==================== block 1
Block 1, placement by cell class:
The bar under the picture is 10 um long. Fill, decap, tap and diode cells in gray.
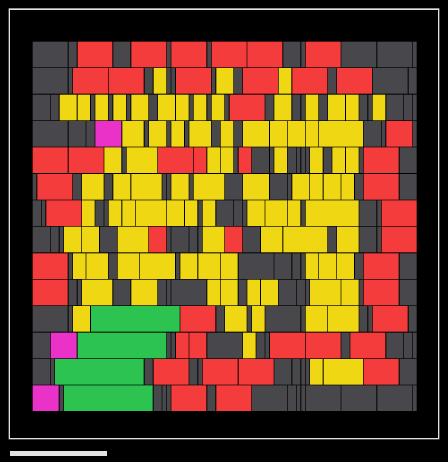

`config.mk`:
```
export PLATFORM = sky130hd
export DESIGN_NAME = mips_multicycle_controller
export DESIGN_NICKNAME = d
export VERILOG_FILES = /design/src/rtl/mips_pkg.sv /design/src/rtl/alu_decoder.sv /design/src/rtl/mips_multicycle_controller.sv
export SDC_FILE = /design/constraint.sdc
export NUM_CORES = 1
export LEC_CHECK = 0
export CAP_MARGIN = 10
export CORE_MARGIN = 2
export CORE_UTILIZATION = 39
export CTS_CLUSTER_SIZE = 12
export DETAILED_ROUTE_END_ITERATION = 10
export GPL_TIMING_DRIVEN = 0
export HOLD_SLACK_MARGIN = 0.03
export MAX_ROUTING_LAYER = met4
export PLACE_DENSITY = 0.85
export RECOVER_POWER = 50
export SETUP_SLACK_MARGIN = 0.1
export SYNTH_ARGS = -nofsm -noshare
export SYNTH_HDL_FRONTEND = slang
export SYNTH_SLANG_ARGS = --single-unit
```
`constraint.sdc`:
```
create_clock -name clk -period 4.4 [get_ports clk]
set_clock_uncertainty 0.2 [all_clocks]
set_input_delay 0.44 -clock clk [delete_from_list [all_inputs] [get_ports clk]]
set_output_delay 0.44 -clock clk [all_outputs]
set_load 0.03 [all_outputs]
```
`src/rtl/mips_pkg.sv`:
```
// Shared constants for the 8-bit multicycle MIPS controller: opcodes, funct
// codes, ALU-control codes, ALU-op classes, state encoding and the bundle of
// raw (pre-reset-gating) control signals produced by the FSM.
package mips_pkg;

  // Opcodes understood by the controller
  localparam logic [5:0] OP_LB    = 6'b100000;
  localparam logic [5:0] OP_SB    = 6'b101000;
  localparam logic [5:0] OP_RTYPE = 6'b000000;
  localparam logic [5:0] OP_BEQ   = 6'b000100;
  localparam logic [5:0] OP_J     = 6'b000010;
  localparam logic [5:0] OP_ADDI  = 6'b001000;

  // R-type function codes
  localparam logic [5:0] FN_ADD = 6'b100000;
  localparam logic [5:0] FN_SUB = 6'b100010;
  localparam logic [5:0] FN_AND = 6'b100100;
  localparam logic [5:0] FN_OR  = 6'b100101;
  localparam logic [5:0] FN_SLT = 6'b101010;

  // ALU operation codes seen by the datapath
  localparam logic [2:0] ALU_ADD = 3'b010;
  localparam logic [2:0] ALU_SUB = 3'b110;
  localparam logic [2:0] ALU_AND = 3'b000;
  localparam logic [2:0] ALU_OR  = 3'b001;
  localparam logic [2:0] ALU_SLT = 3'b111;

  // ALU-op classes handed from the FSM to the ALU decoder
  localparam logic [1:0] ALUOP_ADD   = 2'b00;
  localparam logic [1:0] ALUOP_SUB   = 2'b01;
  localparam logic [1:0] ALUOP_FUNCT = 2'b10;

  // Controller states; S_HALT is only reachable when the illegal-op trap is built in
  typedef enum logic [3:0] {
    S_FETCH1  = 4'd0,
    S_FETCH2  = 4'd1,
    S_FETCH3  = 4'd2,
    S_FETCH4  = 4'd3,
    S_DECODE  = 4'd4,
    S_MEMADR  = 4'd5,
    S_LBRD    = 4'd6,
    S_LBWR    = 4'd7,
    S_SBWR    = 4'd8,
    S_RTYPEEX = 4'd9,
    S_RTYPEWR = 4'd10,
    S_BEQEX   = 4'd11,
    S_JEX     = 4'd12,
    S_ADDIEX  = 4'd13,
    S_ADDIWR  = 4'd14,
    S_HALT    = 4'd15
  } state_t;

  // Raw per-state controls; alu_en marks states where alucont is meaningful
  typedef struct packed {
    logic       pcwrite;
    logic       pcwritecond;
    logic       iord;
    logic [3:0] irwrite;
    logic       regdst;
    logic       memtoreg;
    logic       regwrite;
    logic       alusrca;
    logic [1:0] alusrcb;
    logic [1:0] aluop;
    logic       alu_en;
    logic [1:0] pcsource;
    logic       memread;
    logic       memwrite;
  } ctrl_t;

endpackage

```
`src/rtl/alu_decoder.sv`:
```
// Combinational ALU-control decoder: maps the FSM's ALU-op class and the
// R-type funct field onto the datapath's 3-bit ALU operation code.
module alu_decoder
  import mips_pkg::*;
(
  input  logic [1:0] aluop,
  input  logic [5:0] funct,
  output logic [2:0] alucont
);

  // Fixed add/sub for address and branch math; funct decode for R-type
  always_comb begin
    alucont = ALU_ADD;
    case (aluop)
      ALUOP_ADD: alucont = ALU_ADD;
      ALUOP_SUB: alucont = ALU_SUB;
      ALUOP_FUNCT: begin
        case (funct)
          FN_ADD:  alucont = ALU_ADD;
          FN_SUB:  alucont = ALU_SUB;
          FN_AND:  alucont = ALU_AND;
          FN_OR:   alucont = ALU_OR;
          FN_SLT:  alucont = ALU_SLT;
          default: alucont = ALU_ADD;
        endcase
      end
      default: alucont = ALU_ADD;
    endcase
  end

endmodule

```
`src/rtl/mips_multicycle_controller.sv`:
```
// Moore control FSM for the 8-bit multicycle MIPS datapath (LB, SB, R-type,
// BEQ, J, ADDI). Instructions are fetched one byte per cycle over FETCH1..4.
// Optional build macro MIPS_CTRL_ILLEGAL_TRAP_EN: an unknown opcode in DECODE
// parks the FSM in HALT (all controls 0, illegal = 1) until reset; without it
// an unknown opcode simply returns to FETCH1 and illegal is tied low.
// Interface timing: there is no handshake; every output is a per-cycle control
// level derived from the current state (pcen in BEQEX also follows zero), and
// all outputs are forced low combinationally while reset is low.
module mips_multicycle_controller
  import mips_pkg::*;
(
  input  logic       clk,
  input  logic       reset,
  input  logic [5:0] op,
  input  logic [5:0] funct,
  input  logic       zero,
  output logic       pcen,
  output logic       iord,
  output logic [3:0] irwrite,
  output logic       regdst,
  output logic       memtoreg,
  output logic       regwrite,
  output logic       alusrca,
  output logic [1:0] alusrcb,
  output logic [2:0] alucont,
  output logic [1:0] pcsource,
  output logic       memread,
  output logic       memwrite,
  output logic       illegal,
  output logic [3:0] dbg_state
);

  state_t     state;
  state_t     next_state;
  ctrl_t      c;
  logic [2:0] dec_alucont;

  alu_decoder u_alu_decoder (
    .aluop   (c.aluop),
    .funct   (funct),
    .alucont (dec_alucont)
  );

  // State register: asynchronous active-low reset back to FETCH1
  always_ff @(posedge clk or negedge reset) begin
    if (!reset) state <= S_FETCH1;
    else        state <= next_state;
  end

  // Next-state and raw Moore control decode; all controls default to 0
  always_comb begin
    next_state = state;
    c          = '0;
    case (state)
      S_FETCH1: begin
        c.memread = 1'b1;  c.irwrite = 4'b0001;
        c.alusrcb = 2'b01; c.aluop = ALUOP_ADD; c.alu_en = 1'b1;
        c.pcwrite = 1'b1;
        next_state = S_FETCH2;
      end
      S_FETCH2: begin
        c.memread = 1'b1;  c.irwrite = 4'b0010;
        c.alusrcb = 2'b01; c.aluop = ALUOP_ADD; c.alu_en = 1'b1;
        c.pcwrite = 1'b1;
        next_state = S_FETCH3;
      end
      S_FETCH3: begin
        c.memread = 1'b1;  c.irwrite = 4'b0100;
        c.alusrcb = 2'b01; c.aluop = ALUOP_ADD; c.alu_en = 1'b1;
        c.pcwrite = 1'b1;
        next_state = S_FETCH4;
      end
      S_FETCH4: begin
        c.memread = 1'b1;  c.irwrite = 4'b1000;
        c.alusrcb = 2'b01; c.aluop = ALUOP_ADD; c.alu_en = 1'b1;
        c.pcwrite = 1'b1;
        next_state = S_DECODE;
      end
      S_DECODE: begin
        // PC + (imm << 2) lands in ALUOUT ready for a possible BEQ
        c.alusrcb = 2'b11; c.aluop = ALUOP_ADD; c.alu_en = 1'b1;
        case (op)
          OP_LB:    next_state = S_MEMADR;
          OP_SB:    next_state = S_MEMADR;
          OP_RTYPE: next_state = S_RTYPEEX;
          OP_BEQ:   next_state = S_BEQEX;
          OP_J:     next_state = S_JEX;
          OP_ADDI:  next_state = S_ADDIEX;
`ifdef MIPS_CTRL_ILLEGAL_TRAP_EN
          default:  next_state = S_HALT;
`else
          default:  next_state = S_FETCH1;
`endif
        endcase
      end
      S_MEMADR: begin
        c.alusrca = 1'b1; c.alusrcb = 2'b10; c.aluop = ALUOP_ADD; c.alu_en = 1'b1;
        next_state = (op == OP_LB) ? S_LBRD : S_SBWR;
      end
      S_LBRD: begin
        c.memread = 1'b1; c.iord = 1'b1;
        next_state = S_LBWR;
      end
      S_LBWR: begin
        c.regwrite = 1'b1; c.memtoreg = 1'b1;
        next_state = S_FETCH1;
      end
      S_SBWR: begin
        c.memwrite = 1'b1; c.iord = 1'b1;
        next_state = S_FETCH1;
      end
      S_RTYPEEX: begin
        c.alusrca = 1'b1; c.alusrcb = 2'b00; c.aluop = ALUOP_FUNCT; c.alu_en = 1'b1;
        next_state = S_RTYPEWR;
      end
      S_RTYPEWR: begin
        c.regwrite = 1'b1; c.regdst = 1'b1;
        next_state = S_FETCH1;
      end
      S_BEQEX: begin
        c.alusrca = 1'b1; c.alusrcb = 2'b00; c.aluop = ALUOP_SUB; c.alu_en = 1'b1;
        c.pcsource = 2'b01; c.pcwritecond = 1'b1;
        next_state = S_FETCH1;
      end
      S_JEX: begin
        c.pcsource = 2'b10; c.pcwrite = 1'b1;
        next_state = S_FETCH1;
      end
      S_ADDIEX: begin
        c.alusrca = 1'b1; c.alusrcb = 2'b10; c.aluop = ALUOP_ADD; c.alu_en = 1'b1;
        next_state = S_ADDIWR;
      end
      S_ADDIWR: begin
        c.regwrite = 1'b1;
        next_state = S_FETCH1;
      end
`ifdef MIPS_CTRL_ILLEGAL_TRAP_EN
      S_HALT: begin
        next_state = S_HALT;
      end
`endif
      default: begin
        next_state = S_FETCH1;
      end
    endcase
  end

  // Reset gating: every strobe drops the moment reset goes low
  assign pcen      = reset & (c.pcwrite | (c.pcwritecond & zero));
  assign iord      = reset & c.iord;
  assign irwrite   = reset ? c.irwrite : 4'b0000;
  assign regdst    = reset & c.regdst;
  assign memtoreg  = reset & c.memtoreg;
  assign regwrite  = reset & c.regwrite;
  assign alusrca   = reset & c.alusrca;
  assign alusrcb   = reset ? c.alusrcb : 2'b00;
  assign alucont   = (reset && c.alu_en) ? dec_alucont : 3'b000;
  assign pcsource  = reset ? c.pcsource : 2'b00;
  assign memread   = reset & c.memread;
  assign memwrite  = reset & c.memwrite;
  assign dbg_state = state;

`ifdef MIPS_CTRL_ILLEGAL_TRAP_EN
  assign illegal = reset & (state == S_HALT);
`else
  assign illegal = 1'b0;
`endif

endmodule

```
==================== block 2
File: src/rtl/hf_tans_frame_ctrl.sv
// Frame sequencer for the HF tANS recoder: buffers one frame of 2-bit symbols, replays it
// into the recoder, packs emitted bits into OUT_W-bit words. HF_TANS_CTRL_STATS_EN adds counters.
module hf_tans_frame_ctrl #(
    parameter int FRAME_MAX = 16,
    parameter int OUT_W     = 8,
    parameter int LAT       = 4
) (
    input  logic                       PHI,
    input  logic                       RST,
    input  logic                       s_valid,
    output logic                       s_ready,
    input  logic [1:0]                 s_symbol,
    input  logic                       s_last,
    output logic                       rc_init,
    output logic [1:0]                 rc_symbol,
    input  logic [1:0]                 rc_btr,
    input  logic [2:0]                 rc_bits,
    input  logic [3:0]                 rc_state,
    output logic                       o_valid,
    output logic [OUT_W-1:0]           o_word,
    output logic [$clog2(OUT_W+1)-1:0] o_nbits,
    output logic                       done,
    output logic [3:0]                 final_state,
    output logic                       err_ovf
`ifdef HF_TANS_CTRL_STATS_EN
    ,
    output logic [15:0]                stat_frames,
    output logic [23:0]                stat_bits
`endif
);

    localparam int NB_W     = $clog2(OUT_W + 1);
    localparam int CNT_W    = $clog2(FRAME_MAX + 1);
    localparam int IDX_W    = $clog2(FRAME_MAX);
    localparam int ACC_W    = OUT_W + 3;
    localparam int PK_W     = $clog2(OUT_W + 3);
    localparam int TAG_SAMP = 0;
    localparam int TAG_FIN  = 1;

    typedef enum logic [1:0] {
        ST_LOAD,
        ST_RUN,
        ST_DRAIN,
        ST_FLUSH
    } state_t;

    state_t             state_q;
    logic [CNT_W-1:0]   cnt_q;
    logic [IDX_W-1:0]   k_q;
    logic [IDX_W-1:0]   n_last_q;
    logic               s_ready_q;
    logic               rc_init_q;
    logic [1:0]         rc_symbol_q;
    logic [1:0]         tag_pres_q;
    logic [1:0]         tag_sr_q [LAT];
    logic [1:0]         tag_act;
    logic [ACC_W-1:0]   acc_q;
    logic [PK_W-1:0]    pk_cnt_q;
    logic               o_valid_q;
    logic [OUT_W-1:0]   o_word_q;
    logic [NB_W-1:0]    o_nbits_q;
    logic               done_q;
    logic [3:0]         final_state_q;
    logic               err_ovf_q;

    logic [1:0]         sym_mem [FRAME_MAX];

    logic [3:0]         bit_mask_d;
    logic [2:0]         app_bits_d;
    logic [ACC_W-1:0]   acc_sum_d;
    logic [PK_W-1:0]    cnt_sum_d;

    // Symbol buffer: plain array with registered read in the RUN branch below
    always_ff @(posedge PHI) begin
        if (state_q == ST_LOAD && s_valid && s_ready_q) begin
            sym_mem[cnt_q[IDX_W-1:0]] <= s_symbol;
        end
    end

    // Tags travel alongside the recoder pipeline: bit0 = sample, bit1 = final
    always_ff @(posedge PHI or posedge RST) begin
        if (RST) begin
            for (int i = 0; i < LAT; i++) begin
                tag_sr_q[i] <= 2'b00;
            end
        end else begin
            tag_sr_q[0] <= tag_pres_q;
            for (int i = 1; i < LAT; i++) begin
                tag_sr_q[i] <= tag_sr_q[i-1];
            end
        end
    end

    assign tag_act = tag_sr_q[LAT-1];

    always_comb begin
        bit_mask_d = (4'd1 << rc_btr) - 4'd1;
        app_bits_d = rc_bits & bit_mask_d[2:0];
        acc_sum_d  = acc_q | (ACC_W'(app_bits_d) << pk_cnt_q);
        cnt_sum_d  = pk_cnt_q + PK_W'(rc_btr);
    end

    always_ff @(posedge PHI or posedge RST) begin
        if (RST) begin
            state_q       <= ST_LOAD;
            cnt_q         <= '0;
            k_q           <= '0;
            n_last_q      <= '0;
            s_ready_q     <= 1'b1;
            rc_init_q     <= 1'b0;
            rc_symbol_q   <= 2'b01;
            tag_pres_q    <= 2'b00;
            acc_q         <= '0;
            pk_cnt_q      <= '0;
            o_valid_q     <= 1'b0;
            o_word_q      <= '0;
            o_nbits_q     <= '0;
            done_q        <= 1'b0;
            final_state_q <= 4'h0;
            err_ovf_q     <= 1'b0;
        end else begin
            o_valid_q   <= 1'b0;
            done_q      <= 1'b0;
            rc_init_q   <= 1'b0;
            rc_symbol_q <= 2'b01;
            tag_pres_q  <= 2'b00;

            // rc_btr <= 3 < OUT_W, so one append can complete at most one word
            if (tag_act[TAG_SAMP]) begin
                if (cnt_sum_d >= PK_W'(OUT_W)) begin
                    o_valid_q <= 1'b1;
                    o_word_q  <= acc_sum_d[OUT_W-1:0];
                    o_nbits_q <= NB_W'(OUT_W);
                    acc_q     <= acc_sum_d >> OUT_W;
                    pk_cnt_q  <= cnt_sum_d - PK_W'(OUT_W);
                end else begin
                    acc_q    <= acc_sum_d;
                    pk_cnt_q <= cnt_sum_d;
                end
            end

            case (state_q)
                ST_LOAD: begin
                    if (s_valid && s_ready_q) begin
                        cnt_q <= cnt_q + CNT_W'(1);
                        if (s_last || cnt_q == CNT_W'(FRAME_MAX - 1)) begin
                            n_last_q  <= cnt_q[IDX_W-1:0];
                            k_q       <= '0;
                            s_ready_q <= 1'b0;
                            state_q   <= ST_RUN;
                            if (!s_last) begin
                                err_ovf_q <= 1'b1;
                            end
                        end
                    end
                end
                ST_RUN: begin
                    rc_symbol_q <= sym_mem[k_q];
                    rc_init_q   <= (k_q == '0);
                    if (k_q == n_last_q) begin
                        tag_pres_q <= 2'b10;
                        state_q    <= ST_DRAIN;
                    end else begin
                        tag_pres_q <= 2'b01;
                        k_q        <= k_q + IDX_W'(1);
                    end
                end
                ST_DRAIN: begin
                    // Final symbol is never sampled, so the accumulator is settled here
                    if (tag_act[TAG_FIN]) begin
                        final_state_q <= rc_state;
                        done_q        <= 1'b1;
                        state_q       <= ST_FLUSH;
                        if (pk_cnt_q != '0) begin
                            o_valid_q <= 1'b1;
                            o_word_q  <= acc_q[OUT_W-1:0];
                            o_nbits_q <= NB_W'(pk_cnt_q);
                        end
                        acc_q    <= '0;
                        pk_cnt_q <= '0;
                    end
                end
                ST_FLUSH: begin
                    cnt_q     <= '0;
                    s_ready_q <= 1'b1;
                    state_q   <= ST_LOAD;
                end
                default: begin
                    state_q <= ST_LOAD;
                end
            endcase
        end
    end

    assign s_ready     = s_ready_q;
    assign rc_init     = rc_init_q;
    assign rc_symbol   = rc_symbol_q;
    assign o_valid     = o_valid_q;
    assign o_word      = o_word_q;
    assign o_nbits     = o_nbits_q;
    assign done        = done_q;
    assign final_state = final_state_q;
    assign err_ovf     = err_ovf_q;

`ifdef HF_TANS_CTRL_STATS_EN
    logic [15:0] stat_frames_q;
    logic [23:0] stat_bits_q;
    logic [24:0] bits_sum_d;

    assign bits_sum_d = {1'b0, stat_bits_q} + 25'(rc_btr);

    always_ff @(posedge PHI or posedge RST) begin
        if (RST) begin
            stat_frames_q <= '0;
            stat_bits_q   <= '0;
        end else begin
            if (state_q == ST_DRAIN && tag_act[TAG_FIN] && stat_frames_q != 16'hFFFF) begin
                stat_frames_q <= stat_frames_q + 16'd1;
            end
            if (tag_act[TAG_SAMP]) begin
                stat_bits_q <= bits_sum_d[24] ? 24'hFFFFFF : bits_sum_d[23:0];
            end
        end
    end

    assign stat_frames = stat_frames_q;
    assign stat_bits   = stat_bits_q;
`endif

endmodule

File: config.mk
export PLATFORM = sky130hd
export DESIGN_NAME = hf_tans_frame_ctrl
export DESIGN_NICKNAME = d
export VERILOG_FILES = /design/src/rtl/hf_tans_frame_ctrl.sv
export SDC_FILE = /design/constraint.sdc
export NUM_CORES = 1
export LEC_CHECK = 0
export CORE_AREA = 2 2 116 118
export DETAILED_ROUTE_END_ITERATION = 10
export DIE_AREA = 0 0 118 120
export RECOVER_POWER = 50
export SLEW_MARGIN = 20
export SYNTH_ARGS = -nofsm -noshare
export SYNTH_HDL_FRONTEND = slang
export SYNTH_SLANG_ARGS = --single-unit
File: constraint.sdc
create_clock -name PHI -period 2.2 [get_ports PHI]
set_clock_uncertainty 0.05 [all_clocks]
set_input_delay 0.22 -clock PHI [delete_from_list [all_inputs] [get_ports PHI]]
set_output_delay 0.22 -clock PHI [all_outputs]
set_load 0.02 [all_outputs]
==================== block 3
### src/rtl/stopwatch_fsm_timer.sv
// Stopwatch/timer core: start/pause/stop FSM, tick prescaler, up/down counter, lap capture.
// Define STOPWATCH_DOWN_EN to enable countdown mode, the DONE state and o_expire.
module stopwatch_fsm_timer #(
    parameter int CNT_W    = 16,
    parameter int TICK_DIV = 100,
    parameter int MAX_CNT  = 9999
) (
    input  logic             clk,
    input  logic             rst_n,
    input  logic             i_start_pause,
    input  logic             i_stop,
    input  logic             i_lap,
    input  logic             i_mode,
    input  logic [CNT_W-1:0] i_load_val,
    output logic [CNT_W-1:0] o_cnt,
    output logic [CNT_W-1:0] o_lap_cnt,
    output logic             o_lap_valid,
    output logic [1:0]       o_state,
    output logic [1:0]       o_cnt_ctrl,
    output logic             o_wrap,
    output logic             o_expire
);
    localparam int PW = (TICK_DIV > 1) ? $clog2(TICK_DIV) : 1;
    localparam logic [CNT_W-1:0] MAX_V      = CNT_W'(MAX_CNT);
    localparam logic [PW-1:0]    PRESC_LAST = PW'(TICK_DIV - 1);
`ifdef STOPWATCH_DOWN_EN
    localparam bit DOWN_EN = 1'b1;
`else
    localparam bit DOWN_EN = 1'b0;
`endif

    typedef enum logic [1:0] {
        S_IDLE  = 2'b00,
        S_COUNT = 2'b01,
        S_PAUSE = 2'b10,
        S_DONE  = 2'b11
    } state_t;

    localparam logic [1:0] CTRL_ENABLE  = 2'b00;
    localparam logic [1:0] CTRL_DISABLE = 2'b01;
    localparam logic [1:0] CTRL_RESET   = 2'b10;

    state_t           state_q, state_d;
    logic [CNT_W-1:0] cnt_q, cnt_d;
    logic [CNT_W-1:0] lap_q, lap_d;
    logic [PW-1:0]    presc_q, presc_d;
    logic [1:0]       ctrl_q, ctrl_d;
    logic             lap_valid_q, lap_valid_d;
    logic             wrap_q, wrap_d;
    logic             expire_q, expire_d;
    logic             mode_q, mode_d;
    logic             sp_hist_q, sp_hist_d;
    logic             stop_hist_q, stop_hist_d;
    logic             lap_hist_q, lap_hist_d;

    logic             sp_edge, stop_edge, lap_edge;
    logic             run;
    logic [CNT_W-1:0] load_sat;

    always_comb begin
        sp_hist_d   = i_start_pause;
        stop_hist_d = i_stop;
        lap_hist_d  = i_lap;
        sp_edge     = i_start_pause & ~sp_hist_q;
        stop_edge   = i_stop & ~stop_hist_q;
        lap_edge    = i_lap & ~lap_hist_q;
        load_sat    = (i_load_val > MAX_V) ? MAX_V : i_load_val;

        state_d     = state_q;
        cnt_d       = cnt_q;
        lap_d       = lap_q;
        presc_d     = presc_q;
        mode_d      = mode_q;
        lap_valid_d = 1'b0;
        wrap_d      = 1'b0;
        expire_d    = 1'b0;
        run         = 1'b0;

        // A clock edge that leaves COUNT does not advance time; a resume edge does.
        case (state_q)
            S_IDLE: begin
                mode_d  = DOWN_EN & i_mode;
                cnt_d   = (DOWN_EN && i_mode) ? load_sat : '0;
                presc_d = '0;
                if (sp_edge) begin
                    if (DOWN_EN && i_mode && (load_sat == '0)) begin
                        state_d  = S_DONE;
                        expire_d = 1'b1;
                    end else begin
                        state_d = S_COUNT;
                    end
                end
            end
            S_COUNT: begin
                if (stop_edge) begin
                    state_d = S_IDLE;
                end else if (sp_edge) begin
                    state_d = S_PAUSE;
                end else begin
                    run = 1'b1;
                    if (lap_edge) begin
                        lap_d       = cnt_q;
                        lap_valid_d = 1'b1;
                    end
                end
            end
            S_PAUSE: begin
                if (stop_edge) begin
                    state_d = S_IDLE;
                end else if (sp_edge) begin
                    state_d = S_COUNT;
                    run     = 1'b1;
                end
            end
            S_DONE: begin
                cnt_d = '0;
                if (stop_edge || sp_edge) begin
                    state_d = S_IDLE;
                end
            end
            default: state_d = S_IDLE;
        endcase

        if (run) begin
            if (presc_q == PRESC_LAST) begin
                presc_d = '0;
                if (mode_q) begin
                    if (cnt_q <= CNT_W'(1)) begin
                        cnt_d    = '0;
                        state_d  = S_DONE;
                        expire_d = 1'b1;
                    end else begin
                        cnt_d = cnt_q - CNT_W'(1);
                    end
                end else if (cnt_q >= MAX_V) begin
                    cnt_d  = '0;
                    wrap_d = 1'b1;
                end else begin
                    cnt_d = cnt_q + CNT_W'(1);
                end
            end else begin
                presc_d = presc_q + PW'(1);
            end
        end

        if ((state_d == S_IDLE) && (state_q != S_IDLE)) begin
            cnt_d   = '0;
            lap_d   = '0;
            presc_d = '0;
        end

        case (state_d)
            S_IDLE:  ctrl_d = CTRL_RESET;
            S_COUNT: ctrl_d = CTRL_ENABLE;
            default: ctrl_d = CTRL_DISABLE;
        endcase
    end

    always_ff @(posedge clk or negedge rst_n) begin
        if (!rst_n) begin
            state_q     <= S_IDLE;
            cnt_q       <= '0;
            lap_q       <= '0;
            presc_q     <= '0;
            ctrl_q      <= CTRL_RESET;
            lap_valid_q <= 1'b0;
            wrap_q      <= 1'b0;
            expire_q    <= 1'b0;
            mode_q      <= 1'b0;
            sp_hist_q   <= 1'b0;
            stop_hist_q <= 1'b0;
            lap_hist_q  <= 1'b0;
        end else begin
            state_q     <= state_d;
            cnt_q       <= cnt_d;
            lap_q       <= lap_d;
            presc_q     <= presc_d;
            ctrl_q      <= ctrl_d;
            lap_valid_q <= lap_valid_d;
            wrap_q      <= wrap_d;
            expire_q    <= expire_d;
            mode_q      <= mode_d;
            sp_hist_q   <= sp_hist_d;
            stop_hist_q <= stop_hist_d;
            lap_hist_q  <= lap_hist_d;
        end
    end

    assign o_cnt       = cnt_q;
    assign o_lap_cnt   = lap_q;
    assign o_lap_valid = lap_valid_q;
    assign o_state     = state_q;
    assign o_cnt_ctrl  = ctrl_q;
    assign o_wrap      = wrap_q;
    assign o_expire    = expire_q;

endmodule

### config.mk
export PLATFORM = sky130hd
export DESIGN_NAME = stopwatch_fsm_timer
export DESIGN_NICKNAME = d
export VERILOG_FILES = /design/src/rtl/stopwatch_fsm_timer.sv
export SDC_FILE = /design/constraint.sdc
export NUM_CORES = 1
export LEC_CHECK = 0
export CAP_MARGIN = 20
export CORE_MARGIN = 2
export CORE_UTILIZATION = 53
export CTS_CLUSTER_DIAMETER = 30
export CTS_CLUSTER_SIZE = 30
export DETAILED_ROUTE_END_ITERATION = 10
export PLACE_DENSITY = 0.84
export SKIP_LAST_GASP = 1
export SLEW_MARGIN = 20
export SYNTH_ARGS = -nofsm -noshare
export SYNTH_HDL_FRONTEND = slang
export SYNTH_SLANG_ARGS = --single-unit
### constraint.sdc
create_clock -name clk -period 3.2 [get_ports clk]
set_input_delay 0.64 -clock clk [delete_from_list [all_inputs] [get_ports clk]]
set_output_delay 0.64 -clock clk [all_outputs]
set_load 0.05 [all_outputs]
==================== block 4
===== config.mk =====
export PLATFORM = sky130hd
export DESIGN_NAME = door_dwell_ctrl_flat
export DESIGN_NICKNAME = d
export VERILOG_FILES = /design/src/rtl/door_dwell_ctrl_pkg.sv /design/src/rtl/door_dwell_ctrl_if.sv /design/src/rtl/door_dwell_ctrl_tick_gen.sv /design/src/rtl/door_dwell_ctrl.sv /design/src/flat_wrapper.sv
export SDC_FILE = /design/constraint.sdc
export NUM_CORES = 1
export LEC_CHECK = 0
export CORE_ASPECT_RATIO = 1.2
export CORE_UTILIZATION = 45
export CTS_CLUSTER_DIAMETER = 200
export DETAILED_ROUTE_END_ITERATION = 6
export PLACE_DENSITY = 0.74
export SKIP_CTS_REPAIR_TIMING = 1
export SYNTH_ARGS = -nofsm -noshare
export SYNTH_HDL_FRONTEND = slang
export SYNTH_SLANG_ARGS = --single-unit

===== constraint.sdc =====
create_clock -name clk -period 3.1 [get_ports clk]
set_clock_uncertainty 0.2 [all_clocks]
set_input_delay 0.62 -clock clk [delete_from_list [all_inputs] [get_ports clk]]
set_output_delay 0.62 -clock clk [all_outputs]
set_load 0.02 [all_outputs]

===== src/rtl/door_dwell_ctrl_pkg.sv =====
// Shared door-sequencer types and sizing constants.
package elevator_pkg;

  localparam int DOOR_W = 2;

  typedef enum logic [DOOR_W-1:0] {
    CLOSED  = 2'd0,
    OPENING = 2'd1,
    OPEN    = 2'd2,
    CLOSING = 2'd3
  } door_st_t;

  // Largest of the three phase durations; sizes the shared tick counter.
  function automatic int max3(input int a, input int b, input int c);
    int m;
    m = (a > b) ? a : b;
    return (m > c) ? m : c;
  endfunction

endpackage


===== src/rtl/door_dwell_ctrl_if.sv =====
// Door sequencer signal bundle: car/button inputs and door status outputs.
import elevator_pkg::*;

interface door_dwell_ctrl_if;
  logic     arrive;
  logic     open_btn;
  logic     close_btn;
  logic     obstruct;
  logic     moving;
  logic     pause;
  logic     show;
  logic     door_closed;
  logic     door_done;
  door_st_t state;
  logic     interlock_err;

  // Car controller / buttons side.
  modport master (
    output arrive, open_btn, close_btn, obstruct, moving,
    input  pause, show, door_closed, door_done, state, interlock_err
  );

  // Door sequencer side.
  modport slave (
    input  arrive, open_btn, close_btn, obstruct, moving,
    output pause, show, door_closed, door_done, state, interlock_err
  );
endinterface


===== src/rtl/door_dwell_ctrl_tick_gen.sv =====
// Modulo-DIV prescaler: one-cycle tick while the count sits at DIV-1.
// Tick is decoded from the count register so it is 0 straight out of reset.
module tick_gen #(
  parameter int DIV = 4
) (
  input  logic clk,
  input  logic rst,
  input  logic clr,
  output logic tick
);
  localparam int CW = (DIV > 1) ? $clog2(DIV) : 1;

  logic [CW-1:0] cnt;

  // Count up, wrap at DIV-1; synchronous clear restarts the period.
  always_ff @(posedge clk or posedge rst) begin
    if (rst)                             cnt <= '0;
    else if (clr || cnt == CW'(DIV - 1)) cnt <= '0;
    else                                 cnt <= cnt + 1'b1;
  end

  assign tick = (cnt == CW'(DIV - 1));
endmodule


===== src/rtl/door_dwell_ctrl.sv =====
// Elevator door sequencer: CLOSED->OPENING->OPEN->CLOSING with tick timers,
// reopen on obstruction/open button, and a sticky door/motion interlock flag.
module door_dwell_ctrl
  import elevator_pkg::*;
#(
  parameter int TICK_DIV = 50_000_000,
  parameter int SHOW_DIV = 50_000,
  parameter int OPEN_T   = 2,
  parameter int DWELL_T  = 10,
  parameter int CLOSE_T  = 2
) (
  input logic              clk,
  input logic              rst,
  door_dwell_ctrl_if.slave bus
);
  localparam int MAX_T = max3(OPEN_T, DWELL_T, CLOSE_T);
  localparam int TW    = $clog2(MAX_T + 1);

  door_st_t      st, nxt;
  logic [TW-1:0] tcnt;
  logic          tick, show_w;
  logic          last_tick;
  logic          restart, tclr, done_set;
  logic          done_q, ierr_q;
  logic          reopen;

  assign reopen = bus.open_btn | bus.obstruct;

  // Final tick of the current phase (phase length in ticks).
  always_comb begin
    last_tick = 1'b0;
    case (st)
      OPENING: last_tick = tick && (tcnt == TW'(OPEN_T - 1));
      OPEN:    last_tick = tick && (tcnt == TW'(DWELL_T - 1));
      CLOSING: last_tick = tick && (tcnt == TW'(CLOSE_T - 1));
      default: last_tick = 1'b0;
    endcase
  end

  // Next-state: reopen requests win over timer expiry and close_btn.
  always_comb begin
    nxt      = st;
    restart  = 1'b0;
    done_set = 1'b0;
    case (st)
      CLOSED:  if ((bus.arrive | bus.open_btn) & ~bus.moving) nxt = OPENING;
      OPENING: if (last_tick) nxt = OPEN;
      OPEN: begin
        if (reopen)             restart = 1'b1;
        else if (bus.close_btn) nxt = CLOSING;
        else if (last_tick)     nxt = CLOSING;
      end
      CLOSING: begin
        if (reopen) nxt = OPENING;
        else if (last_tick) begin
          nxt      = CLOSED;
          done_set = 1'b1;
        end
      end
      default: nxt = CLOSED;
    endcase
  end

  // Prescaler and tick count restart on every state entry and on a dwell restart.
  assign tclr = (nxt != st) | restart;

  tick_gen #(.DIV(TICK_DIV)) u_tick (
    .clk  (clk),
    .rst  (rst),
    .clr  (tclr),
    .tick (tick)
  );

  tick_gen #(.DIV(SHOW_DIV)) u_show (
    .clk  (clk),
    .rst  (rst),
    .clr  (1'b0),
    .tick (show_w)
  );

  // State register.
  always_ff @(posedge clk or posedge rst) begin
    if (rst) st <= CLOSED;
    else     st <= nxt;
  end

  // Elapsed ticks in the current phase; idle while CLOSED.
  always_ff @(posedge clk or posedge rst) begin
    if (rst)                          tcnt <= '0;
    else if (tclr)                    tcnt <= '0;
    else if (tick && st != CLOSED)    tcnt <= tcnt + 1'b1;
  end

  // door_done registered so it lines up with the first CLOSED cycle.
  always_ff @(posedge clk or posedge rst) begin
    if (rst) done_q <= 1'b0;
    else     done_q <= done_set;
  end

  // Sticky interlock: motor running while the door is not fully closed.
  always_ff @(posedge clk or posedge rst) begin
    if (rst)                            ierr_q <= 1'b0;
    else if (bus.moving && st != CLOSED) ierr_q <= 1'b1;
  end

  assign bus.state         = st;
  assign bus.pause         = (st == OPEN);
  assign bus.door_closed   = (st == CLOSED);
  assign bus.door_done     = done_q;
  assign bus.show          = show_w;
  assign bus.interlock_err = ierr_q;
endmodule


===== src/flat_wrapper.sv =====
// flat-port wrapper written by rule: the top's interface ports become plain ports
module door_dwell_ctrl_flat import elevator_pkg::*;
#(
  parameter int TICK_DIV = 50_000_000,
  parameter int SHOW_DIV = 50_000,
  parameter int OPEN_T   = 2,
  parameter int DWELL_T  = 10,
  parameter int CLOSE_T  = 2
)
  (clk, rst, bus_arrive, bus_open_btn, bus_close_btn, bus_obstruct, bus_moving, bus_pause, bus_show, bus_door_closed, bus_door_done, bus_state, bus_interlock_err);
  door_dwell_ctrl_if bus_i ();
  input logic clk;
  input logic rst;
  input wire logic [$bits(bus_i.arrive)-1:0] bus_arrive;
  input wire logic [$bits(bus_i.open_btn)-1:0] bus_open_btn;
  input wire logic [$bits(bus_i.close_btn)-1:0] bus_close_btn;
  input wire logic [$bits(bus_i.obstruct)-1:0] bus_obstruct;
  input wire logic [$bits(bus_i.moving)-1:0] bus_moving;
  output wire logic [$bits(bus_i.pause)-1:0] bus_pause;
  output wire logic [$bits(bus_i.show)-1:0] bus_show;
  output wire logic [$bits(bus_i.door_closed)-1:0] bus_door_closed;
  output wire logic [$bits(bus_i.door_done)-1:0] bus_door_done;
  output wire logic [$bits(bus_i.state)-1:0] bus_state;
  output wire logic [$bits(bus_i.interlock_err)-1:0] bus_interlock_err;
  assign bus_i.arrive = bus_arrive;
  assign bus_i.open_btn = bus_open_btn;
  assign bus_i.close_btn = bus_close_btn;
  assign bus_i.obstruct = bus_obstruct;
  assign bus_i.moving = bus_moving;
  assign bus_pause = bus_i.pause;
  assign bus_show = bus_i.show;
  assign bus_door_closed = bus_i.door_closed;
  assign bus_door_done = bus_i.door_done;
  assign bus_state = bus_i.state;
  assign bus_interlock_err = bus_i.interlock_err;
  door_dwell_ctrl #(.TICK_DIV(TICK_DIV), .SHOW_DIV(SHOW_DIV), .OPEN_T(OPEN_T), .DWELL_T(DWELL_T), .CLOSE_T(CLOSE_T)) u_core (.clk(clk), .rst(rst), .bus(bus_i));
endmodule

Block 1, wiring by layer:
The bar under the picture is 10 um long.
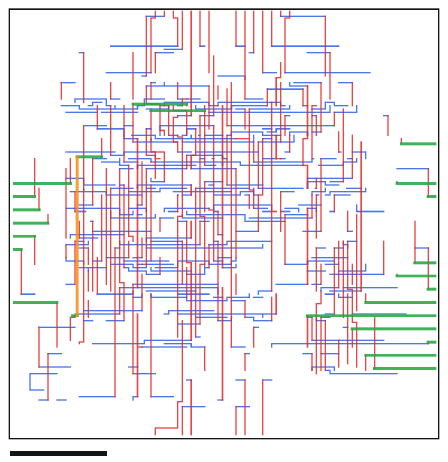
color	layer	wire length
blue	met1	814 um
orange	met4	16.3 um
red	met2	960 um
green	met3	92.2 um
WL/cell: 12.1 um
gr usage total: 20.2%
final WL: 1.88 mm
vias: 860

Block 1, signal wires on met1:
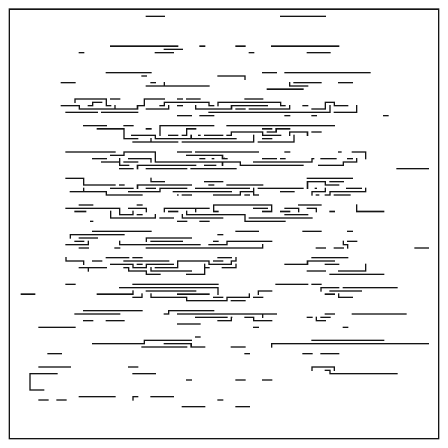
wire length on this layer	814 um
nets with wire on the layer	131
share of all routed wire	43%
met1 GRT Util: 24.9%

Notes on 'placement by cell class' of block 1 above:
color	class	cells	share of their area
magenta	cells driving clock nets	3	2.2%
yellow	all other logic	89	48%
green	flops	4	9.8%
red	other buffers and delay cells	44	40%

==> deck_impl_summary.md, block 1 <==
Flow Results at a Glance

Timing
  – Worst slew margin: 64.6%
  – Actual slew at the worst max-slew pin: between 500 and 600 ps

Setup path
  – CP required: 3760 ps
  – Critical Path Fanout Max: 10
  – Buffer-and-inverter tally for the worst setup path: 4
  – Length in cells of the worst reg-to-reg path: 3
  – Startpoint Class: flip-flop
  – R2R Setup Slk: 2850 ps
  – Crit. Startpoint: dbg_state[0]
  – Worst Path Arrival: roughly 2700 ps
  – Critical path destination: alucont[0]

GRT
  – Gr ovfl total: 0
  – Initial antenna violation count: 0
  – Number of global-route vias before repair: 714

Layout
  – CLK BUF: 3
  – Final Cell Area: 0.00104 mm2
  – Logic share of the area: between 40% and 50%
  – Max FFs per register: 4
  – Multi-input comb cells: 82
  – Final Util: 68.9%
  – Dominant class by area: multi-input combinational cells
  – # fillers: 141
  – Logic area: 464 um2

Synth
  – Seq share, synth: between 15 and 20%
  – Xor+xnor area frac: 1.40%
  – Commonest flop: dfrtp_1
  – Adder Area Share: 4.01%
  – Dominant comb cell: simple AND/OR/NAND/NOR gates
  – Commonest cells in the netlist: 15 x nor2_1, 12 x nand2_1, 9 x a21oi_1, 8 x nor3_1, 7 x inv_1
  – Largest area contributor in the netlist: dfrtp_1

Outcome
  – Status: completed

Power
  – Gate power share: approximately three quarters
  – VDD IR-drop max: 355 uV

Floorplanning
  – Tap cells: 16

Place
  – GP Congestion: 0.826
  – Placed cells: 153

Clock tree
  – Root Driver: clkbuf_4
  – CTS H-tree depth: 1
  – Clock tree sinks: 4
  – Post-cts hold buffer count: 0

Run
  – Number of max-cap violations: 0
==> block 1: worst reg2reg max path: cells and delay by family (launching register included) <==
| kind | cells | cell delay [ps] |
|---|---|---|
| DFF | 1 | 460 |
| buffers and inverters | 1 | 400 |
| AOI/OAI and AO/OA | 2 | 380 |
==> block 1: routing by layer <==
layer / vias up / wire, um / track usage (%)
met2: 25 / 960 / 33.2
li1: 438 / - / -
met5: - / 0 / -
met3: 2 / 92 / 1.63
met1: 395 / 813 / 24.9
met4: 0 / 16 / 9.70
Block 2, placement by cell class:
The bar under the picture is 20 um long. Fill, decap, tap and diode cells in gray.
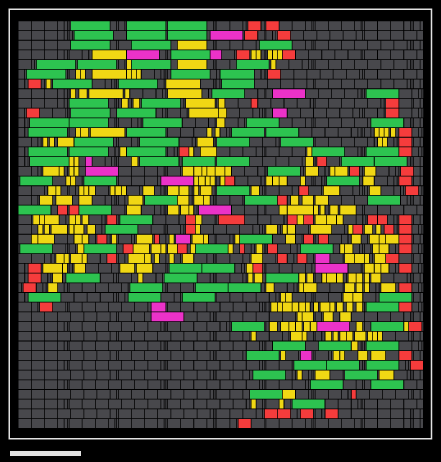
color	class	cells	share of their area
red	other buffers and delay cells	69	12%
green	flops	95	49%
magenta	clock drivers and dummy loads	16	5.6%
yellow	all other logic	262	34%

==> deck_impl_summary.md, block 2 <==
Flow Results at a Glance

Layout
  – Sequential cell area share: between 40% and 50%
  – Most frequent logic cell in the layout: dfrtp_1
  – Multi-input comb cells: around 240
  – Final Cell Area: about 0.0055 mm2
  – Non-clock inverter count: 26
  – Commonest non-fill, non-tap cells in the layout: 61 x dfrtp_1, 41 x nand2_1, 34 x clkdlybuf4s50_1
  – Signal buffers: 69
  – Logic area: roughly 0.0017 mm2
  – CLK BUF: 9

Min path
  – Hold path depth: 0
  – HP Class: flip-flop to flip-flop
  – Hold endpoint: tag_sr_q[7]

Synth
  – Synth async-reset ratio: 66.3%
  – Top-area cell type share of the netlist area: approximately a third
  – Unique cell types: 59
  – Mux frac, synth: 8.60%
  – Post-synth EDFFs: 32
  – Dominant comb cell: simple AND/OR/NAND/NOR gates
  – Mapped Nets: roughly 400
  – Largest area contributor in the netlist: dfrtp_1
  – Synthesized registers: 95
  – Adder Area Share: 4.16%
  – Commonest flop: dfrtp_1
  – Seq share, synth: 57.8%
  – AO/OA Area Share: around an eighth

Timing
  – Actual slew at the worst max-slew pin: 824 ps
  – Final Critical Period: 2080 ps
  – Final Hold Vio Count: 0

Clock tree
  – Later-pin clock latency in the skew report: 350 ps
  – Total CTS buffers: 9
  – Root Driver: clkbuf_16
  – CTS tree: yes
  – Post-CTS sizing: 0

Place
  – Dpl ws: -172 ps
  – Placed cells: 602

Floorplanning
  – Fp_density: 33.9%
  – Tap cells: 176
  – Die x size: 118 um
  – Die Ht: 120 um
  – Row cnt: approximately 42

Drt
  – 1st-pass router iterations: 4
  – Final WL: 9.37 mm
  – Starting DRT DRC Count: 269

GRT
  – Global-route wire length before repair: ~16 mm
  – Number of global-route vias before repair: 3145
  – Gr usage total: 14.2%
  – Initial antenna violation count: 0

Power
  – Int Pwr: 4.42 mW
  – Sequential fraction of design power: 36.7%
  – Seq. pwr: 2.57 mW
  – Switch share: between 30% and 40%
  – Power per cell area: 1290 mW/mm2

Setup path
  – Reg-to-Reg Start: cnt_q[1]
  – Worst Path Arrival: 2260 ps
  – Crit path depth: 7
  – Setup CP Type: flip-flop to flip-flop
  – CP required: 2380 ps
  – Critical path destination: state_q[1]
  – Critical Path Fanout Max: 5
  – Most Frequent Cell on Critical Path: ha_1
  – Buffer-and-inverter tally for the worst setup path: 0

Outcome
  – Status: completed
[block 2: sequential cells by signal (all words and copies together), names as in the netlist, 5 cells and up]
signal and count:
o_word 8, tag_sr_q 6, acc_q 11, cnt_q 5
sym_mem 32
[block 2: worst register-to-register path, stage by stage, from the launching register on]
cell       delay [ps]
dfrtp_1           440
ha_1              220
and3_1            180
ha_1              200
o2111ai_2         250
nand2_1           120
o221ai_1          120
mux2_2            370
[block 2: routing by layer]
layer	global-route usage, %	vias up	wire length, um
met2	22.9	74	4520
met1	18.3	1528	4250
li1	-	1484	-
met5	0	-	0
met4	6.10	0	178
met3	3.42	15	417
Block 3, wiring by layer:
The bar under the picture is 20 um long.
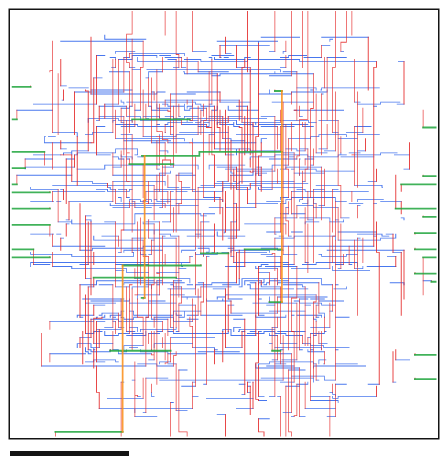
color	layer	wire length
green	met3	184 um
orange	met4	87.0 um
blue	met1	2390 um
red	met2	2360 um
final WL: 5.02 mm
vias: 1874
gr usage total: 21.2%
WL/cell: 15.1 um

==> deck_impl_summary.md, block 3 <==
Flow Results at a Glance

Place
  – Post-DP HPWL: 3.37 mm

Synth
  – Synth top cell by count: dfrtp_1
  – Commonest flop: dfrtp_1
  – Post-Syn Area: around 0.0024 mm2
  – Synth area leaders: dfrtp_1 48%, mux2i_1 6.6%, nand2_1 3.9%
  – Largest area contributor in the netlist: dfrtp_1

Clock tree
  – Later-pin clock latency in the skew report: about 310 ps
  – Root Driver: clkbuf_8
  – Maximum buffer depth of the clock tree: 2

Setup path
  – Crit path cell chain: clkdlybuf4s50_1 > nand2b_1 > a22oi_1 > a22o_2 > inv_1 > nor2_1 > o221a_2 > buf_4 > mux2i_1
  – Setup CP Type: input pin to flip-flop
  – CP endpoint kind: flip-flop
  – Crit path depth: 9

Layout
  – CLK BUF: 7
  – FF+latch count: ~48
  – Non-clk buf share: 15.3%
  – Final Cell Area: 0.00296 mm2

Timing
  – Fmax: 383 MHz
  – Setup violations, final: 0

Power
  – Switch share: 40.4%
  – Int Pwr: 1.06 mW
  – Comb pwr: 751 uW

Min path
  – HP Class: input pin to asynchronous set/reset pin

Drt
  – Wire length on met2: around 2.4 mm

GRT
  – Global-route wire length before repair: 8.60 mm

Outcome
  – Status: completed

Floorplanning
  – Die x size: a little over 70 um
[block 3: logic make-up (layout without fill, tap and decap cells)]
kind of cell | count (synthesis) | in the layout | synth area share, %
other | 1 | 1 | 0.154
AND/OR/NAND/NOR | 78 | 78 | 18.1
multiplexers | 20 | 20 | 8.44
buffers and inverters | 35 | 77 | 6.39
AND-OR/OR-AND | 48 | 48 | 13.6
adder cells (fa/ha/maj) | 6 | 6 | 3.09
XOR/XNOR | 2 | 2 | 0.721
flip-flops | 48 | 48 | 49.5
Block 4, wiring by layer:
The bar under the picture is 20 um long.
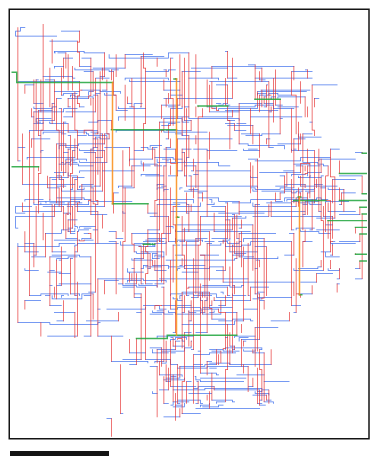
color	layer	wire length
red	met2	2500 um
green	met3	119 um
orange	met4	95.9 um
blue	met1	2340 um
vias: 2068
gr usage total: 18.2%
WL/cell: 13.8 um

==> deck_impl_summary.md, block 4 <==
Flow Results at a Glance

Outcome
  – Status: completed

Setup path
  – CP endpoint kind: primary output
  – R2r endpoint: u_core.tcnt[3]
  – Buffer-and-inverter tally for the worst setup path: 1
  – Setup CP Type: flip-flop to primary output

Synth
  – Synth async-reset ratio: 100%
  – Syn Area/Cell: 9.81 um2
  – Seq share, synth: 46.9%
  – Post-Syn Area: 0.00267 mm2
  – Unique cell types: 51
  – Post-synthesis cell count: around 270

GRT
  – GR Util met3: 3.14%

Timing
  – RSZ-0062 raised after global routing: false
  – Final max-slew violation count: 0
  – Actual slew at the worst max-slew pin: 953 ps
  – Fmax: approximately 340 MHz
  – Setup violations, final: 0

Layout
  – Non-clk buf share: 5.85%

Min path
  – HP Class: flip-flop to flip-flop

Clock tree
  – Root Driver: clkbuf_8
  – Later-pin clock latency in the skew report: 310 ps

Drt
  – Wl on met1: 2.34 mm
  – Top Layer Used: met4
  – Via density: around 5.7
block 4: state kept, by name, indices dropped and copies added, names as in the netlist:
name,cells
u_core.u_tick.cnt,26
u_core.u_show.cnt,16
u_core.bus.interlock_err,1
u_core.bus.door_done,1
u_core.bus.state,2
u_core.tcnt,4
block 4: kinds of logic (layout without fill, tap and decap cells):
kind of cell	count (synthesis)	count (layout)	share of synthesized area, %
xor+xnor	23	23	7.55
fa+ha+maj	4	4	1.88
compound gates	49	49	11.7
mux	1	1	0.375
simple gates	120	120	27.7
flops	50	50	46.9
buf+inv	25	39	3.94

==> screenshots <==
Logic cells by family.
Plate I
The bar under the picture is 20 um long.
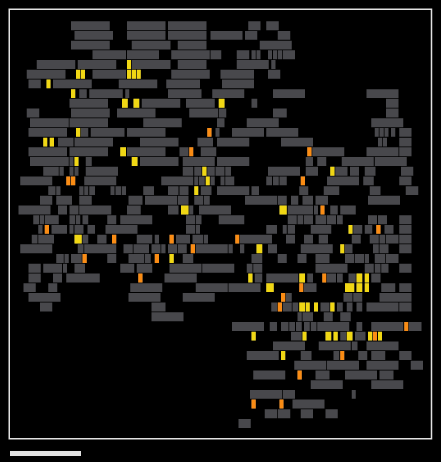
Plate II
The bar under the picture is 10 um long.
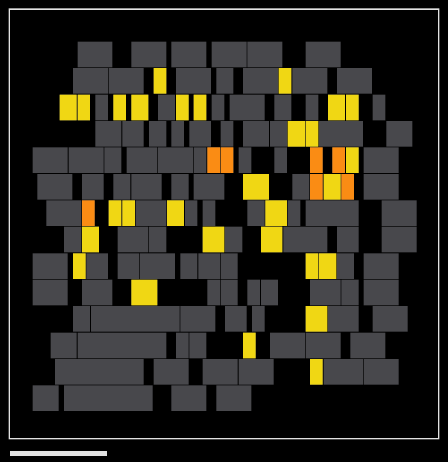
Plate III
The bar under the picture is 20 um long.
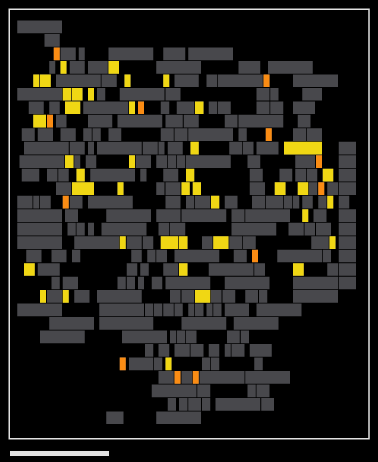
Plate IV
The bar under the picture is 20 um long.
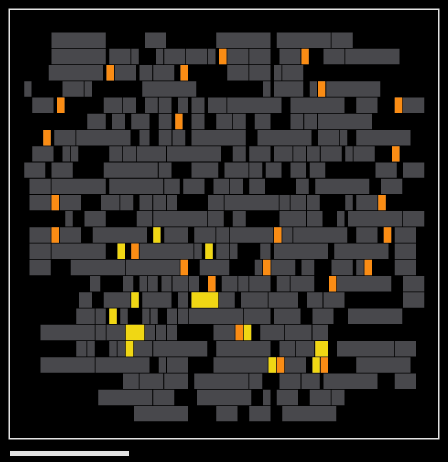
- Plate IV = block 3
- Plate II = block 1
- Plate III = block 4
- Plate I = block 2
- fewest cells: Plate II


==================== block 5
Block 5, logic cells by family:
The bar under the picture is 20 um long.
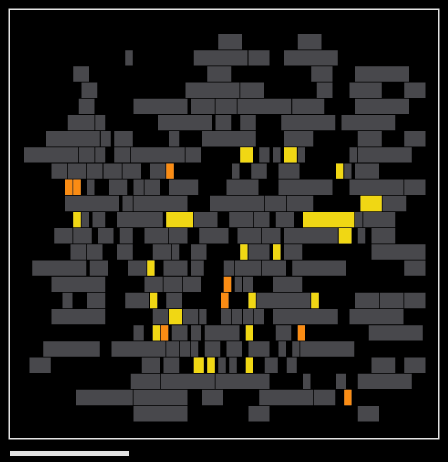

`config.mk`:
```
export PLATFORM = sky130hd
export DESIGN_NAME = uart_rx_core
export DESIGN_NICKNAME = d
export VERILOG_FILES = /design/src/rtl/uart_rx_core.sv
export SDC_FILE = /design/constraint.sdc
export NUM_CORES = 1
export LEC_CHECK = 0
export ABC_CLOCK_PERIOD_IN_PS = 2080
export CAP_MARGIN = 5
export CORE_MARGIN = 2
export CORE_UTILIZATION = 40
export DETAILED_ROUTE_END_ITERATION = 10
export RECOVER_POWER = 100
export SLEW_MARGIN = 40
export SYNTH_ARGS = -nofsm -noshare
export SYNTH_HDL_FRONTEND = slang
export SYNTH_SLANG_ARGS = --single-unit
```
`constraint.sdc`:
```
create_clock -name clk -period 2.08 [get_ports clk]
set_clock_uncertainty 0.15 [all_clocks]
set_input_delay 0.416 -clock clk [delete_from_list [all_inputs] [get_ports clk]]
set_output_delay 0.416 -clock clk [all_outputs]
set_load 0.02 [all_outputs]
```
`src/rtl/uart_rx_core.sv`:
```
// uart_rx_core: parametrised UART receiver (5-9 data bits, optional parity, 1-2 stop bits)
// with a ready/valid holding register and framing, parity, break and overrun status.
module uart_rx_core #(
    parameter int CLKS_PER_BIT = 217,
    parameter int DATA_BITS    = 8,
    parameter int PARITY       = 0,
    parameter int STOP_BITS    = 1
) (
    input  logic                 clk,
    input  logic                 rst,
    input  logic                 uart_rxd,
    output logic [DATA_BITS-1:0] data,
    output logic                 data_valid,
    input  logic                 data_ready,
    output logic                 frame_err,
    output logic                 parity_err,
    output logic                 break_det,
    output logic                 overrun,
    output logic                 busy
);
    localparam int CW = $clog2(CLKS_PER_BIT);
    localparam int IW = DATA_BITS > 1 ? $clog2(DATA_BITS) : 1;
    localparam logic [CW-1:0] H    = CW'((CLKS_PER_BIT - 1) / 2);
    localparam logic [CW-1:0] LAST = CW'(CLKS_PER_BIT - 1);
    localparam logic [IW-1:0] IDX_LAST = IW'(DATA_BITS - 1);
    typedef enum logic [2:0] {IDLE, START, DATA, PAR, STOP1, STOP2, COMMIT, BRK} state_t;
    state_t state, state_n;
    logic [1:0] sync;
    logic rx_s, tick, brk, pe_calc, load;
    logic [CW-1:0] cnt, cnt_n;
    logic [IW-1:0] idx, idx_n;
    logic [DATA_BITS-1:0] shift, shift_n;
    logic par_bit, par_bit_n, fe_int, fe_int_n, stop_hi, stop_hi_n;
    assign rx_s = sync[1];
    assign busy = state != IDLE;
    assign tick = cnt == LAST;
    // A break needs every sampled bit low, stops included; stop_hi records any high stop bit.
    assign brk = ~|shift && (PARITY == 0 || !par_bit) && !stop_hi;
    assign pe_calc = PARITY == 1 ? ~(^shift ^ par_bit) : PARITY == 2 ? (^shift ^ par_bit) : 1'b0;
    assign load = state == COMMIT && !brk && (!data_valid || data_ready);
    assign cnt_n = (state_n != state || tick) ? '0 : cnt + 1'b1;
    always_comb begin
        state_n   = state;
        idx_n     = idx;
        shift_n   = shift;
        par_bit_n = par_bit;
        fe_int_n  = fe_int;
        stop_hi_n = stop_hi;
        case (state)
            IDLE: begin
                idx_n     = '0;
                par_bit_n = 1'b0;
                fe_int_n  = 1'b0;
                stop_hi_n = 1'b0;
                if (!rx_s) state_n = START;
            end
            START: if (cnt == H) state_n = rx_s ? IDLE : DATA;
            DATA: if (tick) begin
                shift_n[idx] = rx_s;
                idx_n = idx + 1'b1;
                if (idx == IDX_LAST) state_n = PARITY != 0 ? PAR : STOP1;
            end
            PAR: if (tick) begin
                par_bit_n = rx_s;
                state_n = STOP1;
            end
            STOP1: if (tick) begin
                fe_int_n  = fe_int | ~rx_s;
                stop_hi_n = stop_hi | rx_s;
                state_n   = STOP_BITS == 2 ? STOP2 : COMMIT;
            end
            STOP2: if (tick) begin
                fe_int_n  = fe_int | ~rx_s;
                stop_hi_n = stop_hi | rx_s;
                state_n   = COMMIT;
            end
            COMMIT: state_n = brk ? BRK : IDLE;
            BRK: if (rx_s) state_n = IDLE;
            default: state_n = IDLE;
        endcase
    end
    always_ff @(posedge clk or posedge rst) begin
        if (rst) begin
            sync       <= 2'b11;
            state      <= IDLE;
            cnt        <= '0;
            idx        <= '0;
            shift      <= '0;
            par_bit    <= 1'b0;
            fe_int     <= 1'b0;
            stop_hi    <= 1'b0;
            data       <= '0;
            data_valid <= 1'b0;
            frame_err  <= 1'b0;
            parity_err <= 1'b0;
            break_det  <= 1'b0;
            overrun    <= 1'b0;
        end else begin
            sync       <= {sync[0], uart_rxd};
            state      <= state_n;
            cnt        <= cnt_n;
            idx        <= idx_n;
            shift      <= shift_n;
            par_bit    <= par_bit_n;
            fe_int     <= fe_int_n;
            stop_hi    <= stop_hi_n;
            if (load) begin
                data       <= shift;
                frame_err  <= fe_int;
                parity_err <= pe_calc;
            end
            data_valid <= load | (data_valid & ~data_ready);
            break_det  <= state == COMMIT && brk;
            overrun    <= state == COMMIT && !brk && data_valid && !data_ready;
        end
    end
endmodule

```
==================== block 6
**src/rtl/bft_pkt_pkg.sv**
```systemverilog
// bft_pkt_pkg: shared packet layout, mode codes, FSM states and saturating add
package bft_pkt_pkg;
   localparam logic [1:0] MODE_IDLE = 2'd0;
   localparam logic [1:0] MODE_LOOP = 2'd1;
   localparam logic [1:0] MODE_GEN = 2'd2;
   typedef enum logic [1:0] {IDLE, GEN, DONE} state_t;
   function automatic int addr_w(int num_leaves);
      return $clog2(num_leaves);
   endfunction
   function automatic int valid_pos(int num_leaves, int payload_sz);
      return 2 * addr_w(num_leaves) + payload_sz;
   endfunction
   function automatic int dst_lsb(int num_leaves, int payload_sz);
      return addr_w(num_leaves) + payload_sz;
   endfunction
   function automatic int src_lsb(int payload_sz);
      return payload_sz;
   endfunction
   function automatic int payload_lsb();
      return 0;
   endfunction
   function automatic logic [31:0] sat_add(logic [31:0] v, logic [1:0] inc, int w);
      logic [32:0] s, m;
      s = {1'b0, v} + {31'b0, inc};
      m = (33'd1 << w) - 33'd1;
      return s > m ? m[31:0] : s[31:0];
   endfunction
endpackage

```
**src/rtl/bft_leaf_traffic_pe_if.sv**
```systemverilog
// bft_leaf_traffic_pe_if: leaf-to-network packet link with retry strobe
interface bft_leaf_traffic_pe_if #(parameter int P_SZ = 60);
   logic [P_SZ-1:0] pe_interface;
   logic [P_SZ-1:0] interface_pe;
   logic resend;
   modport master(output pe_interface, input interface_pe, resend);
   modport slave(input pe_interface, output interface_pe, resend);
endinterface

```
**src/rtl/bft_tx_hold.sv**
```systemverilog
// bft_tx_hold: transmit holding register that keeps rejected packets for retry
module bft_tx_hold #(parameter int P_SZ = 60) (
   input  logic            clk,
   input  logic            reset,
   input  logic            clr,
   input  logic            load_v,
   input  logic [P_SZ-1:0] load_pkt,
   input  logic            resend,
   output logic [P_SZ-1:0] pkt,
   output logic            held,
   output logic            accept
);
   assign held = pkt[P_SZ-1] & resend;
   assign accept = pkt[P_SZ-1] & ~resend;
   // Keep a rejected packet, otherwise take the next one or go empty
   always_ff @(posedge clk)
      if (reset || clr) pkt <= '0;
      else if (!held) pkt <= load_v ? load_pkt : '0;
endmodule

```
**src/rtl/bft_leaf_traffic_pe.sv**
```systemverilog
// bft_leaf_traffic_pe: BFT leaf endpoint with loopback, traffic generation and counters
module bft_leaf_traffic_pe import bft_pkt_pkg::*; #(
   parameter int NUM_LEAVES = 256,
   parameter int PAYLOAD_SZ = 43,
   parameter int P_SZ = 1 + 2 * $clog2(NUM_LEAVES) + PAYLOAD_SZ,
   parameter int ADDR = 0,
   parameter int CNT_W = 16
) (
   input  logic                           clk,
   input  logic                           reset,
   input  logic [1:0]                     mode,
   input  logic                           start,
   input  logic [CNT_W-1:0]               num_pkts,
   input  logic [addr_w(NUM_LEAVES)-1:0]  dst_base,
   input  logic [addr_w(NUM_LEAVES)-1:0]  dst_stride,
   bft_leaf_traffic_pe_if.master          link,
   output logic                           busy,
   output logic                           done,
   output logic [CNT_W-1:0]               sent_cnt,
   output logic [CNT_W-1:0]               rcvd_cnt,
   output logic [CNT_W-1:0]               err_cnt,
   output logic [P_SZ-1:0]                last_rx
);
   localparam int ADDR_W = addr_w(NUM_LEAVES);
   localparam int VB = valid_pos(NUM_LEAVES, PAYLOAD_SZ);
   localparam int DL = dst_lsb(NUM_LEAVES, PAYLOAD_SZ);
   localparam int SL = src_lsb(PAYLOAD_SZ);
   localparam int PLB = payload_lsb();
   localparam logic [ADDR_W-1:0] ME = ADDR_W'(ADDR);
   state_t state, nxt;
   logic s1, s2, s3, rise;
   logic [CNT_W-1:0] k;
   logic [ADDR_W-1:0] dst;
   logic enter, zero_run, abort, finish, load_v, drop, held, accept;
   logic [P_SZ-1:0] load_pkt;
   logic rx_v;
   logic [ADDR_W-1:0] rx_dst, rx_src;
   logic [PAYLOAD_SZ-1:0] rx_pl;
   logic [1:0] err_inc;
   assign rx_v = link.interface_pe[VB];
   assign rx_dst = link.interface_pe[DL +: ADDR_W];
   assign rx_src = link.interface_pe[SL +: ADDR_W];
   assign rx_pl = link.interface_pe[PLB +: PAYLOAD_SZ];
   assign rise = s2 & ~s3;
   assign busy = state == GEN;
   assign err_inc = {1'b0, rx_v && rx_dst != ME} + {1'b0, drop};
   // Two-flop start synchroniser plus edge-detect history
   always_ff @(posedge clk)
      if (reset) {s3, s2, s1} <= '0;
      else {s3, s2, s1} <= {s2, s1, start};
   // Run FSM state register
   always_ff @(posedge clk)
      state <= reset ? IDLE : nxt;
   // Next state and the packet offered to the holding register
   always_comb begin
      nxt = state;
      enter = 1'b0;
      zero_run = 1'b0;
      abort = 1'b0;
      finish = 1'b0;
      load_v = 1'b0;
      load_pkt = '0;
      drop = 1'b0;
      case (state)
         IDLE:
            if (mode == MODE_GEN && rise) begin
               if (num_pkts != '0) begin
                  nxt = GEN;
                  enter = 1'b1;
                  load_v = 1'b1;
                  load_pkt = {1'b1, dst_base, ME, {PAYLOAD_SZ{1'b0}}};
               end else zero_run = 1'b1;
            end else if (mode == MODE_LOOP && rx_v) begin
               drop = held;
               load_v = 1'b1;
               load_pkt = {1'b1, rx_src, ME, rx_pl + PAYLOAD_SZ'(1)};
            end
         GEN:
            if (mode != MODE_GEN) begin
               abort = 1'b1;
               nxt = IDLE;
            end else if (accept) begin
               if (k + CNT_W'(1) >= num_pkts) begin
                  finish = 1'b1;
                  nxt = DONE;
               end else begin
                  load_v = 1'b1;
                  load_pkt = {1'b1, dst + dst_stride, ME, PAYLOAD_SZ'(k + CNT_W'(1))};
               end
            end
         DONE: nxt = s2 ? DONE : IDLE;
         default: nxt = IDLE;
      endcase
   end
   // Packet index and accumulated destination advance only on acceptance
   always_ff @(posedge clk)
      if (reset) begin
         k <= '0;
         dst <= '0;
      end else if (enter) begin
         k <= '0;
         dst <= dst_base;
      end else if (state == GEN && accept) begin
         k <= k + CNT_W'(1);
         dst <= dst + dst_stride;
      end
   // Sticky run-complete flag
   always_ff @(posedge clk)
      if (reset || enter) done <= 1'b0;
      else if (zero_run || finish) done <= 1'b1;
   // Saturating counters and last received packet
   always_ff @(posedge clk)
      if (reset) begin
         sent_cnt <= '0;
         rcvd_cnt <= '0;
         err_cnt <= '0;
         last_rx <= '0;
      end else begin
         sent_cnt <= enter ? '0 : CNT_W'(sat_add(32'(sent_cnt), {1'b0, accept}, CNT_W));
         err_cnt <= enter ? '0 : CNT_W'(sat_add(32'(err_cnt), err_inc, CNT_W));
         rcvd_cnt <= CNT_W'(sat_add(32'(rcvd_cnt), {1'b0, rx_v}, CNT_W));
         if (rx_v) last_rx <= link.interface_pe;
      end
   bft_tx_hold #(.P_SZ(P_SZ)) u_tx (
      .clk(clk),
      .reset(reset),
      .clr(abort),
      .load_v(load_v),
      .load_pkt(load_pkt),
      .resend(link.resend),
      .pkt(link.pe_interface),
      .held(held),
      .accept(accept)
   );
endmodule

```
**src/flat_wrapper.sv**
```systemverilog
// flat-port wrapper written by rule: the top's interface ports become plain ports
module bft_leaf_traffic_pe_flat import bft_pkt_pkg::*;
#(
   parameter int NUM_LEAVES = 256,
   parameter int PAYLOAD_SZ = 43,
   parameter int P_SZ = 1 + 2 * $clog2(NUM_LEAVES) + PAYLOAD_SZ,
   parameter int ADDR = 0,
   parameter int CNT_W = 16
)
  (clk, reset, mode, start, num_pkts, dst_base, dst_stride, busy, done, sent_cnt, rcvd_cnt, err_cnt, last_rx, link_pe_interface, link_interface_pe, link_resend);
  bft_leaf_traffic_pe_if #(.P_SZ(P_SZ)) link_i ();
  input  logic clk;
  input  logic reset;
  input  logic [1:0] mode;
  input  logic start;
  input  logic [CNT_W-1:0] num_pkts;
  input  logic [addr_w(NUM_LEAVES)-1:0] dst_base;
  input  logic [addr_w(NUM_LEAVES)-1:0] dst_stride;
  output logic busy;
  output logic done;
  output logic [CNT_W-1:0] sent_cnt;
  output logic [CNT_W-1:0] rcvd_cnt;
  output logic [CNT_W-1:0] err_cnt;
  output logic [P_SZ-1:0] last_rx;
  output wire logic [$bits(link_i.pe_interface)-1:0] link_pe_interface;
  input wire logic [$bits(link_i.interface_pe)-1:0] link_interface_pe;
  input wire logic [$bits(link_i.resend)-1:0] link_resend;
  assign link_pe_interface = link_i.pe_interface;
  assign link_i.interface_pe = link_interface_pe;
  assign link_i.resend = link_resend;
  bft_leaf_traffic_pe #(.NUM_LEAVES(NUM_LEAVES), .PAYLOAD_SZ(PAYLOAD_SZ), .P_SZ(P_SZ), .ADDR(ADDR), .CNT_W(CNT_W)) u_core (.clk(clk), .reset(reset), .mode(mode), .start(start), .num_pkts(num_pkts), .dst_base(dst_base), .dst_stride(dst_stride), .link(link_i), .busy(busy), .done(done), .sent_cnt(sent_cnt), .rcvd_cnt(rcvd_cnt), .err_cnt(err_cnt), .last_rx(last_rx));
endmodule
```
**config.mk**
```make
export PLATFORM = sky130hd
export DESIGN_NAME = bft_leaf_traffic_pe_flat
export DESIGN_NICKNAME = d
export VERILOG_FILES = /design/src/rtl/bft_pkt_pkg.sv /design/src/rtl/bft_leaf_traffic_pe_if.sv /design/src/rtl/bft_tx_hold.sv /design/src/rtl/bft_leaf_traffic_pe.sv /design/src/flat_wrapper.sv
export SDC_FILE = /design/constraint.sdc
export NUM_CORES = 1
export LEC_CHECK = 0
export CORE_ASPECT_RATIO = 0.8
export CORE_MARGIN = 1
export CORE_UTILIZATION = 49
export CTS_CLUSTER_SIZE = 8
export DETAILED_ROUTE_END_ITERATION = 8
export PLACE_DENSITY = 0.84
export SLEW_MARGIN = 20
export SYNTH_ARGS = -nofsm -noshare
export SYNTH_HDL_FRONTEND = slang
export SYNTH_HIERARCHICAL = 1
export SYNTH_SLANG_ARGS = --single-unit
```
**constraint.sdc**
```tcl
create_clock -name clk -period 3.9 [get_ports clk]
set_input_delay 0.975 -clock clk [delete_from_list [all_inputs] [get_ports clk]]
set_output_delay 0.975 -clock clk [all_outputs]
set_load 0.01 [all_outputs]
```
==================== block 7
**config.mk**
```make
export PLATFORM = sky130hd
export DESIGN_NAME = aes_key_sched_seq
export DESIGN_NICKNAME = d
export VERILOG_FILES = /design/src/rtl/aes_key_sched_seq.sv
export SDC_FILE = /design/constraint.sdc
export NUM_CORES = 2
export LEC_CHECK = 0
export CAP_MARGIN = 20
export CORE_AREA = 2 2 658 660
export CTS_CLUSTER_DIAMETER = 50
export DETAILED_ROUTE_END_ITERATION = 10
export DIE_AREA = 0 0 660 662
export PLACE_DENSITY_LB_ADDON = 0.3
export SLEW_MARGIN = 20
export SYNTH_ARGS = -nofsm -noshare
export SYNTH_HDL_FRONTEND = slang
export SYNTH_SLANG_ARGS = --single-unit
export TNS_END_PERCENT = 5
```
**constraint.sdc**
```tcl
create_clock -name clk -period 41.5 [get_ports clk]
set_input_delay 4.15 -clock clk [delete_from_list [all_inputs] [get_ports clk]]
set_output_delay 4.15 -clock clk [all_outputs]
set_load 0.03 [all_outputs]
```
**src/rtl/aes_key_sched_seq.sv**
```systemverilog
// Sequential AES-128 key scheduler: accepts a cipher key, expands round keys 0..10 one
// per clock into a register table, and exposes the table flat and through an indexed port.
module aes_key_sched_seq #(
  parameter int NR    = 10,
  parameter int KEY_W = 128
) (
  input  logic                    clk,
  input  logic                    rst,
  input  logic [KEY_W-1:0]        key_in,
  input  logic                    key_valid,
  output logic                    key_ready,
  output logic                    busy,
  output logic                    keys_valid,
  output logic [(NR+1)*KEY_W-1:0] rk_all,
  input  logic [3:0]              rk_sel,
  output logic [KEY_W-1:0]        rk_out
);

  if (NR != 10 || KEY_W != 128) begin : g_bad_params
    $error("aes_key_sched_seq supports only NR=10, KEY_W=128");
  end

  typedef enum logic [1:0] {
    S_IDLE   = 2'b00,
    S_EXPAND = 2'b01,
    S_DONE   = 2'b10
  } state_t;

  localparam logic [3:0] LAST = 4'(NR);

  // Forward S-box, byte 0 in the most significant position.
  localparam logic [2047:0] SBOX = {
    128'h637c777bf26b6fc53001672bfed7ab76, 128'hca82c97dfa5947f0add4a2af9ca472c0,
    128'hb7fd9326363ff7cc34a5e5f171d83115, 128'h04c723c31896059a071280e2eb27b275,
    128'h09832c1a1b6e5aa0523bd6b329e32f84, 128'h53d100ed20fcb15b6acbbe394a4c58cf,
    128'hd0efaafb434d338545f9027f503c9fa8, 128'h51a3408f929d38f5bcb6da2110fff3d2,
    128'hcd0c13ec5f974417c4a77e3d645d1973, 128'h60814fdc222a908846eeb814de5e0bdb,
    128'he0323a0a4906245cc2d3ac629195e479, 128'he7c8376d8dd54ea96c56f4ea657aae08,
    128'hba78252e1ca6b4c6e8dd741f4bbd8b8a, 128'h703eb5664803f60e613557b986c11d9e,
    128'he1f8981169d98e949b1e87e9ce5528df, 128'h8ca1890dbfe6426841992d0fb054bb16
  };

  // Byte b sits at bit 2047-8*b, which is {~b, 3'b111}.
  function automatic logic [7:0] sbox(input logic [7:0] b);
    return SBOX[{~b, 3'b111} -: 8];
  endfunction

  function automatic logic [7:0] rcon(input logic [3:0] idx);
    case (idx)
      4'd1:    return 8'h01;
      4'd2:    return 8'h02;
      4'd3:    return 8'h04;
      4'd4:    return 8'h08;
      4'd5:    return 8'h10;
      4'd6:    return 8'h20;
      4'd7:    return 8'h40;
      4'd8:    return 8'h80;
      4'd9:    return 8'h1b;
      4'd10:   return 8'h36;
      default: return 8'h00;
    endcase
  endfunction

  state_t           r_state;
  state_t           w_state_nxt;
  logic [3:0]       r_cnt;
  logic [KEY_W-1:0] r_rk [NR+1];

  logic             w_accept;
  logic             w_last;
  logic [KEY_W-1:0] w_prev;
  logic [31:0]      w_rot;
  logic [31:0]      w_t;
  logic [31:0]      w_w0;
  logic [31:0]      w_w1;
  logic [31:0]      w_w2;
  logic [31:0]      w_w3;

  always_ff @(posedge clk or posedge rst) begin
    if (rst) r_state <= S_IDLE;
    else     r_state <= w_state_nxt;
  end

  always_comb begin
    // NOTE: every output of this block gets a default first so no latch is inferred.
    w_state_nxt = r_state;
    key_ready   = 1'b0;
    busy        = 1'b0;
    keys_valid  = 1'b0;
    case (r_state)
      S_IDLE: begin
        key_ready = 1'b1;
        if (key_valid) w_state_nxt = S_EXPAND;
      end
      S_EXPAND: begin
        busy = 1'b1;
        if (w_last) w_state_nxt = S_DONE;
      end
      S_DONE: begin
        key_ready  = 1'b1;
        keys_valid = 1'b1;
        if (key_valid) w_state_nxt = S_EXPAND;
      end
      default: w_state_nxt = S_IDLE;
    endcase
  end

  assign w_accept = key_valid & key_ready;
  assign w_last   = (r_cnt == LAST);

  // One FIPS-197 round step, fed only from the previous table entry.
  assign w_prev = r_rk[r_cnt - 4'd1];
  assign w_rot  = {w_prev[23:0], w_prev[31:24]};
  assign w_t    = {sbox(w_rot[31:24]), sbox(w_rot[23:16]), sbox(w_rot[15:8]), sbox(w_rot[7:0])}
                  ^ {rcon(r_cnt), 24'h0};
  assign w_w0   = w_prev[127:96] ^ w_t;
  assign w_w1   = w_prev[95:64]  ^ w_w0;
  assign w_w2   = w_prev[63:32]  ^ w_w1;
  assign w_w3   = w_prev[31:0]   ^ w_w2;

  always_ff @(posedge clk or posedge rst) begin
    if (rst) begin
      // NOTE: the table is built from flops, so it is cleared by reset like any other state;
      // nothing may survive an aborted expansion.
      r_cnt <= 4'd0;
      for (int i = 0; i <= NR; i++) r_rk[i] <= '0;
    end else if (w_accept) begin
      r_rk[0] <= key_in;
      r_cnt   <= 4'd1;
    end else if (r_state == S_EXPAND) begin
      r_rk[r_cnt] <= {w_w0, w_w1, w_w2, w_w3};
      r_cnt       <= r_cnt + 4'd1;
    end
  end

  for (genvar g = 0; g <= NR; g++) begin : g_flat
    assign rk_all[KEY_W*g +: KEY_W] = r_rk[g];
  end

  assign rk_out = (rk_sel <= LAST) ? r_rk[rk_sel] : '0;

endmodule

```
Block 5, wiring by layer:
The bar under the picture is 20 um long.
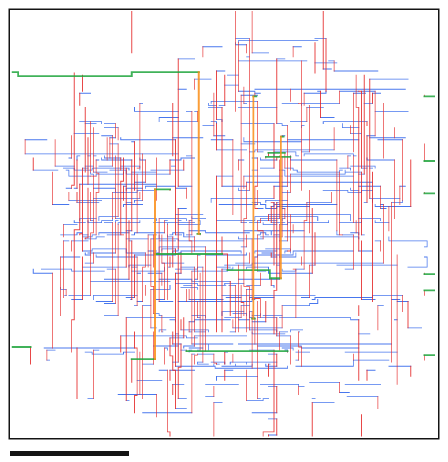
color	layer	wire length
orange	met4	117 um
blue	met1	1740 um
green	met3	98.2 um
red	met2	1920 um

## Picture notes: 'logic cells by family' of block 5
color	family	cells
orange	inverters	8
yellow	NOR gates	20
most frequent logic cell in the layout: dfrtp_1
logic share of the area: 37.4%
Non-Filler Instances: 261

==> deck_impl_summary.md, block 5 <==
Flow Results at a Glance

Setup path
  – Worst Path Arrival: 2250 ps
  – Length in cells of the worst reg-to-reg path: 7
  – Crit-path leading delay family: simple AND/OR/NAND/NOR gates
  – Setup CP Type: flip-flop to flip-flop
  – Slowest-stage cell, CP: or4_4

Clock tree
  – CTS tree: yes
  – Clock tree sinks: 38

Synth
  – Synth area leaders: dfrtp_1 49%, mux2_2 8.5%, nand2_1 3.2%
  – Synth top cell by count: dfrtp_1
  – Syn Area/Cell: 11.0 um2
  – Unique cell types: around 44
  – Ys Warns: 0
  – Post-Syn Area: 0.00185 mm2
  – Yosys stat chip area: approximately 0.0018 mm2
  – Xor+xnor area frac: approximately 3.3%

Outcome
  – Status: complete, but fails checks
  – Failing checks: setup timing

GRT
  – Pin count of the biggest net entering global routing: 23
  – Global-route wire length before repair: 6.70 mm

Timing
  – Worst slew margin: 43.2%
  – PnR worst setup slack: -133 ps
  – Setup violations, final: 12
  – Setup TNS: -886 ps
  – RSZ-0062 raised after global routing: true

Floorplanning
  – Row cnt: 24
  – IO Count: 18

Drt
  – Post-route ant nets: 0

Layout
  – CLK BUF: 5

Place
  – GP Congestion: around 0.86
-- block 5: routing by layer --
| layer | wire length [um] | vias to the layer above | global-route usage, % | share of wire [%] |
|---|---|---|---|---|
| met5 | 0 | - | 0 | 0 |
| met2 | 1920 | 23 | 27.1 | 50 |
| met4 | 116 | 0 | 9.85 | 3.0 |
| li1 | - | 670 | - | - |
| met3 | 98 | 9 | 3.33 | 2.5 |
| met1 | 1740 | 670 | 21.9 | 45 |
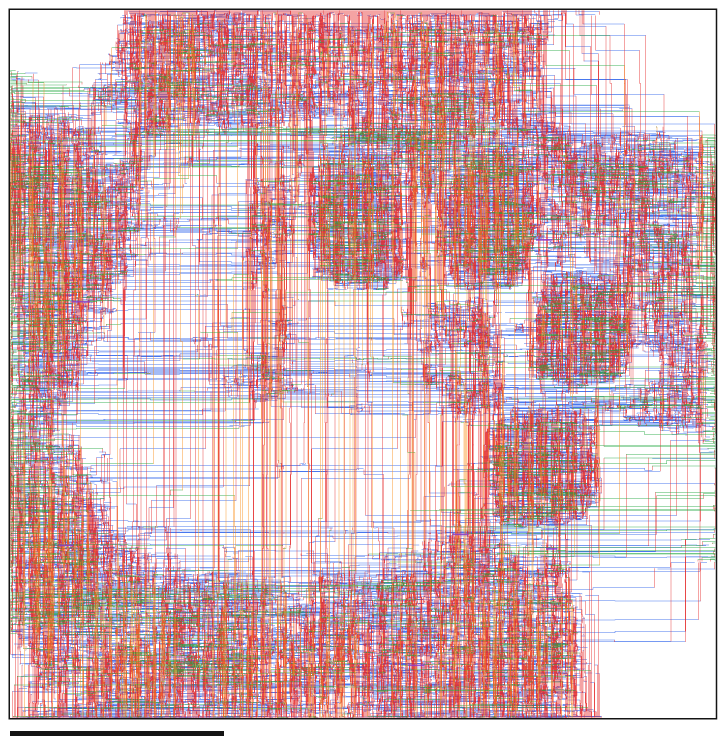
Block 7: wiring by layer
The bar under the picture is 200 um long.
color	layer	wire length
green	met3	63.1 mm
red	met2	302 mm
orange	met4	60.3 mm
purple	met5	78.2 um
blue	met1	260 mm
vias: 95400
WL/cell: 40.2 um
final WL: 685 mm
gr usage total: 30.2%

Block 7, the metal 4 layer:
The bar under the picture is 200 um long.
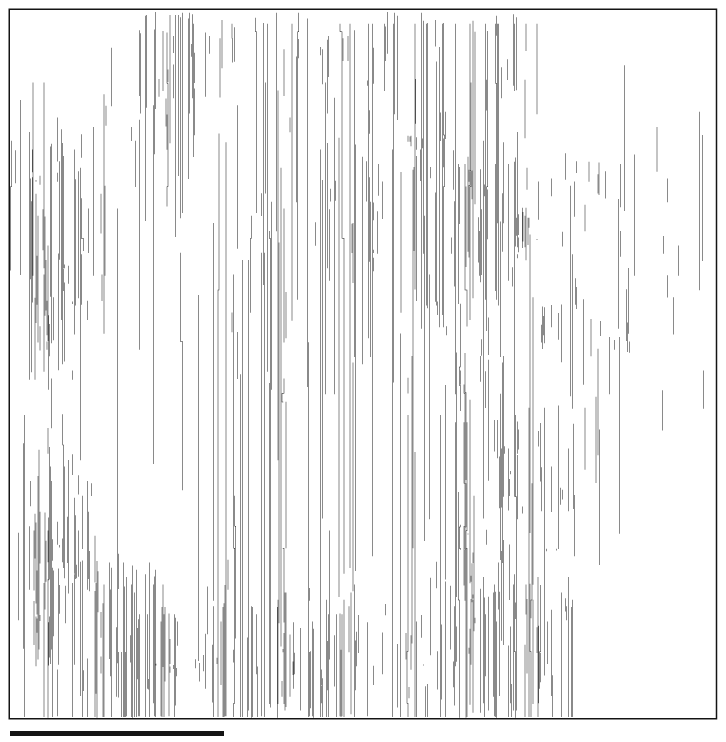
share of all routed wire	8.8%
longest straight run	537 um
wire length on this layer	60.3 mm

==> deck_impl_summary.md, block 7 <==
Flow Results at a Glance

Outcome
  – Status: completed

Min path
  – Hold Path Origin: rk_all[142]
  – Hold endpoint: rk_all[142]

GRT
  – Initial antenna violation count: 43
  – Pin count of the biggest net entering global routing: about 140

Run
  – Tool Warnings: 86

Layout
  – Final Cell Area: 0.123 mm2
  – Non-clk buf share: 16.1%

Setup path
  – Buffer-and-inverter tally for the worst setup path: 7
  – CP required: between 30000 and 40000 ps
  – CP endpoint kind: primary output
  – Slowest-stage cell, CP: clkdlybuf4s50_1

Place
  – I/O Buffers: 1673
  – GP Congestion: between 1 and 1.5

Synth
  – Synth top cell by count: nand2_1

Drt
  – Wire length on met2: between 300 and 400 mm

Clock tree
  – Root Driver: clkbuf_16
  – CTS tree: yes

Timing
  – Final max-slew violation count: 0
block 7: how the worst max path moves through the flow:
stage	startpoint	end	slack [ps]	depth (start not counted)
floorplan	rst	r_cnt[0]	17780	1
global placement	rk_sel[1]	rk_out[103]	27940	10
detailed placement	rk_sel[1]	rk_out[103]	27900	10
CTS	rk_sel[1]	rk_out[103]	27920	10
global route	rk_sel[1]	rk_out[103]	27680	10
finish	rk_sel[1]	rk_out[103]	27730	10
block 7: sequential cells by signal (all words and copies together) (netlist names):
name     count
r_cnt        4
rk_all    1408
r_state      2
Block 6, placement by cell class:
The bar under the picture is 50 um long. Fill, decap, tap and diode cells in gray.
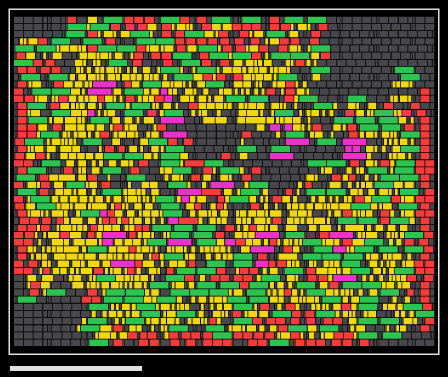
color	class	cells	share of their area
yellow	all other logic	903	44%
green	flops	198	30%
red	other buffers and delay cells	302	22%
magenta	clock drivers and dummy loads	31	4.2%
Core ar.: 0.0200 mm2
row cnt: 46

==> deck_impl_summary.md, block 6 <==
Flow Results at a Glance

Synth
  – Yosys cell count: 1159
  – Synthesized registers: 198
  – Yosys stat chip area: 0.0101 mm2
  – Commonest cells in the netlist: 198 x dfxtp_1, 148 x nor2_1, 108 x nand2_1, 94 x nand3_1
  – Simple Share, Synth: 23.4%
  – Dominant comb cell: simple AND/OR/NAND/NOR gates
  – Unique cell types: 69
  – Top-area cell type share of the netlist area: 39.4%
  – Synth area leaders: dfxtp_1 39%, mux2i_1 6.0%, nor2_1 5.5%
  – Post-Syn Area: 0.0101 mm2
  – Syn Area/Cell: 8.69 um2
  – Commonest flop: dfxtp_1

GRT
  – Gr ovfl total: 0
  – Global-route wire length before repair: 44.7 mm

Outcome
  – Status: completed

Timing
  – Clk_skew: 10.4 ps
  – Worst slew margin: about a quarter
  – PnR worst setup slack: 79.6 ps
  – Final Critical Period: 3820 ps
  – Setup violations, final: 0
  – Setup TNS: 0 ps

Setup path
  – Length in cells of the worst reg-to-reg path: 16
  – Reg-to-Reg Start: u_core/k[0]
  – CP endpoint kind: flip-flop
  – R2R Setup Slk: 80 ps
  – Crit. Startpoint: u_core/k[0]
  – Crit path depth: 16
  – R2r endpoint: u_core/u_tx/pkt[52]
  – Slowest-stage cell, CP: dfxtp_1
  – Critical path destination: u_core/u_tx/pkt[52]
  – Critical Path Fanout Max: 7

Floorplanning
  – IO Count: 268

Layout
  – Biggest regs: u_core/last_rx: 60 flops, u_core/u_tx/pkt: 60 flops
  – Synth-to-layout area growth: 35.4%
  – Commonest non-fill, non-tap cells in the layout: 265 x clkdlybuf4s50_1, 198 x dfxtp_1, 148 x nor2_1
  – Share of cells above drive strength 1: 10.8%
  – Non-Filler Instances: 1699
  – Most frequent logic cell in the layout: clkdlybuf4s50_1

Place
  – Dpl ws: -68.1 ps
  – GP Congestion: around 0.9
  – Placed cells: 1667
  – Post-DP Area: 0.0131 mm2

Drt
  – 1st-pass router iterations: 5
  – WL/cell: about 17 um
  – Vias: slightly above 9000
  – DR DRC count: 0

Clock tree
  – Total CTS buffers: 17
  – Maximum buffer depth of the clock tree: 2
  – Root Driver: clkbuf_16
  – CTS H-tree depth: 4
  – Post-CTS Setup Bufs: 0
## block 6: layout make-up
| class | count | area [um2] |
|---|---|---|
| Multi-Input combinational cell | 874 | 5700 |
| Clock inverter | 12 | 110 |
| Inverter | 29 | 109 |
| Clock buffer | 19 | 453 |
| Timing Repair Buffer | 302 | 2970 |
| Antenna cell | 1 | 2.50 |
| Tap cell | 264 | 330 |
| Fill cell | 1561 | 6330 |
| Sequential cell | 198 | 3960 |

==================== block 8
Block 8, logic cells by family:
The bar under the picture is 50 um long.
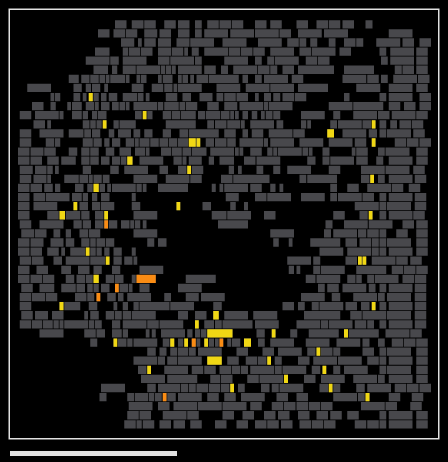

$ cat config.mk
export PLATFORM = sky130hd
export DESIGN_NAME = tlb_refill_ctrl_flat
export DESIGN_NICKNAME = d
export VERILOG_FILES = /design/src/rtl/tlb_refill_ctrl_pkg.sv /design/src/rtl/tlb_refill_ctrl_if.sv /design/src/rtl/tlb_refill_ctrl_rr_arb2.sv /design/src/rtl/tlb_refill_ctrl.sv /design/src/flat_wrapper.sv
export SDC_FILE = /design/constraint.sdc
export NUM_CORES = 1
export LEC_CHECK = 0
export CAP_MARGIN = 20
export CORE_MARGIN = 2
export CORE_UTILIZATION = 39
export CTS_CLUSTER_DIAMETER = 50
export DETAILED_ROUTE_END_ITERATION = 10
export PLACE_DENSITY = 0.79
export SYNTH_ARGS = -nofsm -noshare
export SYNTH_HDL_FRONTEND = slang
export SYNTH_HIERARCHICAL = 1
export SYNTH_SLANG_ARGS = --single-unit
$ cat constraint.sdc
create_clock -name clock -period 3.8 [get_ports clock]
set_input_delay 0.76 -clock clock [delete_from_list [all_inputs] [get_ports clock]]
set_output_delay 0.76 -clock clock [all_outputs]
set_load 0.05 [all_outputs]
$ cat src/rtl/tlb_refill_ctrl_pkg.sv
// Shared definitions for the TLB refill sequencer.
// Holds the address/field widths, the page-table-entry layout, the walk FSM
// state encoding, the TLB side encoding and two small helpers: one that splits
// a raw PTE word into its fields and one that forms a PTE address.
package tlb_refill_ctrl_pkg;

    localparam int VA_W    = 32;
    localparam int PA_W    = 20;
    localparam int PGOFF_W = 12;
    localparam int THR_W   = 2;
    localparam int PTE_W   = 32;
    localparam int VPN_W   = VA_W - PGOFF_W;
    localparam int PPN_W   = PA_W - PGOFF_W;

    // Bit positions inside a raw PTE word
    localparam int PTE_VALID_BIT = 31;
    localparam int PTE_WPRIV_BIT = 30;

    typedef enum logic [2:0] {
        WALK_IDLE  = 3'd0,
        WALK_REQ   = 3'd1,
        WALK_WAIT  = 3'd2,
        WALK_WRITE = 3'd3,
        WALK_FAULT = 3'd4
    } tlb_walk_state_t;

    typedef enum logic {
        TLB_SIDE_I = 1'b0,
        TLB_SIDE_D = 1'b1
    } tlb_side_t;

    typedef struct packed {
        logic             valid;
        logic             wpriv;
        logic [PPN_W-1:0] ppn;
    } tlb_pte_t;

    // Extract valid/wpriv/PPN; PPN bits above PPN_W are dropped.
    function automatic tlb_pte_t pte_unpack(input logic [PTE_W-1:0] raw);
        tlb_pte_t pte;
        pte.valid = raw[PTE_VALID_BIT];
        pte.wpriv = raw[PTE_WPRIV_BIT];
        pte.ppn   = raw[PPN_W-1:0];
        return pte;
    endfunction

    // PTE address = base + VPN*4, wrapping modulo 2^PA_W.
    function automatic logic [PA_W-1:0] pte_addr(input logic [PA_W-1:0] base,
                                                 input logic [VA_W-1:0] va);
        logic [VPN_W+1:0] scaled;
        scaled = {va[VA_W-1:PGOFF_W], 2'b00};
        return base + scaled[PA_W-1:0];
    endfunction

endpackage

$ cat src/rtl/tlb_refill_ctrl_if.sv
// Bus bundle between the refill sequencer and its environment.
// Groups the iTLB/dTLB miss handshakes, the PTE memory read port, the TLB
// write-back strobes and the page-fault report.
// master: the sequencer (drives acks, memory request, TLB writes, faults).
// slave : the environment (drives misses, memory ready/response).
interface tlb_refill_ctrl_if;
    import tlb_refill_ctrl_pkg::*;

    logic             i_miss_valid;
    logic [THR_W-1:0] i_miss_thread;
    logic [VA_W-1:0]  i_miss_va;
    logic             i_miss_ack;

    logic             d_miss_valid;
    logic [THR_W-1:0] d_miss_thread;
    logic [VA_W-1:0]  d_miss_va;
    logic             d_miss_ack;

    logic             mem_req_valid;
    logic [PA_W-1:0]  mem_req_addr;
    logic             mem_req_ready;
    logic             mem_rsp_valid;
    logic [PTE_W-1:0] mem_rsp_data;

    logic             new_tlb_entry_i;
    logic             new_tlb_entry_d;
    logic [THR_W-1:0] new_tlb_thread_id;
    logic [VA_W-1:0]  new_tlb_va;
    logic [PA_W-1:0]  new_tlb_pa;
    logic             new_tlb_wpriv;

    logic             pf_valid;
    logic             pf_side;
    logic [THR_W-1:0] pf_thread;
    logic [VA_W-1:0]  pf_va;

    modport master (
        input  i_miss_valid, i_miss_thread, i_miss_va,
        input  d_miss_valid, d_miss_thread, d_miss_va,
        input  mem_req_ready, mem_rsp_valid, mem_rsp_data,
        output i_miss_ack, d_miss_ack,
        output mem_req_valid, mem_req_addr,
        output new_tlb_entry_i, new_tlb_entry_d, new_tlb_thread_id,
        output new_tlb_va, new_tlb_pa, new_tlb_wpriv,
        output pf_valid, pf_side, pf_thread, pf_va
    );

    modport slave (
        output i_miss_valid, i_miss_thread, i_miss_va,
        output d_miss_valid, d_miss_thread, d_miss_va,
        output mem_req_ready, mem_rsp_valid, mem_rsp_data,
        input  i_miss_ack, d_miss_ack,
        input  mem_req_valid, mem_req_addr,
        input  new_tlb_entry_i, new_tlb_entry_d, new_tlb_thread_id,
        input  new_tlb_va, new_tlb_pa, new_tlb_wpriv,
        input  pf_valid, pf_side, pf_thread, pf_va
    );

endinterface

$ cat src/rtl/tlb_refill_ctrl_rr_arb2.sv
// Two-requester round-robin arbiter.
// Ports: clock, reset (sync, active-high); req[0]=iTLB, req[1]=dTLB;
// advance = the current grant was taken; grant = one-hot (combinational).
// After reset the dTLB side is preferred; after every taken grant the
// preference moves to the side that was not granted.
module tlb_rr_arb2 (
    input  logic       clock,
    input  logic       reset,
    input  logic [1:0] req,
    input  logic       advance,
    output logic [1:0] grant
);

    logic prefer_d_r;

    // Grant selection: preference only matters when both sides request
    always_comb begin
        grant = 2'b00;
        if (req == 2'b11) begin
            grant = prefer_d_r ? 2'b10 : 2'b01;
        end else begin
            grant = req;
        end
    end

    // Preference pointer update on every taken grant
    always_ff @(posedge clock) begin
        if (reset) begin
            prefer_d_r <= 1'b1;
        end else if (advance && grant[1]) begin
            prefer_d_r <= 1'b0;
        end else if (advance && grant[0]) begin
            prefer_d_r <= 1'b1;
        end else begin
            prefer_d_r <= prefer_d_r;
        end
    end

endmodule

$ cat src/rtl/tlb_refill_ctrl.sv
// TLB refill sequencer shared by the iTLB and dTLB of one core.
// Arbitrates miss requests, reads one PTE from a single-level page table and
// either writes the translation back to the requesting TLB or reports a
// page fault. One walk in flight; every output comes straight from a flop.
// Ports: clock, reset (sync, active-high); pt_base = page-table base, sampled
// at grant; flush = kill the walk in progress; bus = tlb_refill_ctrl_if.master.
module tlb_refill_ctrl
    import tlb_refill_ctrl_pkg::*;
(
    input  logic             clock,
    input  logic             reset,
    input  logic [PA_W-1:0]  pt_base,
    input  logic             flush,
    tlb_refill_ctrl_if.master bus
);

    tlb_walk_state_t  state_r, state_s;
    tlb_side_t        side_r, side_s;
    logic [THR_W-1:0] thread_r, thread_s;
    logic [VA_W-1:0]  va_r, va_s;
    logic             kill_r, kill_s;

    logic             i_ack_r, i_ack_s;
    logic             d_ack_r, d_ack_s;
    logic             req_valid_r, req_valid_s;
    logic [PA_W-1:0]  req_addr_r, req_addr_s;
    logic             entry_i_r, entry_i_s;
    logic             entry_d_r, entry_d_s;
    logic [THR_W-1:0] new_thread_r, new_thread_s;
    logic [VA_W-1:0]  new_va_r, new_va_s;
    logic [PA_W-1:0]  new_pa_r, new_pa_s;
    logic             new_wpriv_r, new_wpriv_s;
    logic             pf_valid_r, pf_valid_s;
    logic             pf_side_r, pf_side_s;
    logic [THR_W-1:0] pf_thread_r, pf_thread_s;
    logic [VA_W-1:0]  pf_va_r, pf_va_s;

    logic [1:0]       arb_req_s;
    logic [1:0]       arb_grant_s;
    logic             arb_advance_s;
    tlb_pte_t         pte_s;
    logic             kill_now_s;
    logic [VA_W-1:0]  grant_va_s;
    logic [THR_W-1:0] grant_thread_s;

    assign arb_req_s = {bus.d_miss_valid, bus.i_miss_valid};

    tlb_rr_arb2 u_arb (
        .clock   (clock),
        .reset   (reset),
        .req     (arb_req_s),
        .advance (arb_advance_s),
        .grant   (arb_grant_s)
    );

    // Next-state and next-output logic of the walk FSM
    always_comb begin
        state_s        = state_r;
        side_s         = side_r;
        thread_s       = thread_r;
        va_s           = va_r;
        kill_s         = kill_r;
        i_ack_s        = 1'b0;
        d_ack_s        = 1'b0;
        req_valid_s    = 1'b0;
        req_addr_s     = req_addr_r;
        entry_i_s      = 1'b0;
        entry_d_s      = 1'b0;
        new_thread_s   = '0;
        new_va_s       = '0;
        new_pa_s       = '0;
        new_wpriv_s    = 1'b0;
        pf_valid_s     = 1'b0;
        pf_side_s      = 1'b0;
        pf_thread_s    = '0;
        pf_va_s        = '0;
        arb_advance_s  = 1'b0;
        pte_s          = pte_unpack(bus.mem_rsp_data);
        // A flush arriving together with the response still counts.
        kill_now_s     = kill_r | flush;
        grant_va_s     = arb_grant_s[1] ? bus.d_miss_va : bus.i_miss_va;
        grant_thread_s = arb_grant_s[1] ? bus.d_miss_thread : bus.i_miss_thread;

        case (state_r)
            WALK_IDLE: begin
                kill_s = 1'b0;
                if (arb_grant_s != 2'b00) begin
                    arb_advance_s = 1'b1;
                    side_s        = arb_grant_s[1] ? TLB_SIDE_D : TLB_SIDE_I;
                    thread_s      = grant_thread_s;
                    va_s          = grant_va_s;
                    req_addr_s    = pte_addr(pt_base, grant_va_s);
                    req_valid_s   = 1'b1;
                    i_ack_s       = arb_grant_s[0];
                    d_ack_s       = arb_grant_s[1];
                    state_s       = WALK_REQ;
                end else begin
                    state_s = WALK_IDLE;
                end
            end
            WALK_REQ: begin
                // The request is never withdrawn, even when killed.
                kill_s = kill_now_s;
                if (bus.mem_req_ready) begin
                    req_valid_s = 1'b0;
                    state_s     = WALK_WAIT;
                end else begin
                    req_valid_s = 1'b1;
                    state_s     = WALK_REQ;
                end
            end
            WALK_WAIT: begin
                kill_s = kill_now_s;
                if (bus.mem_rsp_valid) begin
                    if (pte_s.valid) begin
                        state_s = WALK_WRITE;
                        if (!kill_now_s) begin
                            entry_i_s    = (side_r == TLB_SIDE_I);
                            entry_d_s    = (side_r == TLB_SIDE_D);
                            new_thread_s = thread_r;
                            new_va_s     = va_r;
                            new_pa_s     = {pte_s.ppn, va_r[PGOFF_W-1:0]};
                            new_wpriv_s  = pte_s.wpriv;
                        end else begin
                            entry_i_s = 1'b0;
                        end
                    end else begin
                        state_s = WALK_FAULT;
                        if (!kill_now_s) begin
                            pf_valid_s  = 1'b1;
                            pf_side_s   = side_r;
                            pf_thread_s = thread_r;
                            pf_va_s     = va_r;
                        end else begin
                            pf_valid_s = 1'b0;
                        end
                    end
                end else begin
                    state_s = WALK_WAIT;
                end
            end
            WALK_WRITE, WALK_FAULT: begin
                kill_s  = 1'b0;
                state_s = WALK_IDLE;
            end
            default: begin
                kill_s  = 1'b0;
                state_s = WALK_IDLE;
            end
        endcase
    end

    // State, walk context and registered outputs
    always_ff @(posedge clock) begin
        if (reset) begin
            state_r      <= WALK_IDLE;
            side_r       <= TLB_SIDE_I;
            thread_r     <= '0;
            va_r         <= '0;
            kill_r       <= 1'b0;
            i_ack_r      <= 1'b0;
            d_ack_r      <= 1'b0;
            req_valid_r  <= 1'b0;
            req_addr_r   <= '0;
            entry_i_r    <= 1'b0;
            entry_d_r    <= 1'b0;
            new_thread_r <= '0;
            new_va_r     <= '0;
            new_pa_r     <= '0;
            new_wpriv_r  <= 1'b0;
            pf_valid_r   <= 1'b0;
            pf_side_r    <= 1'b0;
            pf_thread_r  <= '0;
            pf_va_r      <= '0;
        end else begin
            state_r      <= state_s;
            side_r       <= side_s;
            thread_r     <= thread_s;
            va_r         <= va_s;
            kill_r       <= kill_s;
            i_ack_r      <= i_ack_s;
            d_ack_r      <= d_ack_s;
            req_valid_r  <= req_valid_s;
            req_addr_r   <= req_addr_s;
            entry_i_r    <= entry_i_s;
            entry_d_r    <= entry_d_s;
            new_thread_r <= new_thread_s;
            new_va_r     <= new_va_s;
            new_pa_r     <= new_pa_s;
            new_wpriv_r  <= new_wpriv_s;
            pf_valid_r   <= pf_valid_s;
            pf_side_r    <= pf_side_s;
            pf_thread_r  <= pf_thread_s;
            pf_va_r      <= pf_va_s;
        end
    end

    assign bus.i_miss_ack        = i_ack_r;
    assign bus.d_miss_ack        = d_ack_r;
    assign bus.mem_req_valid     = req_valid_r;
    assign bus.mem_req_addr      = req_addr_r;
    assign bus.new_tlb_entry_i   = entry_i_r;
    assign bus.new_tlb_entry_d   = entry_d_r;
    assign bus.new_tlb_thread_id = new_thread_r;
    assign bus.new_tlb_va        = new_va_r;
    assign bus.new_tlb_pa        = new_pa_r;
    assign bus.new_tlb_wpriv     = new_wpriv_r;
    assign bus.pf_valid          = pf_valid_r;
    assign bus.pf_side           = pf_side_r;
    assign bus.pf_thread         = pf_thread_r;
    assign bus.pf_va             = pf_va_r;

endmodule
$ cat src/flat_wrapper.sv
// flat-port wrapper written by rule: the top's interface ports become plain ports
module tlb_refill_ctrl_flat import tlb_refill_ctrl_pkg::*;
  (clock, reset, pt_base, flush, bus_i_miss_valid, bus_i_miss_thread, bus_i_miss_va, bus_d_miss_valid, bus_d_miss_thread, bus_d_miss_va, bus_mem_req_ready, bus_mem_rsp_valid, bus_mem_rsp_data, bus_i_miss_ack, bus_d_miss_ack, bus_mem_req_valid, bus_mem_req_addr, bus_new_tlb_entry_i, bus_new_tlb_entry_d, bus_new_tlb_thread_id, bus_new_tlb_va, bus_new_tlb_pa, bus_new_tlb_wpriv, bus_pf_valid, bus_pf_side, bus_pf_thread, bus_pf_va);
  tlb_refill_ctrl_if bus_i ();
  input  logic clock;
  input  logic reset;
  input  logic [PA_W-1:0] pt_base;
  input  logic flush;
  input wire logic [$bits(bus_i.i_miss_valid)-1:0] bus_i_miss_valid;
  input wire logic [$bits(bus_i.i_miss_thread)-1:0] bus_i_miss_thread;
  input wire logic [$bits(bus_i.i_miss_va)-1:0] bus_i_miss_va;
  input wire logic [$bits(bus_i.d_miss_valid)-1:0] bus_d_miss_valid;
  input wire logic [$bits(bus_i.d_miss_thread)-1:0] bus_d_miss_thread;
  input wire logic [$bits(bus_i.d_miss_va)-1:0] bus_d_miss_va;
  input wire logic [$bits(bus_i.mem_req_ready)-1:0] bus_mem_req_ready;
  input wire logic [$bits(bus_i.mem_rsp_valid)-1:0] bus_mem_rsp_valid;
  input wire logic [$bits(bus_i.mem_rsp_data)-1:0] bus_mem_rsp_data;
  output wire logic [$bits(bus_i.i_miss_ack)-1:0] bus_i_miss_ack;
  output wire logic [$bits(bus_i.d_miss_ack)-1:0] bus_d_miss_ack;
  output wire logic [$bits(bus_i.mem_req_valid)-1:0] bus_mem_req_valid;
  output wire logic [$bits(bus_i.mem_req_addr)-1:0] bus_mem_req_addr;
  output wire logic [$bits(bus_i.new_tlb_entry_i)-1:0] bus_new_tlb_entry_i;
  output wire logic [$bits(bus_i.new_tlb_entry_d)-1:0] bus_new_tlb_entry_d;
  output wire logic [$bits(bus_i.new_tlb_thread_id)-1:0] bus_new_tlb_thread_id;
  output wire logic [$bits(bus_i.new_tlb_va)-1:0] bus_new_tlb_va;
  output wire logic [$bits(bus_i.new_tlb_pa)-1:0] bus_new_tlb_pa;
  output wire logic [$bits(bus_i.new_tlb_wpriv)-1:0] bus_new_tlb_wpriv;
  output wire logic [$bits(bus_i.pf_valid)-1:0] bus_pf_valid;
  output wire logic [$bits(bus_i.pf_side)-1:0] bus_pf_side;
  output wire logic [$bits(bus_i.pf_thread)-1:0] bus_pf_thread;
  output wire logic [$bits(bus_i.pf_va)-1:0] bus_pf_va;
  assign bus_i.i_miss_valid = bus_i_miss_valid;
  assign bus_i.i_miss_thread = bus_i_miss_thread;
  assign bus_i.i_miss_va = bus_i_miss_va;
  assign bus_i.d_miss_valid = bus_d_miss_valid;
  assign bus_i.d_miss_thread = bus_d_miss_thread;
  assign bus_i.d_miss_va = bus_d_miss_va;
  assign bus_i.mem_req_ready = bus_mem_req_ready;
  assign bus_i.mem_rsp_valid = bus_mem_rsp_valid;
  assign bus_i.mem_rsp_data = bus_mem_rsp_data;
  assign bus_i_miss_ack = bus_i.i_miss_ack;
  assign bus_d_miss_ack = bus_i.d_miss_ack;
  assign bus_mem_req_valid = bus_i.mem_req_valid;
  assign bus_mem_req_addr = bus_i.mem_req_addr;
  assign bus_new_tlb_entry_i = bus_i.new_tlb_entry_i;
  assign bus_new_tlb_entry_d = bus_i.new_tlb_entry_d;
  assign bus_new_tlb_thread_id = bus_i.new_tlb_thread_id;
  assign bus_new_tlb_va = bus_i.new_tlb_va;
  assign bus_new_tlb_pa = bus_i.new_tlb_pa;
  assign bus_new_tlb_wpriv = bus_i.new_tlb_wpriv;
  assign bus_pf_valid = bus_i.pf_valid;
  assign bus_pf_side = bus_i.pf_side;
  assign bus_pf_thread = bus_i.pf_thread;
  assign bus_pf_va = bus_i.pf_va;
  tlb_refill_ctrl u_core (.clock(clock), .reset(reset), .pt_base(pt_base), .flush(flush), .bus(bus_i));
endmodule
==================== block 9
[src/rtl/mem_access_unit.sv]
// mem_access_unit
//   MEM-stage data-memory sequencer. Takes one load/store op from the pipeline
//   latch, issues the request(s) to data memory (two for LDI/STI: pointer
//   fetch then access), returns the load result and pulses mem_done.
//
//   States:
//     IDLE   | waiting for a live op; stall only while accepting one
//     PTR    | reading the pointer word for LDI/STI
//     ACCESS | data read or write outstanding
//     DONE   | one-cycle completion, stall released
//
//   Ports:
//     clk, rst_n                  clock, async active-low reset
//     mem_valid, mem_op           live-op flag and operation code
//     mem_address, mem_wdata      effective address, store data
//     dmem_read, dmem_write       memory request strobes (registered)
//     dmem_address, dmem_wdata    word-aligned address, lane-replicated data
//     dmem_byte_enable            store lanes {high, low}
//     dmem_rdata, dmem_resp       read data and completion pulse
//     mem_rdata, mem_done         load result, completion pulse
//     mem_stall                   pipeline freeze
module mem_access_unit (
  input  logic        clk,
  input  logic        rst_n,
  input  logic        mem_valid,
  input  logic [2:0]  mem_op,
  input  logic [15:0] mem_address,
  input  logic [15:0] mem_wdata,
  output logic        dmem_read,
  output logic        dmem_write,
  output logic [15:0] dmem_address,
  output logic [15:0] dmem_wdata,
  output logic [1:0]  dmem_byte_enable,
  input  logic [15:0] dmem_rdata,
  input  logic        dmem_resp,
  output logic [15:0] mem_rdata,
  output logic        mem_done,
  output logic        mem_stall
);

  localparam logic [2:0] OP_NONE = 3'd0;
  localparam logic [2:0] OP_LDR  = 3'd1;
  localparam logic [2:0] OP_LDB  = 3'd2;
  localparam logic [2:0] OP_STR  = 3'd3;
  localparam logic [2:0] OP_STB  = 3'd4;
  localparam logic [2:0] OP_LDI  = 3'd5;
  localparam logic [2:0] OP_STI  = 3'd6;

  typedef enum logic [1:0] {IDLE, PTR, ACCESS, DONE} state_t;

  state_t      state;
  logic [2:0]  op_q;
  logic        addr_lsb_q;   // only the byte-select bit is needed after issue
  logic [15:0] wdata_q;
  logic        accept;

  assign accept    = mem_valid && (mem_op != OP_NONE) && (mem_op != 3'd7);
  assign mem_stall = (state == PTR) || (state == ACCESS) || ((state == IDLE) && accept);

  function automatic logic is_load(input logic [2:0] op);
    return (op == OP_LDR) || (op == OP_LDB) || (op == OP_LDI);
  endfunction

  function automatic logic [1:0] store_lanes(input logic [2:0] op, input logic lsb);
    if (op == OP_STR || op == OP_STI) return 2'b11;
    if (op == OP_STB)                 return lsb ? 2'b10 : 2'b01;
    return 2'b00;
  endfunction

  function automatic logic [15:0] store_data(input logic [2:0] op, input logic [15:0] w);
    return (op == OP_STB) ? {w[7:0], w[7:0]} : w;
  endfunction

  function automatic logic [15:0] load_data(input logic [2:0] op, input logic lsb,
                                            input logic [15:0] r);
    if (op == OP_LDB)
      return lsb ? {{8{r[15]}}, r[15:8]} : {{8{r[7]}}, r[7:0]};
    return r;
  endfunction

  always_ff @(posedge clk or negedge rst_n) begin
    if (!rst_n) begin
      state            <= IDLE;
      op_q             <= OP_NONE;
      addr_lsb_q       <= 1'b0;
      wdata_q          <= '0;
      dmem_read        <= 1'b0;
      dmem_write       <= 1'b0;
      dmem_address     <= '0;
      dmem_wdata       <= '0;
      dmem_byte_enable <= '0;
      mem_rdata        <= '0;
      mem_done         <= 1'b0;
    end else begin
      case (state)
        IDLE: begin
          mem_done <= 1'b0;
          if (accept) begin
            op_q         <= mem_op;
            addr_lsb_q   <= mem_address[0];
            wdata_q      <= mem_wdata;
            dmem_address <= {mem_address[15:1], 1'b0};
            if (mem_op == OP_LDI || mem_op == OP_STI) begin
              state     <= PTR;
              dmem_read <= 1'b1;
            end else begin
              state            <= ACCESS;
              dmem_read        <= is_load(mem_op);
              dmem_write       <= !is_load(mem_op);
              dmem_wdata       <= store_data(mem_op, mem_wdata);
              dmem_byte_enable <= store_lanes(mem_op, mem_address[0]);
            end
          end
        end
        PTR: begin
          if (dmem_resp) begin
            // The pointer word becomes the effective address of a plain LDR/STR.
            state            <= ACCESS;
            op_q             <= (op_q == OP_LDI) ? OP_LDR : OP_STR;
            addr_lsb_q       <= dmem_rdata[0];
            dmem_address     <= {dmem_rdata[15:1], 1'b0};
            dmem_read        <= (op_q == OP_LDI);
            dmem_write       <= (op_q != OP_LDI);
            dmem_wdata       <= wdata_q;
            dmem_byte_enable <= (op_q == OP_LDI) ? 2'b00 : 2'b11;
          end
        end
        ACCESS: begin
          if (dmem_resp) begin
            state            <= DONE;
            dmem_read        <= 1'b0;
            dmem_write       <= 1'b0;
            dmem_byte_enable <= 2'b00;
            mem_done         <= 1'b1;
            if (is_load(op_q))
              mem_rdata <= load_data(op_q, addr_lsb_q, dmem_rdata);
          end
        end
        DONE: begin
          mem_done <= 1'b0;
          state    <= IDLE;
        end
        default: state <= IDLE;
      endcase
    end
  end

endmodule
[config.mk]
export PLATFORM = sky130hd
export DESIGN_NAME = mem_access_unit
export DESIGN_NICKNAME = d
export VERILOG_FILES = /design/src/rtl/mem_access_unit.sv
export SDC_FILE = /design/constraint.sdc
export NUM_CORES = 1
export LEC_CHECK = 0
export ABC_AREA = 1
export CORE_MARGIN = 5
export CORE_UTILIZATION = 42
export DETAILED_ROUTE_END_ITERATION = 7
export PLACE_DENSITY_LB_ADDON = 0.05
export SYNTH_ARGS = -nofsm -noshare
export SYNTH_HDL_FRONTEND = slang
export SYNTH_SLANG_ARGS = --single-unit
[constraint.sdc]
create_clock -name clk -period 3.3 [get_ports clk]
set_input_delay 0.66 -clock clk [delete_from_list [all_inputs] [get_ports clk]]
set_output_delay 0.66 -clock clk [all_outputs]
set_load 0.02 [all_outputs]
Block 8, wiring by layer:
The bar under the picture is 50 um long.
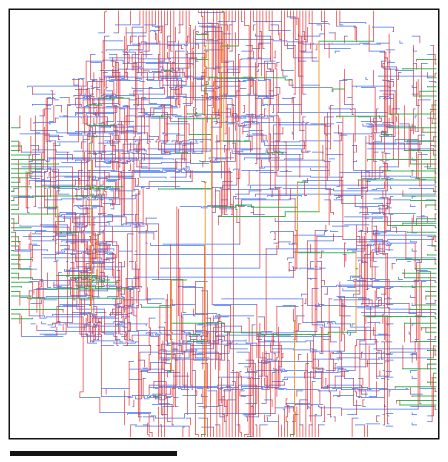
color	layer	wire length
red	met2	8470 um
green	met3	1090 um
blue	met1	6920 um
orange	met4	468 um

## Picture notes: 'logic cells by family' of block 8
color	family	cells
orange	inverters	7
yellow	NOR gates	43
most frequent logic cell in the layout: clkdlybuf4s50_1
logic share of the area: 28.6%
Non-Filler Instances: 1075

==> deck_impl_summary.md, block 8 <==
Flow Results at a Glance

Synth
  – Syn Area/Cell: slightly below 10 um2
  – Xor+xnor area frac: 1.31%
  – Adder Area Share: 3.88%
  – Largest area contributor in the netlist: dfxtp_1
  – Yosys stat chip area: about 0.006 mm2
  – Mapped Nets: 757
  – Post-synth EDFFs: 0
  – Dominant comb cell: simple AND/OR/NAND/NOR gates
  – Commonest flop: dfxtp_1
  – Seq share, synth: 52.0%

Setup path
  – CP required: 4150 ps
  – Slowest-stage cell, CP: clkdlybuf4s50_1
  – Reg-to-Reg Start: u_core/u_arb/prefer_d_r
  – Startpoint Class: input pin
  – Critical Path Fanout Max: 3
  – CP endpoint kind: flip-flop
  – Crit. Startpoint: bus_d_miss_valid
  – R2r endpoint: u_core/bus.mem_req_addr[10]

Drt
  – WL/cell: 15.8 um
  – Via density: about 4.9
  – Starting DRT DRC Count: ~230
  – Top Layer Used: met4
  – Wl on met1: roughly 6.9 mm

Place
  – Post-DP Area: about 0.009 mm2
  – GP Congestion: 0.856
  – Post-DP HPWL: ~12 mm
  – Dpl ws: -290 ps

Clock tree
  – Post-cts hold buffer count: 0
  – Maximum buffer depth of the clock tree: 2
  – CTS tree: yes
  – Post-CTS sizing: 0
  – Total CTS buffers: 17

Timing
  – Clk_skew: 8.17 ps
  – Final Hold Vio Count: 0
  – Period utilization: 96.5%

Outcome
  – Status: completed

Power
  – Power per cell area: 486 mW/mm2
  – Sequential fraction of design power: 39.8%
  – Clock network power: 1.75 mW
  – Leakage: between 3 and 4 nW
  – Comb pwr: 1.00 mW

Min path
  – Hold path depth: 2

GRT
  – Met1 GRT Util: about a quarter

Layout
  – Final Util: between 60% and 70%
  – Commonest non-fill, non-tap cells in the layout: 219 x clkdlybuf4s50_1, 156 x dfxtp_1, 63 x nand2_1

Floorplanning
  – IO Count: 243

Run
  – Tool Warnings: 48
## block 8: critical path, delay by kind of cell
| kind | cells | cell delay [ps] |
|---|---|---|
| muxes | 1 | 370 |
| buffers and inverters | 1 | 490 |
| adders and majority gates | 2 | 630 |
| AOI/OAI and AO/OA | 3 | 640 |
| and+or+nand+nor | 4 | 1120 |
## block 8: final cells by class
type / count / area (um2)
well taps: 188 / 235
flip-flops and latches: 156 / 3120
clock inverters: 14 / 183
repair buffers: 283 / 2700
clock buffers: 18 / 429
fillers: 1259 / 5750
multi-input cells: 409 / 2690
inverters: 7 / 38.8
Block 9, logic cells by family:
The bar under the picture is 20 um long.
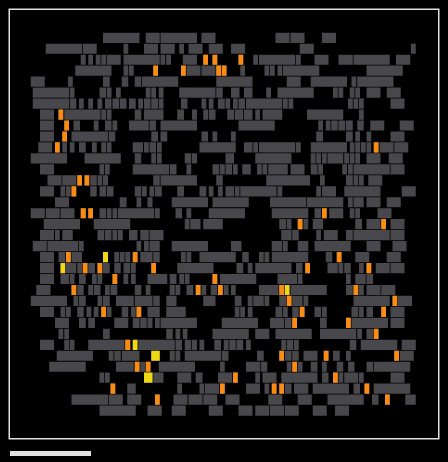
color	family	cells
orange	inverters	60
yellow	NOR gates	6

==> deck_impl_summary.md, block 9 <==
Flow Results at a Glance

Outcome
  – Status: completed

Power
  – Gate power share: 53.9%
  – Leakage: about 2.6 nW
  – Leading power group: combinational logic
  – Sequential fraction of design power: a little under a third
  – Power per cell area: 957 mW/mm2

Layout
  – # diodes: 0
  – Sequential cell area share: 35.6%
  – Signal buffers: 115
  – Synth-to-layout area growth: 34.0%
  – Commonest non-fill, non-tap cells in the layout: 201 x nand2_1, 106 x clkdlybuf4s50_1, 74 x dfrtp_1
  – # fillers: 883
  – Final Cell Area: 0.00521 mm2
  – Final Util: 57.2%

Drt
  – DR DRC count: 0
  – WL/cell: between 10 and 15 um
  – Met3 WL post-DR: 716 um
  – Post-route ant nets: 0

Synth
  – Synth async-reset ratio: 100%
  – Dominant comb cell: simple AND/OR/NAND/NOR gates
  – Mux frac, synth: 0%
  – Mapped Nets: ~580
  – Ys Warns: 0
  – Post-Syn Area: 0.00388 mm2
  – Post-synthesis cell count: 523
  – Yosys cell count: 523
  – Commonest cells in the netlist: 201 x nand2_1, 74 x dfrtp_1, 67 x o21ai_0, 58 x inv_1, 56 x nand3_1
  – Largest area contributor in the netlist: dfrtp_1
  – Unique cell types: 23
  – Xor+xnor area frac: 0%
  – Yosys stat chip area: roughly 0.0039 mm2
  – AO/OA Area Share: between 10 and 15%

Setup path
  – CP required: 2640 ps
  – Startpoint Class: input pin
  – Worst Path Arrival: 2180 ps
  – Critical Path Fanout Max: 6

Clock tree
  – Post-cts hold buffer count: 0
  – Total CTS buffers: 9
  – Maximum buffer depth of the clock tree: 2

Floorplanning
  – Fp_density: between 40% and 50%
  – Chip Area: 0.0113 mm2
  – Core ar.: ~0.0091 mm2
  – Die Ht: between 100 and 150 um
  – IO Count: 109
  – Tap cells: around 110
  – Row cnt: 35

Timing
  – Setup TNS: 0 ps
  – Actual slew at the worst max-slew pin: ~960 ps
  – Final Hold Vio Count: 0
  – Setup violations, final: 0

Run
  – Number of max-cap violations: 0

Place
  – Dpl ws: between 400 and 500 ps

GRT
  – GRT busiest layer: met2
  – Number of global-route vias before repair: 3675
  – Gr usage total: 19.7%
  – GR Util met3: 4.74%
[block 9: worst paths after layout]
check	end	slack [ps]	cells after the start	startpoint
min reg2reg	dmem_read	480	2	dmem_read
min	mem_rdata[12]	450	1	rst_n
max	mem_stall	460	6	mem_op[0]
min in group clk	dmem_read	480	2	dmem_read
max reg2reg	dmem_wdata[15]	1070	7	state[1]
max in group asynchronous	dmem_address[9]	2220	1	rst_n


## Gallery

Wiring by layer.
shot_01.png
The bar under the picture is 50 um long.
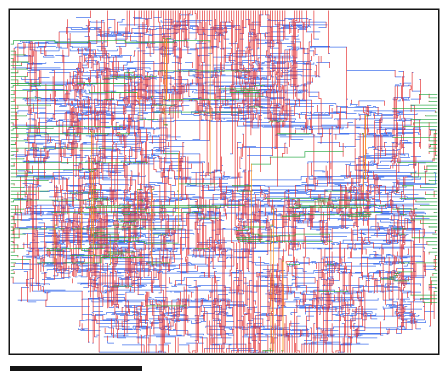
shot_02.png
The bar under the picture is 20 um long.
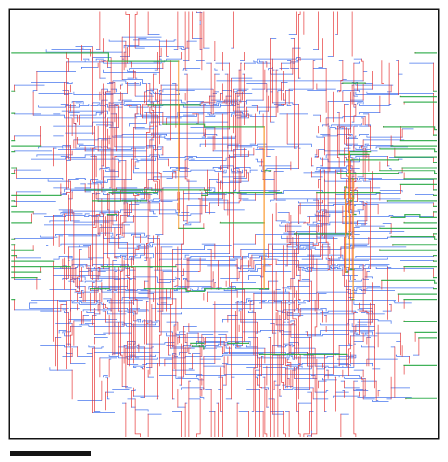
shot_03.png
The bar under the picture is 20 um long.
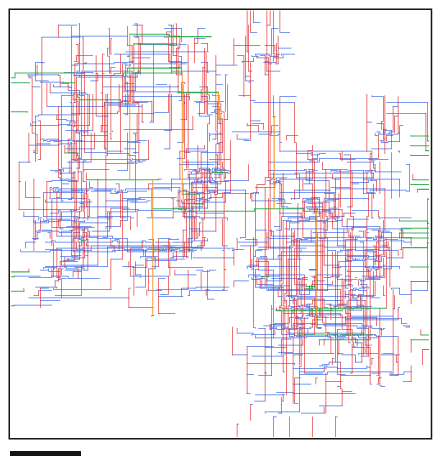
shot_01.png comes from block 6.
shot_02.png comes from block 9.
shot_03.png comes from block 2.
- largest die: shot_01.png
- smallest die: shot_02.png


==> layout pictures side by side <==
Placement by cell class.
(a)
The bar under the picture is 50 um long. Fill, decap, tap and diode cells in gray.
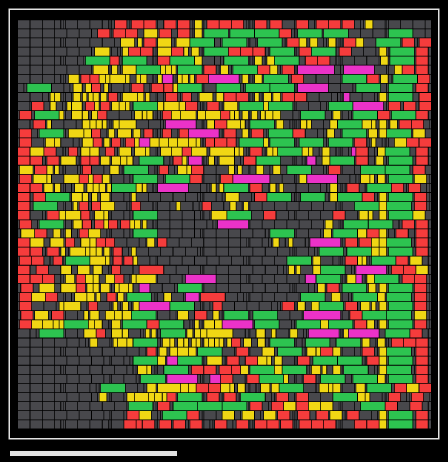
(b)
The bar under the picture is 20 um long. Fill, decap, tap and diode cells in gray.
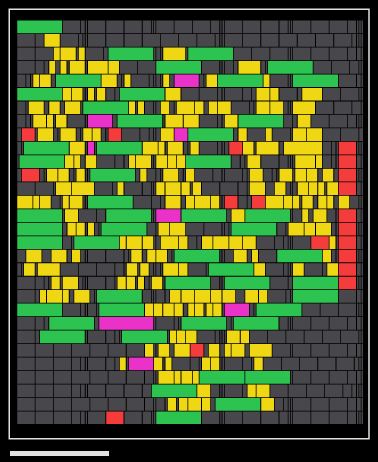
(c)
The bar under the picture is 20 um long. Fill, decap, tap and diode cells in gray.
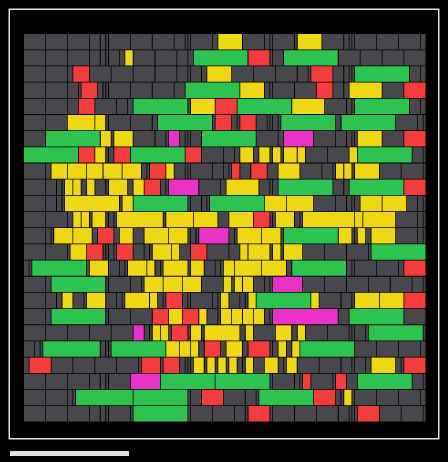
(d)
The bar under the picture is 20 um long. Fill, decap, tap and diode cells in gray.
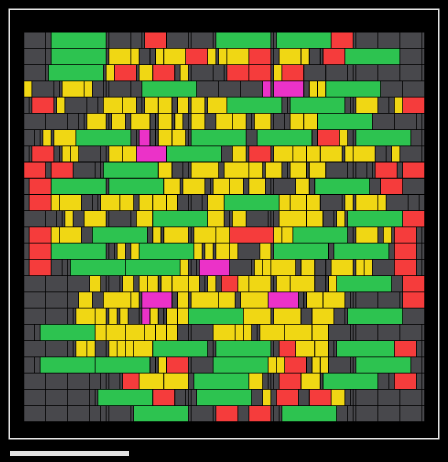
(e)
The bar under the picture is 200 um long. Fill, decap, tap and diode cells in gray.
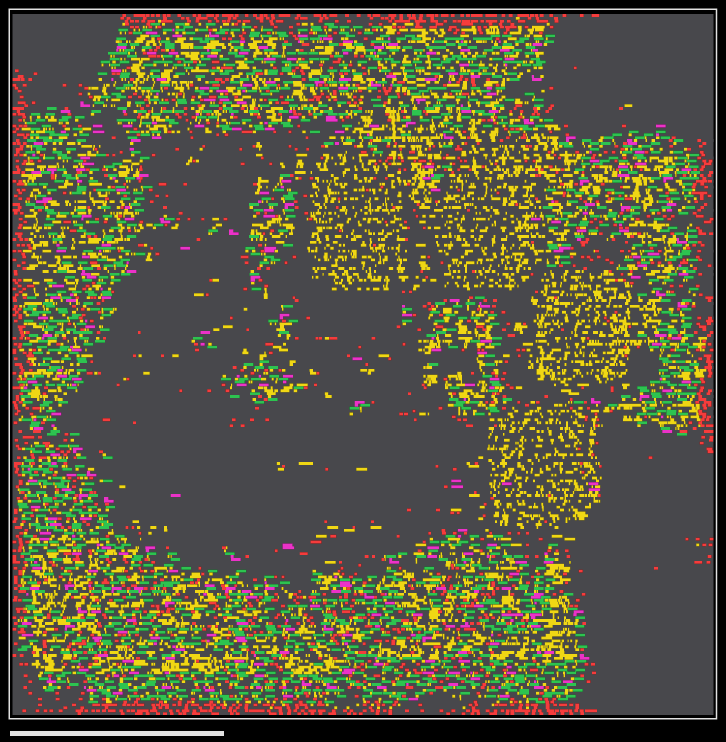
(f)
The bar under the picture is 20 um long. Fill, decap, tap and diode cells in gray.
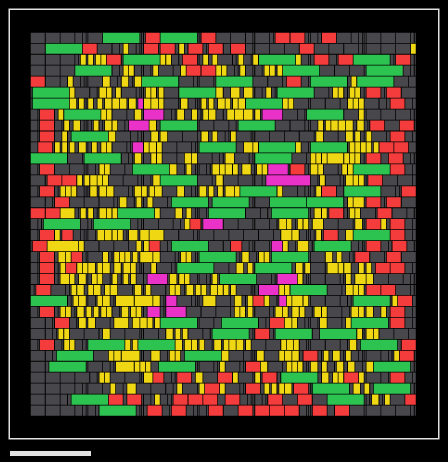
(f) -> block 9
(c) -> block 5
(a) -> block 8
(e) -> block 7
(d) -> block 3
(b) -> block 4
The one with the most cells is (e).
The one with the lowest utilization is (e).

Key to (a):
color	class	cells	share of their area
red	other buffers and delay cells	283	29%
yellow	all other logic	416	30%
green	flops	156	34%
magenta	clock drivers and dummy loads	32	6.7%

Power is estimated from default activity; no workload was simulated.
